==================== block 1
==> block_1/final_congestion.png <==
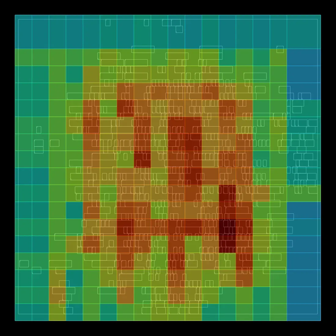
==> block_1/met1.png <==
(4 px per µm) Supply wires on this layer in grey. Cells faint in the background.
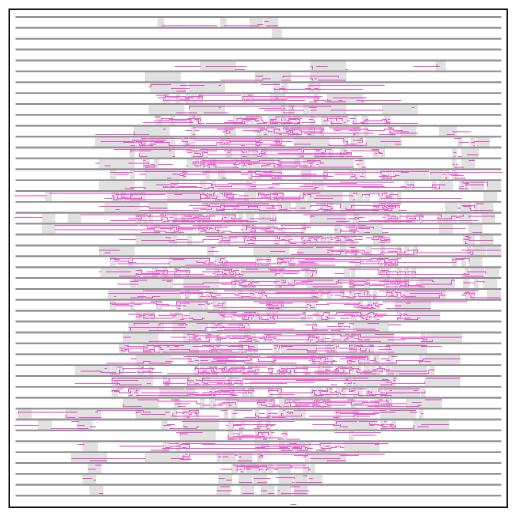
**src/rtl/alu_operand_regfile.sv**
```systemverilog
// Operand/writeback stage around the 8-bit ALU: register file with R0 tied
// to zero, write-through bypass on both read ports, B-operand source mux,
// and the registered carry/zero status flags.
module alu_operand_regfile #(
  parameter int DATA_W = 8,
  parameter int NREGS  = 8,
  parameter int ADDR_W = 3
) (
  input  logic              clk,
  input  logic              rst_n,
  input  logic [ADDR_W-1:0] rs_addr,
  input  logic [ADDR_W-1:0] rt_addr,
  input  logic [1:0]        b_sel,
  input  logic [DATA_W-1:0] imm,
  input  logic [2:0]        shamt,
  output logic [DATA_W-1:0] op_a,
  output logic [DATA_W-1:0] op_b,
  input  logic              wr_en,
  input  logic [ADDR_W-1:0] rd_addr,
  input  logic [DATA_W-1:0] alu_r,
  input  logic              flag_we,
  input  logic              alu_zero,
  input  logic              alu_carry,
  output logic              carry_flag,
  output logic              zero_flag
);

  typedef enum logic [1:0] {
    B_REG  = 2'b00,
    B_IMM  = 2'b01,
    B_SHFT = 2'b10,
    B_REG2 = 2'b11
  } b_src_e;

  logic [DATA_W-1:0] regs [NREGS];
  logic              wr_live;
  logic [DATA_W-1:0] rs_val;
  logic [DATA_W-1:0] rt_val;
  b_src_e            b_src;

  // A write to R0 is a no-op everywhere, so it neither bypasses nor stores.
  assign wr_live = wr_en && (rd_addr != '0);
  assign b_src   = b_src_e'(b_sel);

  // Register storage; reset clears everything and drops any write on that edge.
  always_ff @(posedge clk or negedge rst_n) begin
    if (!rst_n) begin
      for (int i = 0; i < NREGS; i++) begin
        regs[i] <= '0;
      end
    end else if (wr_live) begin
      regs[rd_addr] <= alu_r;
    end
  end

  // Status flags; no bypass so carry_flag never loops back through the ALU combinationally.
  always_ff @(posedge clk or negedge rst_n) begin
    if (!rst_n) begin
      carry_flag <= 1'b0;
      zero_flag  <= 1'b0;
    end else if (flag_we) begin
      carry_flag <= alu_carry;
      zero_flag  <= alu_zero;
    end
  end

  // Combinational read ports with R0 forced to zero and write-through bypass.
  always_comb begin
    rs_val = '0;
    rt_val = '0;
    if (rs_addr != '0) begin
      rs_val = (wr_live && (rd_addr == rs_addr)) ? alu_r : regs[rs_addr];
    end
    if (rt_addr != '0) begin
      rt_val = (wr_live && (rd_addr == rt_addr)) ? alu_r : regs[rt_addr];
    end
  end

  // Operand A is always rs; operand B picks register, immediate or zero-extended shift amount.
  always_comb begin
    op_a = rs_val;
    op_b = rt_val;
    case (b_src)
      B_IMM:   op_b = imm;
      B_SHFT:  op_b = {{(DATA_W-3){1'b0}}, shamt};
      default: op_b = rt_val;
    endcase
  end

endmodule
```
**config.mk**
```make
export PLATFORM = sky130hd
export DESIGN_NAME = alu_operand_regfile
export DESIGN_NICKNAME = d
export VERILOG_FILES = /design/src/rtl/alu_operand_regfile.sv
export SDC_FILE = /design/constraint.sdc
export NUM_CORES = 1
export LEC_CHECK = 0
export ABC_AREA = 1
export CORE_UTILIZATION = 27
export DETAILED_ROUTE_END_ITERATION = 7
export GPL_ROUTABILITY_DRIVEN = 0
export GPL_TIMING_DRIVEN = 0
export PLACE_DENSITY = 0.57
export SYNTH_ARGS = -nofsm -noshare
export SYNTH_HDL_FRONTEND = slang
export SYNTH_SLANG_ARGS = --single-unit
export TNS_END_PERCENT = 50
```
**constraint.sdc**
```tcl
create_clock -name clk -period 3.4 [get_ports clk]
set_clock_uncertainty 0.1 [all_clocks]
set_input_delay 0.34 -clock clk [delete_from_list [all_inputs] [get_ports clk]]
set_output_delay 0.34 -clock clk [all_outputs]
set_load 0.005 [all_outputs]
```
==> qor.csv <==
stage;metric;value;unit
final_timing;fmaxAchievable;348;MHz
power;pwr-share-clk;35.2;%
yosys;synth_top_cell_by_count;nand2_1;
worst_setup_path;cp.buffers_inverters;4;
floorplan;die-area;0.0154;mm²
final_timing;rsz0062_at_grt;no;
power;netSwitchingFraction;31.6;%
layout;largest_reg_flops;64;
yosys;xor_share;0.652;%
power;vdd.ir_drop.worst;0.246;mV
floorplan;num_rows;44;
power;comb_power;0.585;mW
route;first_pass_iters;5;
final_timing;hold_slack;0.0200;ns
layout;top_regs;regs: 64 flops, carry_flag: 1 flops, zero_flag: 1 flops;
route;wl_met1;6580;µm
route;drc;0;
layout;final_layout_top_logic_cells;nand2_1 (226), nand3_1 (104), dfrtp_1 (66);
global_routing;use_met2;27.8;%
global_routing;grt_pass1_wl;21300;µm
layout;ff_latch_area;0.00165;mm²
global_routing;grt_max_degree;67;
route;drtIter0Drc;462;
final_timing;worst_slack;0.525;ns
worst_setup_path;cp_cell_sequence;clkdlybuf4s50_1 > inv_1 > clkbuf_1 > nand3_1 > o21ai_1 > nor2_1 > clkdlybuf4s50_1;
yosys;netlist.area_leader.share;41.0;%
yosys;synthSimpleGateAreaFrac;39.1;%
worst_setup_path;crit_path_frequent_cell;clkdlybuf4s50_1;
clock_network;cts_buffers;9;
power;p_total;2.50;mW
worst_setup_path;crit_start;rs_addr[1];
layout;nets;688;
layout;nonClockBufferCount;86;
clock_network;clock_sinks;66;
route;postRouteAntennaNets;0;
layout;antennaDiodeCount;0;
global_routing;grtUsageMet3;3.43;%
yosys;fa_ha_area_share;0.621;%
layout;fin_cells;837;
layout;comb_share;41.0;%
yosys;top_cells_by_area;dfrtp_1 (41%), nand2_1 (21%), nand3_1 (13%), o21ai_0 (5.8%), nor2_1 (2.6%);
layout;final_layout_size_suffix_gt1_share;9.19;%
layout;nFlopsAndLatches;66;
yosys;ys_area;0.00403;mm²
worst_setup_path;r2r_start;zero_flag;
final_timing;slew_headroom;41.6;%
floorplan;pin_count;54;
final_timing;hold_viol;0;
route;via_per_inst;4.89;
layout;logic_gates;455;
run_status;status;finished clean;
yosys;ys_cells;591;
worst_setup_path;start_kind;input port;
worst_setup_path;crit_arrival;2.44;ns
final_timing;maxSlewViolCount;0;
About block_1/final_congestion.png:
Most Crowded Layer GR: met2
DR WL/cell: 16.6 µm
GRT Total Usage: 19.1%
post-layout util: 34.5%

About block_1/met1.png:
wire length on this layer	6580 µm
share of all routed wire	47%
longest straight run	48.8 µm
met1 Use GR: 27.1%
Via Count: 4091
WL final: 13900 µm


==================== block 2
--- src/rtl/mp3_playback_ctrl_pkg.sv ---
// mp3_playback_ctrl_pkg: shared state encodings for the
// MP3 track sequencer and its SD read sub-sequencer.
package mp3_playback_ctrl_pkg;

  typedef enum logic [2:0] {
    S_IDLE,
    S_READ,
    S_STREAM,
    S_PAUSED,
    S_DRAIN,
    S_ERR
  } ctrl_state_e;

  typedef enum logic [1:0] {
    RD_IDLE,
    RD_REQ,
    RD_WAIT_BUSY,
    RD_WAIT_DONE
  } rd_state_e;

endpackage

--- src/rtl/mp3_sd_read_seq.sv ---
// mp3_sd_read_seq: issues one SD sector read, waits for the
// reader busy pulse, handles timeout and bounded retries.
module mp3_sd_read_seq
  import mp3_playback_ctrl_pkg::*;
#(
  parameter int ADDR_W    = 32,
  parameter int TIMEOUT   = 1024,
  parameter int MAX_RETRY = 3
) (
  input  logic              clk,
  input  logic              rst,
  input  logic              go,
  input  logic [ADDR_W-1:0] addr,
  input  logic              abort,
  input  logic              sd_is_reading,
  output logic              req,
  output logic [ADDR_W-1:0] sector_addr,
  output logic              done,
  output logic              err,
  output logic              busy_mirror
);

  localparam int CNT_W = $clog2(TIMEOUT + 1);
  localparam int RTY_W = $clog2(MAX_RETRY + 2);

  rd_state_e        state;
  rd_state_e        state_nx;
  logic [CNT_W-1:0] wait_cnt;
  logic [RTY_W-1:0] retry_cnt;
  logic             timed_out;

  assign timed_out = (wait_cnt == CNT_W'(TIMEOUT - 1));

  // next read state; done/err are single-cycle events to the top
  always_comb begin
    state_nx = state;
    done     = 1'b0;
    err      = 1'b0;
    if (abort) begin
      state_nx = RD_IDLE;
    end else begin
      unique case (state)
        RD_IDLE: if (go) state_nx = RD_REQ;
        RD_REQ:  state_nx = RD_WAIT_BUSY;
        RD_WAIT_BUSY: begin
          if (sd_is_reading) begin
            state_nx = RD_WAIT_DONE;
          end else if (timed_out) begin
            if (retry_cnt < RTY_W'(MAX_RETRY)) begin
              state_nx = RD_REQ;
            end else begin
              state_nx = RD_IDLE;
              err      = 1'b1;
            end
          end
        end
        RD_WAIT_DONE: begin
          if (!sd_is_reading) begin
            state_nx = RD_IDLE;
            done     = 1'b1;
          end
        end
        default: state_nx = RD_IDLE;
      endcase
    end
  end

  // state, strobe, latched address, wait and retry counters
  always_ff @(posedge clk) begin
    if (rst) begin
      state       <= RD_IDLE;
      req         <= 1'b0;
      sector_addr <= '0;
      wait_cnt    <= '0;
      retry_cnt   <= '0;
      busy_mirror <= 1'b0;
    end else begin
      state <= state_nx;
      req   <= (state_nx == RD_REQ);
      busy_mirror <= sd_is_reading && !abort &&
                     (state == RD_WAIT_BUSY ||
                      state == RD_WAIT_DONE);
      if (state_nx == RD_REQ) begin
        if (state == RD_IDLE) begin
          sector_addr <= addr;
          retry_cnt   <= '0;
        end else begin
          retry_cnt <= retry_cnt + RTY_W'(1);
        end
      end
      if (state == RD_REQ)
        wait_cnt <= '0;
      else if (state == RD_WAIT_BUSY)
        wait_cnt <= wait_cnt + CNT_W'(1);
    end
  end

endmodule

--- src/rtl/mp3_playback_ctrl.sv ---
// mp3_playback_ctrl: track-level sequencer turning player
// commands into per-sector SD reads for the MP3 allocator.
module mp3_playback_ctrl
  import mp3_playback_ctrl_pkg::*;
#(
  parameter int ADDR_W    = 32,
  parameter int LEN_W     = 16,
  parameter int TIMEOUT   = 1024,
  parameter int MAX_RETRY = 3
) (
  input  logic              CLK,
  input  logic              RST,
  input  logic              PLAY,
  input  logic              STOP,
  input  logic              PAUSE,
  input  logic              LOOP,
  input  logic [ADDR_W-1:0] TRACK_START,
  input  logic [LEN_W-1:0]  TRACK_LEN,
  input  logic              SD_IS_READING,
  input  logic              NEED_NEW_DATA,
  output logic              SD_READ_REQ,
  output logic [ADDR_W-1:0] SD_SECTOR_ADDR,
  output logic              ALLOC_START,
  output logic              ALLOC_SD_BUSY,
  output logic              PLAYING,
  output logic              TRACK_DONE,
  output logic              ERROR,
  output logic [LEN_W-1:0]  SECTOR_IDX
);

  ctrl_state_e       state;
  ctrl_state_e       state_nx;
  logic [ADDR_W-1:0] start_q;
  logic [ADDR_W-1:0] start_nx;
  logic [LEN_W-1:0]  len_q;
  logic [LEN_W-1:0]  len_nx;
  logic [LEN_W-1:0]  idx_nx;
  logic              nnd_q;
  logic              nnd_q2;
  logic              nnd_rise;
  logic              go;
  logic              abort;
  logic [ADDR_W-1:0] rd_addr;
  logic              rd_done;
  logic              rd_err;
  logic              playing_nx;
  logic              done_nx;
  logic              error_nx;
  logic              alloc_nx;

  assign nnd_rise = nnd_q && !nnd_q2;

  // track policy: play, stop, pause, loop and end of track
  always_comb begin
    state_nx   = state;
    start_nx   = start_q;
    len_nx     = len_q;
    idx_nx     = SECTOR_IDX;
    playing_nx = PLAYING;
    done_nx    = 1'b0;
    error_nx   = ERROR;
    alloc_nx   = ALLOC_START;
    go         = 1'b0;
    abort      = 1'b0;
    rd_addr    = start_q + ADDR_W'(SECTOR_IDX);
    if (STOP && state != S_IDLE) begin
      abort      = (state == S_READ);
      state_nx   = (state == S_READ || state == S_DRAIN) ?
                   S_DRAIN : S_IDLE;
      playing_nx = 1'b0;
      alloc_nx   = 1'b0;
    end else begin
      unique case (state)
        S_IDLE, S_ERR: begin
          if (PLAY) begin
            error_nx = 1'b0;
            start_nx = TRACK_START;
            len_nx   = TRACK_LEN;
            idx_nx   = '0;
            if (TRACK_LEN == '0) begin
              done_nx  = 1'b1;
              state_nx = S_IDLE;
            end else begin
              playing_nx = 1'b1;
              go         = 1'b1;
              rd_addr    = TRACK_START;
              state_nx   = S_READ;
            end
          end
        end
        S_READ: begin
          if (rd_done) begin
            idx_nx   = SECTOR_IDX + LEN_W'(1);
            alloc_nx = 1'b1;
            state_nx = S_STREAM;
          end else if (rd_err) begin
            error_nx   = 1'b1;
            playing_nx = 1'b0;
            state_nx   = S_ERR;
          end
        end
        S_STREAM: begin
          if (nnd_rise) begin
            if (SECTOR_IDX < len_q) begin
              if (PAUSE) begin
                state_nx = S_PAUSED;
              end else begin
                go       = 1'b1;
                state_nx = S_READ;
              end
            end else if (LOOP) begin
              idx_nx   = '0;
              go       = 1'b1;
              rd_addr  = start_q;
              state_nx = S_READ;
            end else begin
              done_nx    = 1'b1;
              playing_nx = 1'b0;
              state_nx   = S_IDLE;
            end
          end
        end
        S_PAUSED: begin
          if (!PAUSE) begin
            go       = 1'b1;
            state_nx = S_READ;
          end
        end
        S_DRAIN: if (!SD_IS_READING) state_nx = S_IDLE;
        default: state_nx = S_IDLE;
      endcase
    end
  end

  // registered track state and outputs
  always_ff @(posedge CLK) begin
    if (RST) begin
      state       <= S_IDLE;
      start_q     <= '0;
      len_q       <= '0;
      SECTOR_IDX  <= '0;
      nnd_q       <= 1'b0;
      nnd_q2      <= 1'b0;
      PLAYING     <= 1'b0;
      TRACK_DONE  <= 1'b0;
      ERROR       <= 1'b0;
      ALLOC_START <= 1'b0;
    end else begin
      state       <= state_nx;
      start_q     <= start_nx;
      len_q       <= len_nx;
      SECTOR_IDX  <= idx_nx;
      nnd_q       <= NEED_NEW_DATA;
      nnd_q2      <= nnd_q;
      PLAYING     <= playing_nx;
      TRACK_DONE  <= done_nx;
      ERROR       <= error_nx;
      ALLOC_START <= alloc_nx;
    end
  end

  mp3_sd_read_seq #(
    .ADDR_W    (ADDR_W),
    .TIMEOUT   (TIMEOUT),
    .MAX_RETRY (MAX_RETRY)
  ) u_rd (
    .clk           (CLK),
    .rst           (RST),
    .go            (go),
    .addr          (rd_addr),
    .abort         (abort),
    .sd_is_reading (SD_IS_READING),
    .req           (SD_READ_REQ),
    .sector_addr   (SD_SECTOR_ADDR),
    .done          (rd_done),
    .err           (rd_err),
    .busy_mirror   (ALLOC_SD_BUSY)
  );

endmodule
--- config.mk ---
export PLATFORM = sky130hd
export DESIGN_NAME = mp3_playback_ctrl
export DESIGN_NICKNAME = d
export VERILOG_FILES = /design/src/rtl/mp3_playback_ctrl_pkg.sv /design/src/rtl/mp3_sd_read_seq.sv /design/src/rtl/mp3_playback_ctrl.sv
export SDC_FILE = /design/constraint.sdc
export NUM_CORES = 1
export LEC_CHECK = 0
export CELL_PAD_IN_SITES_DETAIL_PLACEMENT = 0
export CELL_PAD_IN_SITES_GLOBAL_PLACEMENT = 1
export CORE_MARGIN = 3
export CORE_UTILIZATION = 41
export CTS_BUF_LIST = sky130_fd_sc_hd__clkbuf_16
export DETAILED_ROUTE_END_ITERATION = 6
export GPL_TIMING_DRIVEN = 1
export PLACE_DENSITY_LB_ADDON = 0.3
export SETUP_SLACK_MARGIN = 0.02
export SKIP_CTS_REPAIR_TIMING = 1
export SLEW_MARGIN = 10
export SYNTH_ARGS = -nofsm -noshare
export SYNTH_HDL_FRONTEND = slang
export SYNTH_SLANG_ARGS = --single-unit
export TNS_END_PERCENT = 30
--- constraint.sdc ---
create_clock -name CLK -period 3.3 [get_ports CLK]
set_clock_uncertainty 0.1 [all_clocks]
set_input_delay 0.66 -clock CLK [delete_from_list [all_inputs] [get_ports CLK]]
set_output_delay 0.66 -clock CLK [all_outputs]
set_load 0.02 [all_outputs]
==> block_2/met4.png <==
(3 px per µm) Supply wires on this layer in grey.
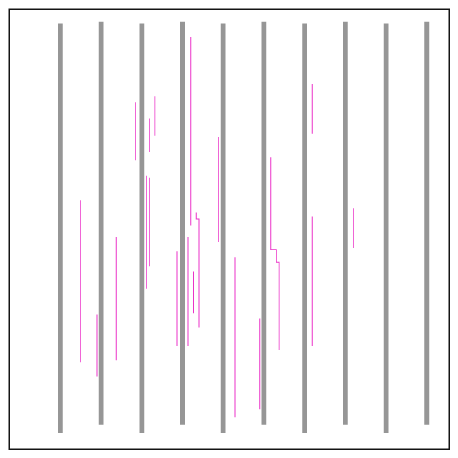
longest straight run	62.6 µm
nets with wire on the layer	17
share of all routed wire	2.3%
main direction	vertical
wire length on this layer	663 µm
Via Count: 8728
WL final: 28900 µm

==> block_2/met1.png <==
(4 px per µm) Supply wires on this layer in grey. Cells faint in the background.
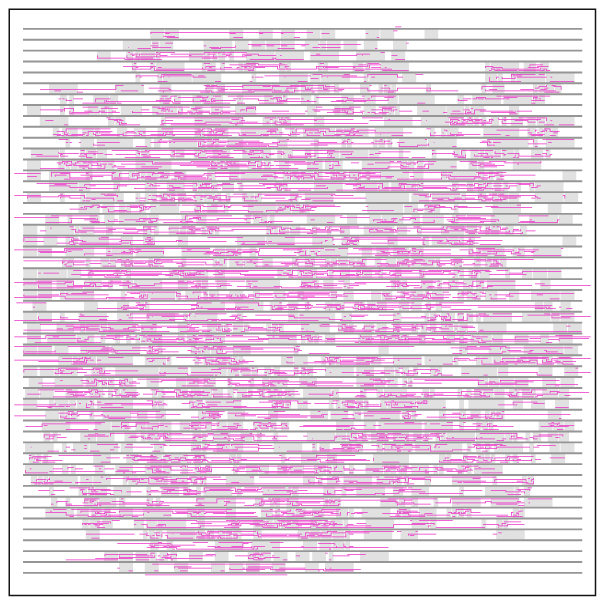
share of all routed wire	47%
wire length on this layer	13500 µm
main direction	horizontal
met1 Use GR: 37.5%

==> qor.csv <==
stage;metric;value;unit
layout;nFlopsAndLatches;123;
run_status;status;finished clean;
power;power.largest_group;combinational logic;
route;highest_layer;met4;
power;seq_power;2.20;mW
power;seqPwrFrac;28.5;%
worst_setup_path;cp.buffers_inverters;1;
hold_path;hold_class;reg -> reg;
route;route.met2.wl;12500;µm
worst_setup_path;rr_worst_depth;9;
power;p_comb_share;47.2;%
global_routing;grt_pass1_vias;7996;
layout;postLayoutCellArea;0.0105;mm²
worst_setup_path;critical_path_class;reg -> reg;
worst_setup_path;crit_family;AND-OR/OR-AND gates;
global_routing;grt-busiest-layer;met2;
yosys;top_logic_kind;AND-OR/OR-AND gates;
placed_design;io_buffers;109;
final_timing;worst_slew_pin_slew;0.730;ns
clock_network;clk_latency;0.43;ns
route;drc;0;
layout;nets;1296;
yosys;fa_ha_area_share;5.53;%
route;first_pass_iters;5;
worst_setup_path;crit_start;SECTOR_IDX[13];

==================== block 3
<file path="src/rtl/pkt_gen_pkg.sv">
// pkt_gen_pkg: shared types, LFSR taps and step function for the packet generator
package pkt_gen_pkg;
  typedef enum logic [1:0] {MODE_FIXED = 2'd0, MODE_INCR = 2'd1, MODE_RANDOM = 2'd2} pay_mode_e;
  typedef enum logic [1:0] {ST_IDLE = 2'd0, ST_SEND = 2'd1, ST_GAP = 2'd2} state_e;
  typedef struct packed {
    logic       eop;
    logic [7:0] payload;
    logic [1:0] ptype;
    logic [1:0] dest;
  } pkt_fields_t;
  // x^16 + x^14 + x^13 + x^11 + 1 expressed as state bits 15, 13, 12, 10
  localparam logic [15:0] LFSR_TAPS = 16'hB400;
  function automatic logic [15:0] lfsr_next(input logic [15:0] s);
    return {s[14:0], ^(s & LFSR_TAPS)};
  endfunction
endpackage

</file>
<file path="src/rtl/pkt_gen_param_lfsr.sv">
// pkt_lfsr: 16-bit Fibonacci LFSR stepping once per advance, state replicated to OUT_W bits
module pkt_lfsr
  import pkt_gen_pkg::*;
#(
  parameter logic [15:0] SEED  = 16'hACE1,
  parameter int          OUT_W = 16
) (
  input  logic             clk,
  input  logic             reset,
  input  logic             advance,
  output logic [OUT_W-1:0] value
);
  logic [15:0] state;
  always_ff @(posedge clk or posedge reset)
    if (reset) state <= SEED;
    else if (advance) state <= lfsr_next(state);
  always_comb begin
    value = '0;
    for (int i = 0; i < OUT_W; i++) value[i] = state[i % 16];
  end
endmodule

</file>
<file path="src/rtl/pkt_gen_param.sv">
// pkt_gen_param: multi-beat packet generator over valid/ready with optional inter-packet gap
// PKTGEN_STATS_EN adds per-destination saturating EOP counters on stat_dest_cnt
module pkt_gen_param
  import pkt_gen_pkg::*;
#(
  parameter int          DEST_W    = 2,
  parameter int          TYPE_W    = 2,
  parameter int          DATA_W    = 8,
  parameter int          MAX_BEATS = 8,
  parameter int          IPG       = 0,
  parameter logic [15:0] LFSR_SEED = 16'hACE1,
  parameter int          CNT_W     = 16,
  localparam int         LEN_W     = $clog2(MAX_BEATS + 1),
  localparam int         PKT_W     = 1 + DATA_W + TYPE_W + DEST_W
) (
  input  logic              clk,
  input  logic              reset,
  input  logic              enable,
  input  logic [1:0]        cfg_mode,
  input  logic              cfg_dest_rand,
  input  logic [DEST_W-1:0] cfg_dest,
  input  logic [TYPE_W-1:0] cfg_type,
  input  logic [DATA_W-1:0] cfg_payload,
  input  logic [LEN_W-1:0]  cfg_len,
  input  logic              ready,
  output logic              valid,
  output logic [PKT_W-1:0]  packet,
  output logic              busy,
  output logic [CNT_W-1:0]  pkt_count
`ifdef PKTGEN_STATS_EN
  ,
  output logic [CNT_W-1:0]  stat_dest_cnt [2**DEST_W]
`endif
);
  localparam int R_W = DATA_W > DEST_W ? DATA_W : DEST_W;
  localparam int G_W = $clog2(IPG + 2);
  localparam logic [G_W-1:0] GAP_LAST = G_W'(IPG > 0 ? IPG - 1 : 0);
  state_e state, state_nx;
  pay_mode_e mode_q;
  logic [LEN_W-1:0] len_q, beat_q;
  logic [DEST_W-1:0] dest_q;
  logic [TYPE_W-1:0] type_q;
  logic [DATA_W-1:0] pay_q;
  logic [G_W-1:0] gap_q;
  logic [R_W-1:0] rbits;
  logic xfer, last, eop_xfer, gap_done, start;
  pkt_lfsr #(.SEED(LFSR_SEED), .OUT_W(R_W)) u_lfsr (
    .clk     (clk),
    .reset   (reset),
    .advance (xfer),
    .value   (rbits)
  );
  assign valid = state == ST_SEND;
  assign busy = state != ST_IDLE;
  assign packet = valid ? {last, mode_q == MODE_RANDOM ? rbits[DATA_W-1:0] : pay_q, type_q, dest_q} : '0;
  always_ff @(posedge clk or posedge reset)
    if (reset) state <= ST_IDLE;
    else state <= state_nx;
  // a new packet may start from IDLE, straight after EOP (no gap) or at the end of the gap
  always_comb begin
    xfer = valid && ready;
    last = beat_q == len_q;
    eop_xfer = xfer && last;
    gap_done = state == ST_GAP && gap_q == GAP_LAST;
    start = enable && (state == ST_IDLE || (eop_xfer && IPG == 0) || gap_done);
    state_nx = start ? ST_SEND :
               eop_xfer ? (IPG > 0 ? ST_GAP : ST_IDLE) :
               gap_done ? ST_IDLE : state;
  end
  always_ff @(posedge clk or posedge reset)
    if (reset) begin
      mode_q <= MODE_FIXED;
      len_q <= '0;
      beat_q <= '0;
      dest_q <= '0;
      type_q <= '0;
      pay_q <= '0;
      gap_q <= '0;
      pkt_count <= '0;
    end else begin
      if (start) begin
        mode_q <= cfg_mode == 2'd3 ? MODE_FIXED : pay_mode_e'(cfg_mode);
        len_q <= cfg_len == '0 ? LEN_W'(1) : cfg_len > LEN_W'(MAX_BEATS) ? LEN_W'(MAX_BEATS) : cfg_len;
        beat_q <= LEN_W'(1);
        dest_q <= cfg_dest_rand ? rbits[DEST_W-1:0] : cfg_dest;
        type_q <= cfg_type;
        pay_q <= cfg_payload;
      end else if (xfer) begin
        beat_q <= beat_q + LEN_W'(1);
        pay_q <= mode_q == MODE_INCR ? pay_q + DATA_W'(1) : pay_q;
      end
      gap_q <= state == ST_GAP ? gap_q + G_W'(1) : '0;
      if (eop_xfer) pkt_count <= pkt_count + CNT_W'(1);
    end
`ifdef PKTGEN_STATS_EN
  always_ff @(posedge clk or posedge reset)
    if (reset) begin
      for (int d = 0; d < 2**DEST_W; d++) stat_dest_cnt[d] <= '0;
    end else if (eop_xfer && stat_dest_cnt[dest_q] != '1) begin
      stat_dest_cnt[dest_q] <= stat_dest_cnt[dest_q] + CNT_W'(1);
    end
`endif
endmodule
</file>
<file path="config.mk">
export PLATFORM = sky130hd
export DESIGN_NAME = pkt_gen_param
export DESIGN_NICKNAME = d
export VERILOG_FILES = /design/src/rtl/pkt_gen_pkg.sv /design/src/rtl/pkt_gen_param_lfsr.sv /design/src/rtl/pkt_gen_param.sv
export SDC_FILE = /design/constraint.sdc
export NUM_CORES = 1
export LEC_CHECK = 0
export ABC_AREA = 1
export CORE_MARGIN = 3
export CORE_UTILIZATION = 51
export CTS_BUF_LIST = sky130_fd_sc_hd__clkbuf_4
export DETAILED_ROUTE_END_ITERATION = 10
export GPL_TIMING_DRIVEN = 0
export PLACE_DENSITY = 0.79
export SLEW_MARGIN = 10
export SYNTH_ARGS = -nofsm -noshare
export SYNTH_HDL_FRONTEND = slang
export SYNTH_SLANG_ARGS = --single-unit
</file>
<file path="constraint.sdc">
create_clock -name clk -period 2.4 [get_ports clk]
set_clock_uncertainty 0.1 [all_clocks]
set_input_delay 0.36 -clock clk [delete_from_list [all_inputs] [get_ports clk]]
set_output_delay 0.36 -clock clk [all_outputs]
set_load 0.05 [all_outputs]
</file>
==> block_3/registers.png <==
(6 px per µm) Other sequential cells in the stronger grey, the rest of the logic in the fainter grey.
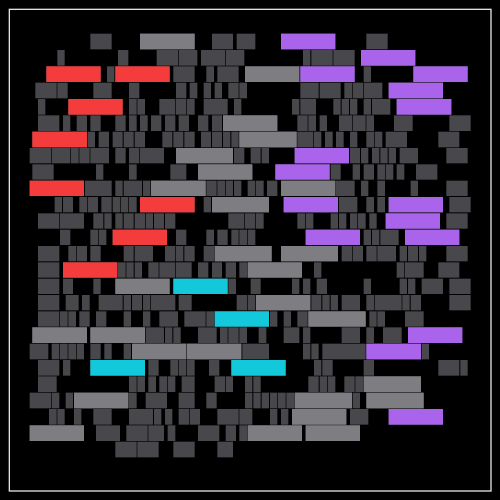
colour	netlist name	placed flops
cyan	beat_q	4
purple	pkt_count	16
red	pay_q	8
not coloured	27
flop share of the area: 39.8%
Seq group: 1.57 mW
post-layout util: 67.0%
register area: 0.00139 mm²

==> qor.csv <==
stage;metric;value;unit
run_status;status;finished clean;
clock_network;cts_setup_buffers;0;
yosys;synthSimpleGateAreaFrac;23.6;%
layout;top_regs;pkt_count: 16 flops, u_lfsr.state: 16 flops, pay_q: 8 flops;
clock_network;post_cts_resized;32;
flow_run;openroad.warnings;26;
route;route.met2.wl;3060;µm
clock_network;cts_root_buf;clkbuf_4;
global_routing;antenna_found_initial;0;
clock_network;clock_sinks;55;
power;seqPwrFrac;36.5;%
power;power.largest_group;combinational logic;
route;postRouteAntennaNets;0;
worst_setup_path;cp-endpoint;packet[4];
route;drt-wirelength-per-cell;12.4;µm
yosys;top_cells_by_area;dfrtp_1 (42%), nand2_1 (13%), dfstp_2 (7.5%), o21ai_0 (6.4%), inv_1 (5.8%);
worst_setup_path;crit_arrival;1.86;ns
global_routing;grt_pass1_wl;10000;µm
worst_setup_path;slowest_stage;dlygate4sd2_1;
yosys;synth_top_cell_by_count;nand2_1;
layout;nonClockBufferCount;66;
layout;clkCellAreaFrac;1.65;%

==================== block 4
## config.mk

```make
export PLATFORM = sky130hd
export DESIGN_NAME = layer_copy_ctrl
export DESIGN_NICKNAME = d
export VERILOG_FILES = /design/src/rtl/layer_copy_ctrl.sv
export SDC_FILE = /design/constraint.sdc
export NUM_CORES = 1
export LEC_CHECK = 0
export CORE_ASPECT_RATIO = 1.1
export CORE_UTILIZATION = 50
export DETAILED_ROUTE_END_ITERATION = 16
export GPL_TIMING_DRIVEN = 0
export HOLD_SLACK_MARGIN = 0.15
export PLACE_DENSITY = 0.85
export SLEW_MARGIN = 20
export SYNTH_ARGS = -nofsm -noshare
export SYNTH_HDL_FRONTEND = slang
export SYNTH_SLANG_ARGS = --single-unit
```

## constraint.sdc

```tcl
create_clock -name clk -period 4.52 [get_ports clk]
set_input_delay 1.13 -clock clk [delete_from_list [all_inputs] [get_ports clk]]
set_output_delay 1.13 -clock clk [all_outputs]
set_load 0.005 [all_outputs]
```

## src/rtl/layer_copy_ctrl.sv

```systemverilog
// layer_copy_ctrl: copies one DIM_X x DIM_Y x NUM_CH feature-map volume
// from a source memory (read latency RD_LATENCY) into a destination memory.
//
// Ports:
//   clk, reset          - rising-edge clock, synchronous active-high reset
//   start               - begin a transfer (honoured only in IDLE)
//   stall               - hold off new source reads (ISSUE only)
//   busy, done          - state != IDLE / one-cycle completion pulse
//   src_rd_en, src_index_{x,y,c} - source read strobe and address
//   dst_wr_en, dst_index_{x,y,c} - destination write strobe and address,
//                                  the source issue delayed by RD_LATENCY
//   xfer_count          - destination writes in the current/last transfer
module layer_copy_ctrl #(
    parameter int DIM_X      = 13,
    parameter int DIM_Y      = 13,
    parameter int NUM_CH     = 16,
    parameter int IDX_W      = 16,
    parameter int RD_LATENCY = 1
) (
    input  logic             clk,
    input  logic             reset,
    input  logic             start,
    input  logic             stall,
    output logic             busy,
    output logic             done,
    output logic             src_rd_en,
    output logic [IDX_W-1:0] src_index_x,
    output logic [IDX_W-1:0] src_index_y,
    output logic [IDX_W-1:0] src_index_c,
    output logic             dst_wr_en,
    output logic [IDX_W-1:0] dst_index_x,
    output logic [IDX_W-1:0] dst_index_y,
    output logic [IDX_W-1:0] dst_index_c,
    output logic [IDX_W-1:0] xfer_count
);

    typedef enum logic [1:0] {
        S_IDLE,
        S_ISSUE,
        S_DRAIN,
        S_DONE
    } state_t;

    localparam logic [IDX_W-1:0] LAST_X = IDX_W'(DIM_X - 1);
    localparam logic [IDX_W-1:0] LAST_Y = IDX_W'(DIM_Y - 1);
    localparam logic [IDX_W-1:0] LAST_C = IDX_W'(NUM_CH - 1);
    localparam logic [IDX_W-1:0] ONE    = IDX_W'(1);
    localparam logic [2:0]       DRAIN_INIT = 3'(RD_LATENCY - 1);

    state_t           r_state;
    logic [IDX_W-1:0] r_x;
    logic [IDX_W-1:0] r_y;
    logic [IDX_W-1:0] r_c;
    logic [IDX_W-1:0] r_cnt;
    logic [2:0]       r_drain;

    // Delay line: stage 0 captures the issue, last stage feeds the dst port.
    logic [RD_LATENCY-1:0]            r_pv;
    logic [RD_LATENCY-1:0][IDX_W-1:0] r_px;
    logic [RD_LATENCY-1:0][IDX_W-1:0] r_py;
    logic [RD_LATENCY-1:0][IDX_W-1:0] r_pc;

    logic w_issue;
    logic w_x_wrap;
    logic w_y_wrap;
    logic w_last;

    assign w_issue  = (r_state == S_ISSUE) & ~stall;
    assign w_x_wrap = (r_x == LAST_X);
    assign w_y_wrap = (r_y == LAST_Y);
    assign w_last   = w_x_wrap & w_y_wrap & (r_c == LAST_C);

    always_ff @(posedge clk) begin
        if (reset) begin
            r_state <= S_IDLE;
            r_x     <= '0;
            r_y     <= '0;
            r_c     <= '0;
            r_cnt   <= '0;
            r_drain <= '0;
            r_pv    <= '0;
            r_px    <= '0;
            r_py    <= '0;
            r_pc    <= '0;
        end else begin
            r_pv[0] <= w_issue;
            r_px[0] <= r_x;
            r_py[0] <= r_y;
            r_pc[0] <= r_c;
            for (int i = 1; i < RD_LATENCY; i++) begin
                r_pv[i] <= r_pv[i-1];
                r_px[i] <= r_px[i-1];
                r_py[i] <= r_py[i-1];
                r_pc[i] <= r_pc[i-1];
            end

            if (dst_wr_en) begin
                r_cnt <= r_cnt + ONE;
            end

            unique case (r_state)
                S_IDLE: begin
                    if (start) begin
                        r_x     <= '0;
                        r_y     <= '0;
                        r_c     <= '0;
                        r_cnt   <= '0;
                        r_state <= S_ISSUE;
                    end
                end
                S_ISSUE: begin
                    if (w_issue) begin
                        // Indices freeze on the final element.
                        if (w_last) begin
                            r_drain <= DRAIN_INIT;
                            r_state <= S_DRAIN;
                        end else if (w_x_wrap) begin
                            r_x <= '0;
                            if (w_y_wrap) begin
                                r_y <= '0;
                                r_c <= r_c + ONE;
                            end else begin
                                r_y <= r_y + ONE;
                            end
                        end else begin
                            r_x <= r_x + ONE;
                        end
                    end
                end
                S_DRAIN: begin
                    // Wait out the read latency so the last write lands.
                    if (r_drain == 3'd0) begin
                        r_state <= S_DONE;
                    end else begin
                        r_drain <= r_drain - 3'd1;
                    end
                end
                S_DONE: begin
                    r_state <= S_IDLE;
                end
            endcase
        end
    end

    assign busy        = (r_state != S_IDLE);
    assign done        = (r_state == S_DONE);
    assign src_rd_en   = w_issue;
    assign src_index_x = r_x;
    assign src_index_y = r_y;
    assign src_index_c = r_c;
    assign dst_wr_en   = r_pv[RD_LATENCY-1];
    assign dst_index_x = r_px[RD_LATENCY-1];
    assign dst_index_y = r_py[RD_LATENCY-1];
    assign dst_index_c = r_pc[RD_LATENCY-1];
    assign xfer_count  = r_cnt;

endmodule

```

==> qor.csv <==
stage;metric;value;unit
worst_setup_path;crit_family;buffers and inverters;
yosys;ff_type;dfxtp_1;
clock_network;clock_tree.buffer_depth;2;
global_routing;track_usage;26.9;%
placed_design;pre_cts_ws;1.07;ns
placed_design;dpl-instance-area;0.00659;mm²
worst_setup_path;cp.buffers_inverters;2;
worst_setup_path;crit_path_max_incr_delay;0.52;ns
floorplan;pin_count;120;
clock_network;cts_tree;done;
worst_setup_path;cp-endpoint;src_rd_en;
final_timing;setup_tns;0;ns
layout;nFlopsAndLatches;118;
route;postRouteAntennaNets;0;
yosys;yosys.area.top_type;dfxtp_1;
final_timing;rsz0062_at_grt;no;
final_timing;finalClockPeriodUsage;76.2;%
final_timing;maxSlewViolCount;0;
route;via_per_inst;5.72;
yosys;syn_nets;588;
hold_path;hold_class;reg -> reg;
power;powerDensity;398;mW/mm²
layout;final_layout_size_suffix_gt1_share;8.02;%
layout;area_growth_syn_to_layout;36.2;%
worst_setup_path;crit_cells;3;
placed_design;place_hpwl;9940;µm
worst_setup_path;r2r_slack;1.98;ns
yosys;avgSynthCellArea;9.14;µm²
layout;nFillCells;771;
worst_setup_path;critical_path_class;in -> out;
floorplan;fp.dieW;99.5;µm
yosys;ys_seq_elements;118;
floorplan;die-area;0.0109;mm²
global_routing;grt_pass1_vias;4823;
layout;ff_latch_area;0.00236;mm²
final_timing;slew_headroom;44.2;%
final_timing;hold_slack;0.517;ns
route;drc;0;
yosys;ys_area;0.00523;mm²
route;drt-wirelength-per-cell;16.4;µm
worst_setup_path;slowest_stage;clkdlybuf4s50_1;
floorplan;core_area;0.0100;mm²
yosys;netlist.area_leader.share;45.2;%
layout;largestClassByArea;combinational gates;
layout;fin_cells;863;
layout;final_layout_top_logic_cells;clkdlybuf4s50_1 (119), dfxtp_1 (118), nor2_1 (47);
yosys;xor_share;4.02;%
global_routing;use_met2;46.0;%
yosys;synth.cells.most_frequent;dfxtp_1 (118), nor2_1 (47), nor2b_1 (43);
clock_network;clkTransAtPathRegs;0.06;ns
run_status;status;finished clean;
power;vdd.ir_drop.worst;0.276;mV
final_timing;finalSetupViolCount;0;
power;leakage;2.51;nW
yosys;aoi_share;10.9;%
worst_setup_path;r2r_start;src_index_c[0];
==> block_4/met1.png <==
(4 px per µm) Supply wires on this layer in grey. Cells faint in the background.
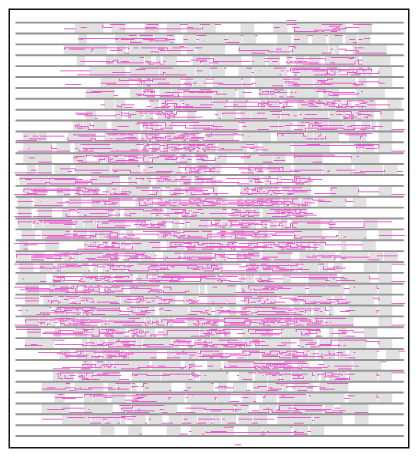
wire length on this layer	5830 µm
main direction	horizontal
nets with wire on the layer	660
share of all routed wire	41%
longest straight run	31.7 µm
WL final: 14100 µm
Via Count: 4933
met1 Use GR: 31.6%

==> block_4/met3.png <==
(3 px per µm) Cells faint in the background.
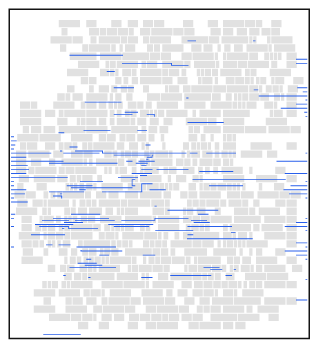
main direction	horizontal
longest straight run	30.8 µm
wire length on this layer	916 µm
share of all routed wire	6.5%
met3 Use GR: 6.28%


==================== block 5
## config.mk

```make
export PLATFORM = sky130hd
export DESIGN_NAME = alu_result_buffer
export DESIGN_NICKNAME = d
export VERILOG_FILES = /design/src/rtl/alu_pkg.sv /design/src/rtl/alu_result_buffer_sync_fifo.sv /design/src/rtl/alu_result_buffer.sv
export SDC_FILE = /design/constraint.sdc
export NUM_CORES = 1
export LEC_CHECK = 0
export CORE_ASPECT_RATIO = 1.1
export CORE_MARGIN = 10
export CORE_UTILIZATION = 35
export CTS_BUF_LIST = sky130_fd_sc_hd__clkbuf_8 sky130_fd_sc_hd__clkbuf_16
export CTS_CLUSTER_DIAMETER = 50
export DETAILED_ROUTE_END_ITERATION = 12
export GPL_TIMING_DRIVEN = 0
export PLACE_DENSITY = 0.65
export SLEW_MARGIN = 15
export SYNTH_ARGS = -nofsm -noshare
export SYNTH_HDL_FRONTEND = slang
export SYNTH_SLANG_ARGS = --single-unit
```

## constraint.sdc

```tcl
create_clock -name clk -period 5.7 [get_ports clk]
set_input_delay 0.855 -clock clk [delete_from_list [all_inputs] [get_ports clk]]
set_output_delay 0.855 -clock clk [all_outputs]
set_load 0.05 [all_outputs]
```

## src/rtl/alu_pkg.sv

```systemverilog
// Shared constants, opcode encodings and the queued entry layout for the ALU result buffer.
package alu_pkg;

  localparam int unsigned WIDTH   = 4;
  localparam int unsigned DEPTH   = 4;
  localparam int unsigned AW      = 2;
  localparam int unsigned ENTRY_W = WIDTH + 3 + 3;

  localparam logic [2:0] OP_ADD = 3'b000;
  localparam logic [2:0] OP_SUB = 3'b001;
  localparam logic [2:0] OP_AND = 3'b010;
  localparam logic [2:0] OP_OR  = 3'b011;

  typedef struct packed {
    logic [2:0]       opp;
    logic [WIDTH-1:0] result;
    logic             carry;
    logic             overflow;
    logic             zero;
  } entry_t;

  // Logic ops leave carry/overflow undriven on the ALU, so they are forced to 0 here.
  function automatic entry_t build_entry(input logic [2:0] opp, input logic [WIDTH-1:0] result,
                                         input logic carry, input logic overflow);
    entry_t e;
    logic   arith;
    arith      = (opp == OP_ADD) || (opp == OP_SUB);
    e.opp      = opp;
    e.result   = result;
    e.carry    = arith ? carry : 1'b0;
    e.overflow = arith ? overflow : 1'b0;
    e.zero     = (result == WIDTH'(0));
    return e;
  endfunction

endpackage

```

## src/rtl/alu_result_buffer_sync_fifo.sv

```systemverilog
// Synchronous FIFO with a separate occupancy counter so full and empty never alias.
module sync_fifo #(
  parameter int unsigned WIDTH = 8,
  parameter int unsigned DEPTH = 4,
  parameter int unsigned AW    = 2
) (
  input  logic             clk,
  input  logic             reset,
  input  logic             push,
  input  logic             pop,
  input  logic [WIDTH-1:0] wdata,
  output logic [WIDTH-1:0] rdata,
  output logic [AW:0]      level,
  output logic             full,
  output logic             empty
);

  logic [WIDTH-1:0] mem [DEPTH];
  logic [AW-1:0]    wr_ptr;
  logic [AW-1:0]    rd_ptr;

  // Storage is cleared on reset so the head data reads as zero while empty.
  always_ff @(posedge clk) begin
    if (reset) begin
      wr_ptr <= '0;
      rd_ptr <= '0;
      level  <= '0;
      for (int unsigned i = 0; i < DEPTH; i++) mem[i] <= '0;
    end else begin
      if (push) begin
        mem[wr_ptr] <= wdata;
        wr_ptr      <= wr_ptr + AW'(1);
      end
      if (pop) rd_ptr <= rd_ptr + AW'(1);
      if (push && !pop)      level <= level + (AW+1)'(1);
      else if (pop && !push) level <= level - (AW+1)'(1);
    end
  end

  assign rdata = mem[rd_ptr];
  assign full  = (level == (AW+1)'(DEPTH));
  assign empty = (level == '0);

endmodule

```

## src/rtl/alu_result_buffer.sv

```systemverilog
// Registered stage behind the 4-bit ALU: decodes opcode, masks flags, queues results, keeps sticky status.
module alu_result_buffer
  import alu_pkg::*;
(
  input  logic             clk,
  input  logic             reset,
  input  logic             in_valid,
  output logic             in_ready,
  input  logic [2:0]       in_opp,
  input  logic [WIDTH-1:0] in_result,
  input  logic             in_carry,
  input  logic             in_overflow,
  output logic             out_valid,
  input  logic             out_ready,
  output logic [2:0]       out_opp,
  output logic [WIDTH-1:0] out_result,
  output logic             out_carry,
  output logic             out_overflow,
  output logic             out_zero,
  input  logic             clr_sticky,
  output logic             sticky_ovf,
  output logic             sticky_err,
  output logic [AW:0]      level
);

  logic   accept;
  logic   push;
  logic   pop;
  logic   full;
  logic   empty;
  entry_t wr_entry;
  entry_t head;
  logic [ENTRY_W-1:0] rdata;

  // Opcodes 1xx are consumed from the ALU but never stored.
  assign accept   = in_valid && in_ready;
  assign push     = accept && !in_opp[2];
  assign pop      = out_valid && out_ready;
  assign wr_entry = build_entry(in_opp, in_result, in_carry, in_overflow);

  sync_fifo #(
    .WIDTH (ENTRY_W),
    .DEPTH (DEPTH),
    .AW    (AW)
  ) u_fifo (
    .clk   (clk),
    .reset (reset),
    .push  (push),
    .pop   (pop),
    .wdata (wr_entry),
    .rdata (rdata),
    .level (level),
    .full  (full),
    .empty (empty)
  );

  assign head         = rdata;
  assign in_ready     = !full;
  assign out_valid    = !empty;
  assign out_opp      = head.opp;
  assign out_result   = head.result;
  assign out_carry    = head.carry;
  assign out_overflow = head.overflow;
  assign out_zero     = head.zero;

  // Set conditions take priority over a same-cycle clear.
  always_ff @(posedge clk) begin
    if (reset) begin
      sticky_ovf <= 1'b0;
      sticky_err <= 1'b0;
    end else begin
      if (push && wr_entry.overflow) sticky_ovf <= 1'b1;
      else if (clr_sticky)           sticky_ovf <= 1'b0;
      if (accept && in_opp[2])       sticky_err <= 1'b1;
      else if (clr_sticky)           sticky_err <= 1'b0;
    end
  end

endmodule

```

==> block_5/metal_stack.png <==
(4 px per µm) Only two layers are drawn.
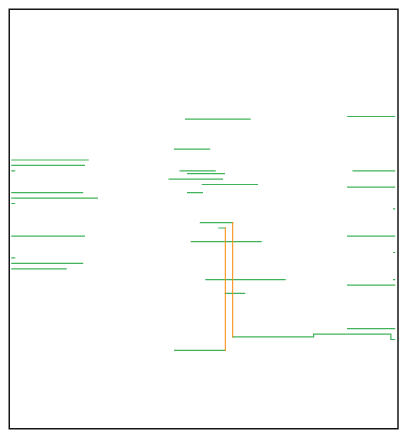
colour	layer	wire length
orange	met4	59.2 µm
green	met3	378 µm
Via Count: 1400
GRT Total Usage: 9.20%
WL final: 4560 µm
DR WL/cell: 16.4 µm

==> qor.csv <==
stage;metric;value;unit
run_status;status;finished clean;
layout;logic_gates;97;
clock_network;cts_max_level;2;
hold_path;hold_start;sticky_ovf;
yosys;yosys.area.top_type;edfxtp_1;
worst_setup_path;r2r_start;u_fifo.level[0];
yosys;top_cells_by_area;edfxtp_1 (53%), mux4_2 (9.9%), dfxtp_1 (9.7%), and3_1 (5.2%), nor2_1 (2.8%);
flow_run;openroad.warnings;26;
route;first_pass_iters;4;
worst_setup_path;start_kind;register;
layout;clkCellAreaFrac;4.86;%
yosys;synth.cells.most_frequent;edfxtp_1 (40), and3_1 (19), nor2_1 (17);
power;comb_power;0.425;mW
clock_network;clk_latency;0.30;ns
final_timing;finalClockPeriodUsage;54.3;%
global_routing;grt_max_degree;17;
worst_setup_path;cp_data_required_time;4.85;ns
power;clock_net_power;0.295;mW
route;via_per_inst;5.04;
layout;nFlopsAndLatches;51;
final_timing;hold_viol;0;
layout;area_growth_syn_to_layout;23.7;%
floorplan;tapCellCount;80;
yosys;ys_types;38;
layout;nFillCells;588;
worst_setup_path;r2r_slack;3.46;ns
yosys;mux_share;10.4;%
layout;buffer_area_share;12.1;%
floorplan;pin_count;31;
worst_setup_path;r2r-end;u_fifo.level[2];
floorplan;num_rows;30;
power;powerDensity;421;mW/mm²
clock_network;clock_tree.buffer_depth;2;
global_routing;grt_pass1_wl;7460;µm
route;drtIter0Drc;81;
power;power.switching;0.403;mW
worst_setup_path;crit_fanout;10;
final_timing;finClkSkew;0.00644;ns
route;postRouteAntennaNets;0;
worst_setup_path;slowest_stage;clkdlybuf4s50_1;
yosys;ys_seq_share;62.6;%
global_routing;grt-busiest-layer;met2;
layout;fin_cells;278;
yosys;ys_cells;158;
worst_setup_path;cp-end-kind;output port;
hold_path;hold_path_depth;2;
layout;antennaDiodeCount;0;
route;highest_layer;met4;
layout;regMostFlops;u_fifo.mem;
worst_setup_path;crit_cells;3;
global_routing;grt.met1_usage;10.7;%
clock_network;cts_tree;done;
power;leakage;1.06;nW
layout;nonClockBufferCount;37;
route;drc;0;
floorplan;fp.dieW;96.8;µm
final_timing;fin_crit;3.10;ns
layout;final_layout_size_suffix_gt1_share;15.2;%
yosys;fa_ha_area_share;1.43;%
layout;nets;213;
placed_design;io_buffers;29;
layout;ff_latch_area;0.00142;mm²
==> block_5/final_congestion.png <==
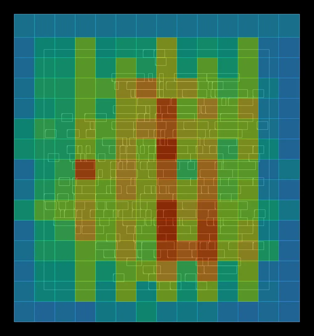
met2 usage: 14.7%
met3 Use GR: 3.79%


==================== block 6
File: config.mk
export PLATFORM = sky130hd
export DESIGN_NAME = ddc_decim
export DESIGN_NICKNAME = d
export VERILOG_FILES = /design/src/rtl/ddc_pkg.sv /design/src/rtl/ddc_decim_ch.sv /design/src/rtl/ddc_decim.sv
export SDC_FILE = /design/constraint.sdc
export NUM_CORES = 1
export LEC_CHECK = 0
export CAP_MARGIN = 25
export CELL_PAD_IN_SITES_DETAIL_PLACEMENT = 1
export CELL_PAD_IN_SITES_GLOBAL_PLACEMENT = 1
export CORE_ASPECT_RATIO = 1.4
export CORE_UTILIZATION = 48
export CTS_CLUSTER_DIAMETER = 40
export DETAILED_ROUTE_END_ITERATION = 10
export PLACE_DENSITY_LB_ADDON = 0.25
export SETUP_SLACK_MARGIN = 0.3
export SYNTH_ARGS = -nofsm -noshare
export SYNTH_HDL_FRONTEND = slang
export SYNTH_HIERARCHICAL = 1
export SYNTH_SLANG_ARGS = --single-unit
File: constraint.sdc
create_clock -name clk_200m -period 7.4 [get_ports clk_200m]
set_input_delay 2.22 -clock clk_200m [delete_from_list [all_inputs] [get_ports clk_200m]]
set_output_delay 2.22 -clock clk_200m [all_outputs]
set_load 0.1 [all_outputs]
File: src/rtl/ddc_pkg.sv
`default_nettype none
// +--------------------------------------------------------------------+
// | ddc_pkg : shared FSM encoding, clip limits and log2 helper          |
// | Rev 1.0                                                             |
// +--------------------------------------------------------------------+
package ddc_pkg;

  typedef enum logic [1:0] {
    S_IDLE   = 2'd0,
    S_SETTLE = 2'd1,
    S_RUN    = 2'd2
  } state_t;

  localparam logic signed [15:0] SAT_MAX = 16'sh7fff;
  localparam logic signed [15:0] SAT_MIN = 16'sh8000;

  function automatic int clog2(input int value);
    int res;
    res = 0;
    while ((1 << res) < value) res++;
    return res;
  endfunction

endpackage
`default_nettype wire

File: src/rtl/ddc_decim_ch.sv
`default_nettype none
// +--------------------------------------------------------------------+
// | ddc_decim_ch : one channel of the decimator - block accumulator,    |
// | round-half-up average, optional DC blocker (DDC_DECIM_DCBLK_EN),    |
// | 16-bit saturation and output register.                              |
// | Rev 1.0                                                             |
// +--------------------------------------------------------------------+
module ddc_decim_ch
  import ddc_pkg::*;
#(
  parameter int DECIM = 8
`ifdef DDC_DECIM_DCBLK_EN
  , parameter int DC_SHIFT = 10
`endif
) (
  input  logic               clk_200m,
  input  logic               cfg_rst,
  input  logic               clr,
  input  logic               accept,
  input  logic               first,
  input  logic               emit,
  input  logic signed [15:0] din,
  output logic signed [15:0] dout,
  output logic               clip
);

  localparam int c_lg = clog2(DECIM);
  localparam int c_aw = 16 + c_lg;
  localparam int c_yw = 33;
  localparam logic signed [c_aw-1:0] c_half = c_aw'(DECIM / 2);
  localparam logic signed [c_yw-1:0] c_max  = c_yw'(SAT_MAX);
  localparam logic signed [c_yw-1:0] c_min  = c_yw'(SAT_MIN);

  logic signed [c_aw-1:0] r_acc;
  logic signed [15:0]     r_dout;
  logic signed [c_aw-1:0] w_din_ext;
  logic signed [c_aw-1:0] w_sum;
  logic signed [c_aw-1:0] w_rnd;
  logic signed [c_yw-1:0] w_y;
  logic signed [15:0]     w_sat;
  logic                   w_hi;
  logic                   w_lo;

  // The full block sum is formed combinationally so the result registers
  // on the same edge that accepts the last sample of the block.
  assign w_din_ext = c_aw'(din);
  assign w_sum     = first ? w_din_ext : r_acc + w_din_ext;
  assign w_rnd     = (w_sum + c_half) >>> c_lg;

`ifdef DDC_DECIM_DCBLK_EN
  logic signed [31:0] r_est;
  logic signed [31:0] w_est_sh;

  assign w_est_sh = r_est >>> DC_SHIFT;
  assign w_y      = c_yw'(w_rnd) - c_yw'(w_est_sh);

  // Estimate only moves on emitted outputs, so it is frozen while idle.
  always_ff @(posedge clk_200m or posedge cfg_rst) begin
    if (cfg_rst) begin
      r_est <= '0;
    end else if (emit) begin
      r_est <= r_est + 32'(w_sat);
    end
  end
`else
  assign w_y = c_yw'(w_rnd);
`endif

  assign w_hi  = (w_y > c_max);
  assign w_lo  = (w_y < c_min);
  assign w_sat = w_hi ? SAT_MAX : (w_lo ? SAT_MIN : w_y[15:0]);

  always_ff @(posedge clk_200m or posedge cfg_rst) begin
    if (cfg_rst) begin
      r_acc  <= '0;
      r_dout <= '0;
    end else begin
      if (clr) begin
        r_acc <= '0;
      end else if (accept) begin
        r_acc <= w_sum;
      end
      if (emit) begin
        r_dout <= w_sat;
      end
    end
  end

  assign dout = r_dout;
  assign clip = w_hi | w_lo;

endmodule
`default_nettype wire

File: src/rtl/ddc_decim.sv
`default_nettype none
// +--------------------------------------------------------------------+
// | ddc_decim : I/Q block-average decimator with settle FSM.            |
// | Define DDC_DECIM_DCBLK_EN to build in the per-channel DC blocker.   |
// | Rev 1.0                                                             |
// +--------------------------------------------------------------------+
module ddc_decim
  import ddc_pkg::*;
#(
  parameter int DECIM       = 8,
  parameter int SETTLE_BLKS = 4,
  parameter int DC_SHIFT    = 10
) (
  input  logic               clk_200m,
  input  logic               cfg_rst,
  input  logic               rx_en,
  input  logic signed [15:0] din_i,
  input  logic signed [15:0] din_q,
  output logic signed [15:0] dout_i,
  output logic signed [15:0] dout_q,
  output logic               dout_valid,
  output logic               sat,
  output logic [1:0]         state_dbg
);

  localparam int c_lg = clog2(DECIM);
  localparam int c_sw = (clog2(SETTLE_BLKS + 1) < 1) ? 1 : clog2(SETTLE_BLKS + 1);

  if ((DECIM < 2) || (DECIM > 64) || ((1 << c_lg) != DECIM)) begin : g_bad_decim
    $error("ddc_decim: DECIM must be a power of two in 2..64");
  end

  if ((DC_SHIFT < 0) || (DC_SHIFT > 30)) begin : g_bad_dc_shift
    $error("ddc_decim: DC_SHIFT must be in 0..30");
  end

  state_t          r_state;
  logic [c_lg-1:0] r_phase;
  logic [c_sw-1:0] r_settle;
  logic            r_valid;
  logic            r_sat;
  logic            w_first;
  logic            w_last;
  logic            w_emit;
  logic            w_clip_i;
  logic            w_clip_q;

  assign w_first = (r_phase == '0);
  assign w_last  = rx_en && (r_phase == c_lg'(DECIM - 1));
  assign w_emit  = w_last && (r_state == S_RUN);

  // Every cycle with rx_en high accepts a sample, including the IDLE cycle
  // that starts block 0; rx_en low abandons any partial block.
  always_ff @(posedge clk_200m or posedge cfg_rst) begin
    if (cfg_rst) begin
      r_state  <= S_IDLE;
      r_phase  <= '0;
      r_settle <= '0;
      r_valid  <= 1'b0;
      r_sat    <= 1'b0;
    end else begin
      r_valid <= w_emit;
      r_sat   <= w_emit && (w_clip_i || w_clip_q);
      if (!rx_en) begin
        r_state  <= S_IDLE;
        r_phase  <= '0;
        r_settle <= '0;
      end else begin
        r_phase <= r_phase + c_lg'(1);
        case (r_state)
          S_IDLE: begin
            r_state <= (SETTLE_BLKS == 0) ? S_RUN : S_SETTLE;
          end
          S_SETTLE: begin
            if (w_last) begin
              if (r_settle == c_sw'(SETTLE_BLKS - 1)) begin
                r_state  <= S_RUN;
                r_settle <= '0;
              end else begin
                r_settle <= r_settle + c_sw'(1);
              end
            end
          end
          S_RUN: begin
            r_state <= S_RUN;
          end
          default: begin
            r_state <= S_IDLE;
          end
        endcase
      end
    end
  end

  ddc_decim_ch #(
    .DECIM    (DECIM)
`ifdef DDC_DECIM_DCBLK_EN
    , .DC_SHIFT (DC_SHIFT)
`endif
  ) u_ch_i (
    .clk_200m (clk_200m),
    .cfg_rst  (cfg_rst),
    .clr      (!rx_en),
    .accept   (rx_en),
    .first    (w_first),
    .emit     (w_emit),
    .din      (din_i),
    .dout     (dout_i),
    .clip     (w_clip_i)
  );

  ddc_decim_ch #(
    .DECIM    (DECIM)
`ifdef DDC_DECIM_DCBLK_EN
    , .DC_SHIFT (DC_SHIFT)
`endif
  ) u_ch_q (
    .clk_200m (clk_200m),
    .cfg_rst  (cfg_rst),
    .clr      (!rx_en),
    .accept   (rx_en),
    .first    (w_first),
    .emit     (w_emit),
    .din      (din_q),
    .dout     (dout_q),
    .clip     (w_clip_q)
  );

  assign dout_valid = r_valid;
  assign sat        = r_sat;
  assign state_dbg  = r_state;

endmodule
`default_nettype wire
==> qor.csv <==
stage;metric;value;unit
final_timing;setup_tns;0;ns
final_timing;worst_slew_pin_slew;1.00;ns
worst_setup_path;cp_data_required_time;7.62;ns
clock_network;clk_latency;0.34;ns
clock_network;clock_sinks;80;
hold_path;hold_start;r_phase[0];
flow_run;openroad.warnings;29;
yosys;xor_share;3.71;%
final_timing;finalClockPeriodUsage;73.4;%
worst_setup_path;crit_cells;12;
power;netSwitchingFraction;41.1;%
worst_setup_path;rr_worst_depth;13;
placed_design;gp_congestion;0.912;
power;clock_net_power;0.447;mW
floorplan;core_area;0.0139;mm²
placed_design;pre_cts_ws;1.62;ns
yosys;synthSimpleGateAreaFrac;23.0;%
yosys;ys_area;0.00684;mm²
final_timing;fin_crit;5.43;ns
yosys;mux_share;5.73;%
power;vdd.ir_drop.worst;0.116;mV
route;postRouteAntennaNets;0;
clock_network;cts_buffers;9;
layout;inverters;24;
layout;nets;882;
power;powerDensity;216;mW/mm²
worst_setup_path;cp.buffers_inverters;2;
run_status;status;finished clean;
final_timing;worst_slack;1.97;ns
route;wirelength;20000;µm
layout;antennaDiodeCount;0;
floorplan;num_rows;51;
layout;comb_share;57.5;%
power;seq_power;0.500;mW
layout;nFillCells;1633;
yosys;ys_types;97;
clock_network;cts_max_level;3;
yosys;synth.cells.most_frequent;dfrtp_1 (80), nor2_1 (73), nand2_1 (58);
placed_design;dp.cells;974;
yosys;yosys.area.top_type;dfrtp_1;
final_timing;finalSetupViolCount;0;
yosys;avgSynthCellArea;9.06;µm²
worst_setup_path;critical_path_class;in -> reg;
route;drtIter0Drc;274;
yosys;top_logic_kind;AND-OR/OR-AND gates;
route;via_count;6221;
yosys;ys_seq_elements;80;
worst_setup_path;crit_family;AND-OR/OR-AND gates;
power;pwr-share-clk;26.2;%
layout;seq_area_share;25.4;%
worst_setup_path;cp_cell_sequence;clkdlybuf4s50_1 > ha_1 > inv_1 > fa_1 > nand2b_2 > a211oi_4 > or3_2 > a31oi_4 > a2111oi_4 > nand3_2 > o31a_1 > o31ai_1;
route;first_pass_iters;4;
worst_setup_path;r2r-end;u_ch_i/dout[11];
layout;top_regs;u_ch_i/r_acc: 19 flops, u_ch_q/r_acc: 19 flops;
worst_setup_path;start_kind;input port;
yosys;syn-instance-count;755;
route;route.met2.wl;10800;µm
global_routing;grt-busiest-layer;met2;
flow_run;cap_violations;0;
worst_setup_path;crit_arrival;5.66;ns
global_routing;grt_pass1_vias;6592;
==> block_6/final_congestion.png <==
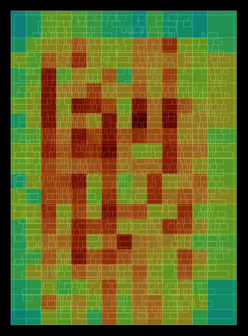
post-layout util: 56.7%
met2 usage: 52.2%
GRT Total Usage: 28.2%


==================== block 7
==> block_7/met4.png <==
(4 px per µm) Supply wires on this layer in grey.
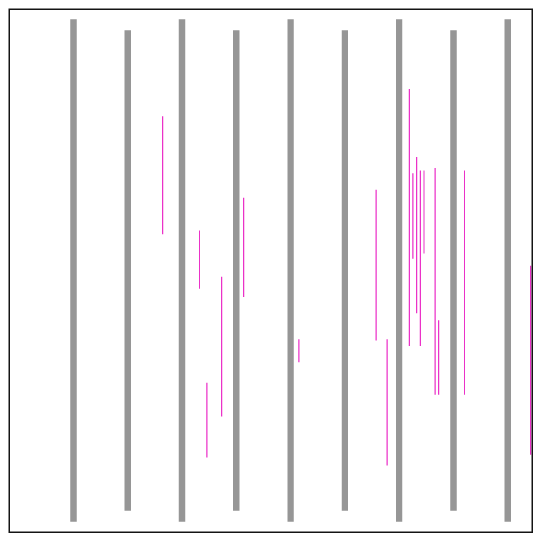
==> block_7/registers.png <==
(4 px per µm) Other cells in grey.
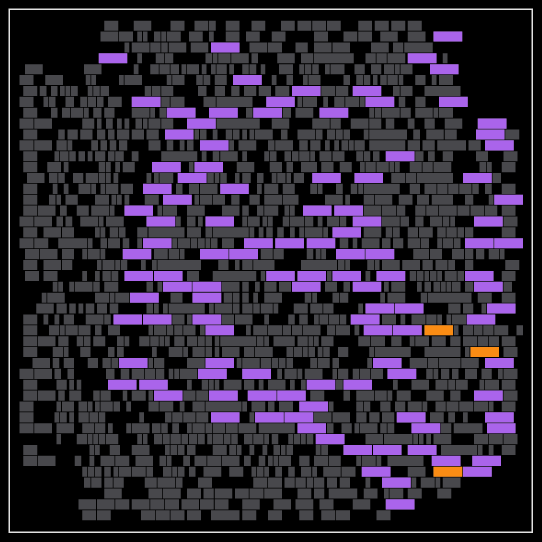
==> block_7/final_congestion.png <==
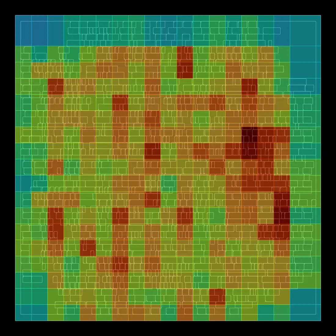
### config.mk
export PLATFORM = sky130hd
export DESIGN_NAME = adder_tree_pipe_flat
export DESIGN_NICKNAME = d
export VERILOG_FILES = /design/src/rtl/adder_tree_pkg.sv /design/src/rtl/adder_tree_pipe_if.sv /design/src/rtl/adder_tree_stage.sv /design/src/rtl/adder_tree_pipe.sv /design/src/flat_wrapper.sv
export SDC_FILE = /design/constraint.sdc
export NUM_CORES = 1
export LEC_CHECK = 0
export CAP_MARGIN = 40
export CORE_MARGIN = 2
export CORE_UTILIZATION = 55
export DETAILED_ROUTE_END_ITERATION = 10
export MAX_ROUTING_LAYER = met4
export PLACE_DENSITY = 0.79
export SLEW_MARGIN = 20
export SYNTH_ARGS = -nofsm -noshare
export SYNTH_HDL_FRONTEND = slang
export SYNTH_HIERARCHICAL = 1
export SYNTH_SLANG_ARGS = --single-unit
### constraint.sdc
create_clock -name clk -period 3.2 [get_ports clk]
set_input_delay 0.48 -clock clk [delete_from_list [all_inputs] [get_ports clk]]
set_output_delay 0.48 -clock clk [all_outputs]
set_load 0.005 [all_outputs]
### src/rtl/adder_tree_pkg.sv
// Shared helpers for the pipelined reduction adder: level count, flat-vector
// offsets for the per-level partial-sum bus, and parameter sanity checks.
package adder_tree_pkg;

  function automatic int clog2(input int v);
    int r;
    int x;
    r = 0;
    x = 1;
    while (x < v) begin
      x = x << 1;
      r = r + 1;
    end
    return r;
  endfunction

  function automatic int tree_levels(input int n_in);
    return clog2(n_in);
  endfunction

  // Level k (k >= 1) holds n_in>>k lanes; levels are packed back to back
  // starting with level 1 at lane 0, so level k starts at n_in - 2*(n_in>>k).
  function automatic int lvl_off(input int n_in, input int k);
    return n_in - 2 * (n_in >> k);
  endfunction

  function automatic bit is_pow2(input int v);
    return (v >= 2) && ((v & (v - 1)) == 0);
  endfunction

  function automatic bit out_w_ok(input int n_in, input int in_w, input int out_w);
    return out_w >= in_w + tree_levels(n_in);
  endfunction

endpackage

### src/rtl/adder_tree_pipe_if.sv
// Handshake bundle for adder_tree_pipe: input beat side and result side.
// The DUT uses the slave modport; the producer/consumer uses master.
interface adder_tree_pipe_if #(
  parameter int N_IN  = 8,
  parameter int IN_W  = 11,
  parameter int OUT_W = 16
);
  logic [N_IN*IN_W-1:0] in_data;
  logic                 in_valid;
  logic                 in_ready;
  logic                 in_last;
  logic [OUT_W-1:0]     out_data;
  logic                 out_valid;
  logic                 out_ready;

  modport master (
    output in_data, in_valid, in_last, out_ready,
    input  in_ready, out_data, out_valid
  );

  modport slave (
    input  in_data, in_valid, in_last, out_ready,
    output in_ready, out_data, out_valid
  );
endinterface

### src/rtl/adder_tree_stage.sv
// One registered level of the reduction tree: N_PAIRS pairwise adds of
// already-extended OUT_W lanes, with a valid bit and a group-last tag that
// travel with the data. The stage loads whenever its advance input is high.
module adder_tree_stage #(
  parameter int N_PAIRS = 4,
  parameter int OUT_W   = 16
) (
  input  logic                       clk,
  input  logic                       rst,
  input  logic                       adv,
  input  logic [2*N_PAIRS*OUT_W-1:0] in_data,
  input  logic                       in_valid,
  input  logic                       in_last,
  output logic [N_PAIRS*OUT_W-1:0]   out_data,
  output logic                       out_valid,
  output logic                       out_last
);

  logic [N_PAIRS*OUT_W-1:0] sums;

  // Pairwise sums of adjacent lanes; lane 2p pairs with lane 2p+1.
  always_comb begin
    sums = '0;
    for (int p = 0; p < N_PAIRS; p++) begin
      sums[p*OUT_W +: OUT_W] = in_data[(2*p)*OUT_W +: OUT_W]
                             + in_data[(2*p+1)*OUT_W +: OUT_W];
    end
  end

  // Stage register: holds while stalled, otherwise takes the upstream level.
  always_ff @(posedge clk) begin
    if (rst) begin
      out_data  <= '0;
      out_valid <= 1'b0;
      out_last  <= 1'b0;
    end else if (adv) begin
      out_data  <= sums;
      out_valid <= in_valid;
      out_last  <= in_last;
    end
  end

endmodule

### src/rtl/adder_tree_pipe.sv
// Pipelined N_IN-input reduction adder with valid/ready at both ends.
// One register level per tree level, so results appear LEVELS cycles after
// the input transfer. Bubbles collapse: an empty stage loads even while the
// output is stalled.
// Build option ADDER_TREE_ACCUM_EN: accumulate tree results across beats and
// emit only on the beat tagged in_last; without it in_last is ignored.
module adder_tree_pipe
  import adder_tree_pkg::*;
#(
  parameter int N_IN   = 8,
  parameter int IN_W   = 11,
  parameter int OUT_W  = 16,
  parameter int SIGNED = 0
) (
  input logic             clk,
  input logic             rst,
  adder_tree_pipe_if.slave bus
);

  localparam int LEVELS = tree_levels(N_IN);
  localparam int TREE_W = (N_IN - 1) * OUT_W;

  if (!is_pow2(N_IN)) begin : g_bad_n
    $error("adder_tree_pipe: N_IN must be a power of two and at least 2");
  end
  if (!out_w_ok(N_IN, IN_W, OUT_W)) begin : g_bad_w
    $error("adder_tree_pipe: OUT_W must be at least IN_W + clog2(N_IN)");
  end

  logic [N_IN*OUT_W-1:0] ext_data;
  logic [TREE_W-1:0]     tree_data;
  logic [LEVELS:1]       stage_v;
  logic [LEVELS:1]       stage_last;
  logic [LEVELS+1:1]     adv;
  logic                  adv_out;
  logic [OUT_W-1:0]      tree_sum;

  // Widen every lane to the full result width before any add.
  for (genvar i = 0; i < N_IN; i++) begin : g_ext
    logic [IN_W-1:0] lane;
    assign lane = bus.in_data[i*IN_W +: IN_W];
    if (SIGNED != 0) begin : g_sext
      assign ext_data[i*OUT_W +: OUT_W] = {{(OUT_W-IN_W){lane[IN_W-1]}}, lane};
    end else begin : g_zext
      assign ext_data[i*OUT_W +: OUT_W] = {{(OUT_W-IN_W){1'b0}}, lane};
    end
  end

  // Advance chain: a stage may load if it is empty or its successor advances.
  always_comb begin
    adv = '0;
    adv[LEVELS+1] = adv_out;
    for (int k = LEVELS; k >= 1; k--) begin
      adv[k] = !stage_v[k] || adv[k+1];
    end
  end

  assign bus.in_ready = adv[1];

  for (genvar k = 1; k <= LEVELS; k++) begin : g_lvl
    localparam int NP = N_IN >> k;
    logic [2*NP*OUT_W-1:0] st_in;
    logic                  st_vin;
    logic                  st_lin;

    if (k == 1) begin : g_first
      assign st_in  = ext_data;
      assign st_vin = bus.in_valid;
      assign st_lin = bus.in_last;
    end else begin : g_next
      assign st_in  = tree_data[lvl_off(N_IN, k-1)*OUT_W +: 2*NP*OUT_W];
      assign st_vin = stage_v[k-1];
      assign st_lin = stage_last[k-1];
    end

    adder_tree_stage #(
      .N_PAIRS (NP),
      .OUT_W   (OUT_W)
    ) u_stage (
      .clk       (clk),
      .rst       (rst),
      .adv       (adv[k]),
      .in_data   (st_in),
      .in_valid  (st_vin),
      .in_last   (st_lin),
      .out_data  (tree_data[lvl_off(N_IN, k)*OUT_W +: NP*OUT_W]),
      .out_valid (stage_v[k]),
      .out_last  (stage_last[k])
    );
  end

  assign tree_sum = tree_data[TREE_W-1 -: OUT_W];

`ifdef ADDER_TREE_ACCUM_EN
  logic [OUT_W-1:0] acc_q;

  // Non-last beats are absorbed into the accumulator without waiting for
  // out_ready; only the last beat of a group is presented downstream.
  assign adv_out       = !stage_last[LEVELS] || bus.out_ready;
  assign bus.out_valid = stage_v[LEVELS] && stage_last[LEVELS];
  assign bus.out_data  = acc_q + tree_sum;

  // Accumulator: add absorbed beats, clear when the group result is taken.
  always_ff @(posedge clk) begin
    if (rst) begin
      acc_q <= '0;
    end else if (stage_v[LEVELS]) begin
      if (!stage_last[LEVELS]) begin
        acc_q <= acc_q + tree_sum;
      end else if (bus.out_ready) begin
        acc_q <= '0;
      end
    end
  end
`else
  logic unused_last;

  assign adv_out       = bus.out_ready;
  assign bus.out_valid = stage_v[LEVELS];
  assign bus.out_data  = tree_sum;
  assign unused_last   = stage_last[LEVELS];
`endif

endmodule

### src/flat_wrapper.sv
// flat-port wrapper written by rule: the top's interface ports become plain ports
module adder_tree_pipe_flat import adder_tree_pkg::*;
#(
  parameter int N_IN   = 8,
  parameter int IN_W   = 11,
  parameter int OUT_W  = 16,
  parameter int SIGNED = 0
)
  (clk, rst, bus_in_data, bus_in_valid, bus_in_last, bus_out_ready, bus_in_ready, bus_out_data, bus_out_valid);
  adder_tree_pipe_if #(.N_IN(N_IN), .IN_W(IN_W), .OUT_W(OUT_W)) bus_i ();
  input logic clk;
  input logic rst;
  input wire logic [$bits(bus_i.in_data)-1:0] bus_in_data;
  input wire logic [$bits(bus_i.in_valid)-1:0] bus_in_valid;
  input wire logic [$bits(bus_i.in_last)-1:0] bus_in_last;
  input wire logic [$bits(bus_i.out_ready)-1:0] bus_out_ready;
  output wire logic [$bits(bus_i.in_ready)-1:0] bus_in_ready;
  output wire logic [$bits(bus_i.out_data)-1:0] bus_out_data;
  output wire logic [$bits(bus_i.out_valid)-1:0] bus_out_valid;
  assign bus_i.in_data = bus_in_data;
  assign bus_i.in_valid = bus_in_valid;
  assign bus_i.in_last = bus_in_last;
  assign bus_i.out_ready = bus_out_ready;
  assign bus_in_ready = bus_i.in_ready;
  assign bus_out_data = bus_i.out_data;
  assign bus_out_valid = bus_i.out_valid;
  adder_tree_pipe #(.N_IN(N_IN), .IN_W(IN_W), .OUT_W(OUT_W), .SIGNED(SIGNED)) u_core (.clk(clk), .rst(rst), .bus(bus_i));
endmodule
==> qor.csv <==
stage;metric;value;unit
worst_setup_path;crit_path_max_incr_delay;0.43;ns
worst_setup_path;crit_fanout;4;
power;leakage;5.01;nW
global_routing;grt_pass1_wl;35500;µm
layout;top_regs;u_core/g_lvl.u_stage/out_data: 112 flops, u_core/g_lvl.u_stage/out_valid: 3 flops;
layout;logic_area;0.00640;mm²
layout;fin_cells;1422;
worst_setup_path;r2r-end;u_core/g_lvl[3].u_stage/out_data[14];
route;wl_met3;1150;µm
layout;final_layout_size_suffix_gt1_share;5.72;%
run_status;status;finished clean;
worst_setup_path;crit_family;AND-OR/OR-AND gates;
layout;largest_reg_flops;112;
clock_network;cts_setup_buffers;0;
worst_setup_path;cp_data_required_time;3.49;ns
clock_network;cts_tree;done;
final_timing;hold_viol;0;
global_routing;grt-busiest-layer;met2;
global_routing;grt_pass1_vias;7586;
final_timing;worst_slew_pin_slew;0.765;ns
hold_path;hold_class;reg -> reg;
route;postRouteAntennaNets;0;
worst_setup_path;cp-end-kind;register;
clock_network;post_cts_resized;0;
floorplan;fp.dieW;130;µm
layout;buffer_area_share;10.7;%
layout;inverters;28;
worst_setup_path;crit_cells;9;
clock_network;cts_buffers;17;
global_routing;use_met2;42.9;%
## Picture notes: block_7/met4.png
main direction	vertical
share of all routed wire	2.6%
longest straight run	63.9 µm
nets with wire on the layer	13
wire length on this layer	560 µm
Via Count: 8207
WL final: 21600 µm

## Picture notes: block_7/registers.png
colour	netlist name	placed flops
orange	u_core/g_lvl.u_stage/out_valid	3
purple	u_core/g_lvl.u_stage/out_data	112
register area: 0.00230 mm²
post-layout util: 69.0%
Seq group: 1.86 mW

## Picture notes: block_7/final_congestion.png
met3 Use GR: 4.44%
GRT Total Usage: 26.8%



==> screenshots <==
Where the registers sit.
shot_01.png
(3 px per µm) Other sequential cells in the stronger grey, the rest of the logic in the fainter grey.
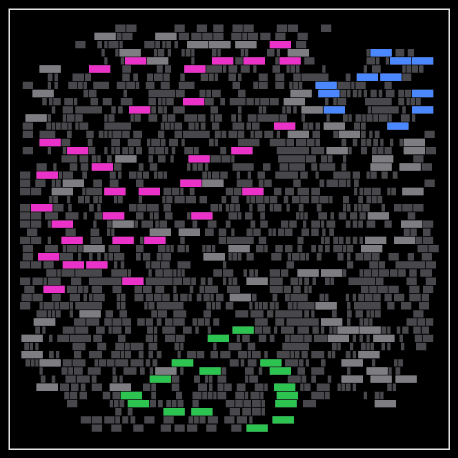
shot_02.png
(4 px per µm) Other sequential cells in the stronger grey, the rest of the logic in the fainter grey.
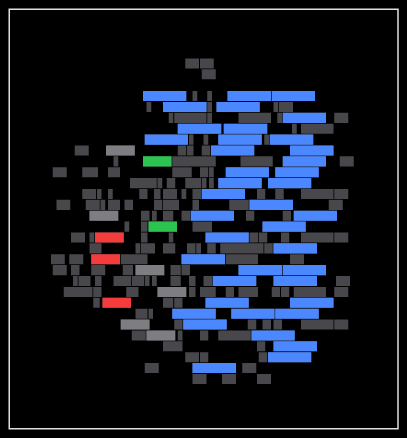
shot_03.png
(3 px per µm) Other sequential cells in the stronger grey, the rest of the logic in the fainter grey.
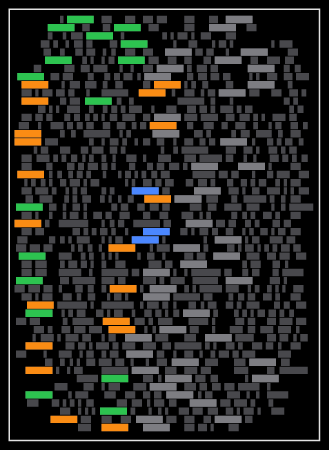
Of these, most sequential cells: shot_01.png
Of these, fewest cells: shot_02.png
For block 2, see shot_01.png.
For block 5, see shot_02.png.
For block 6, see shot_03.png.

Key to shot_01.png:
colour	netlist name	placed flops
magenta	u_rd.sector_addr	32
green	SECTOR_IDX	16
blue	u_rd.wait_cnt	11


==> screenshots <==
Track usage over the die.
panel A
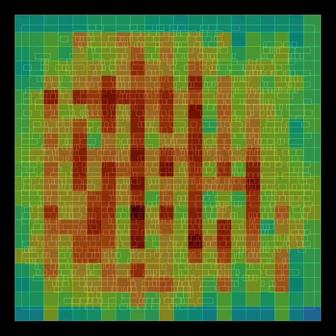
panel B
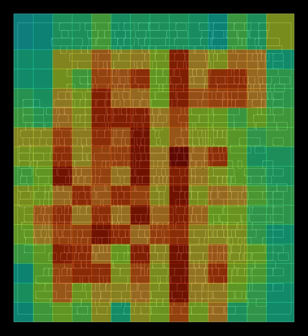
panel C
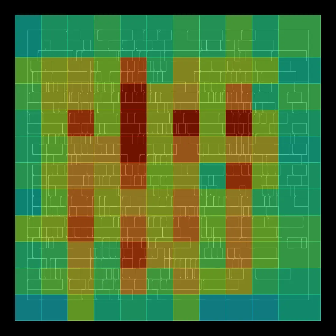
- least wire per cell: panel C
- lowest track usage: panel C
panel C: block 3
panel A: block 2
panel B: block 4

Power is estimated from default activity; no workload was simulated.
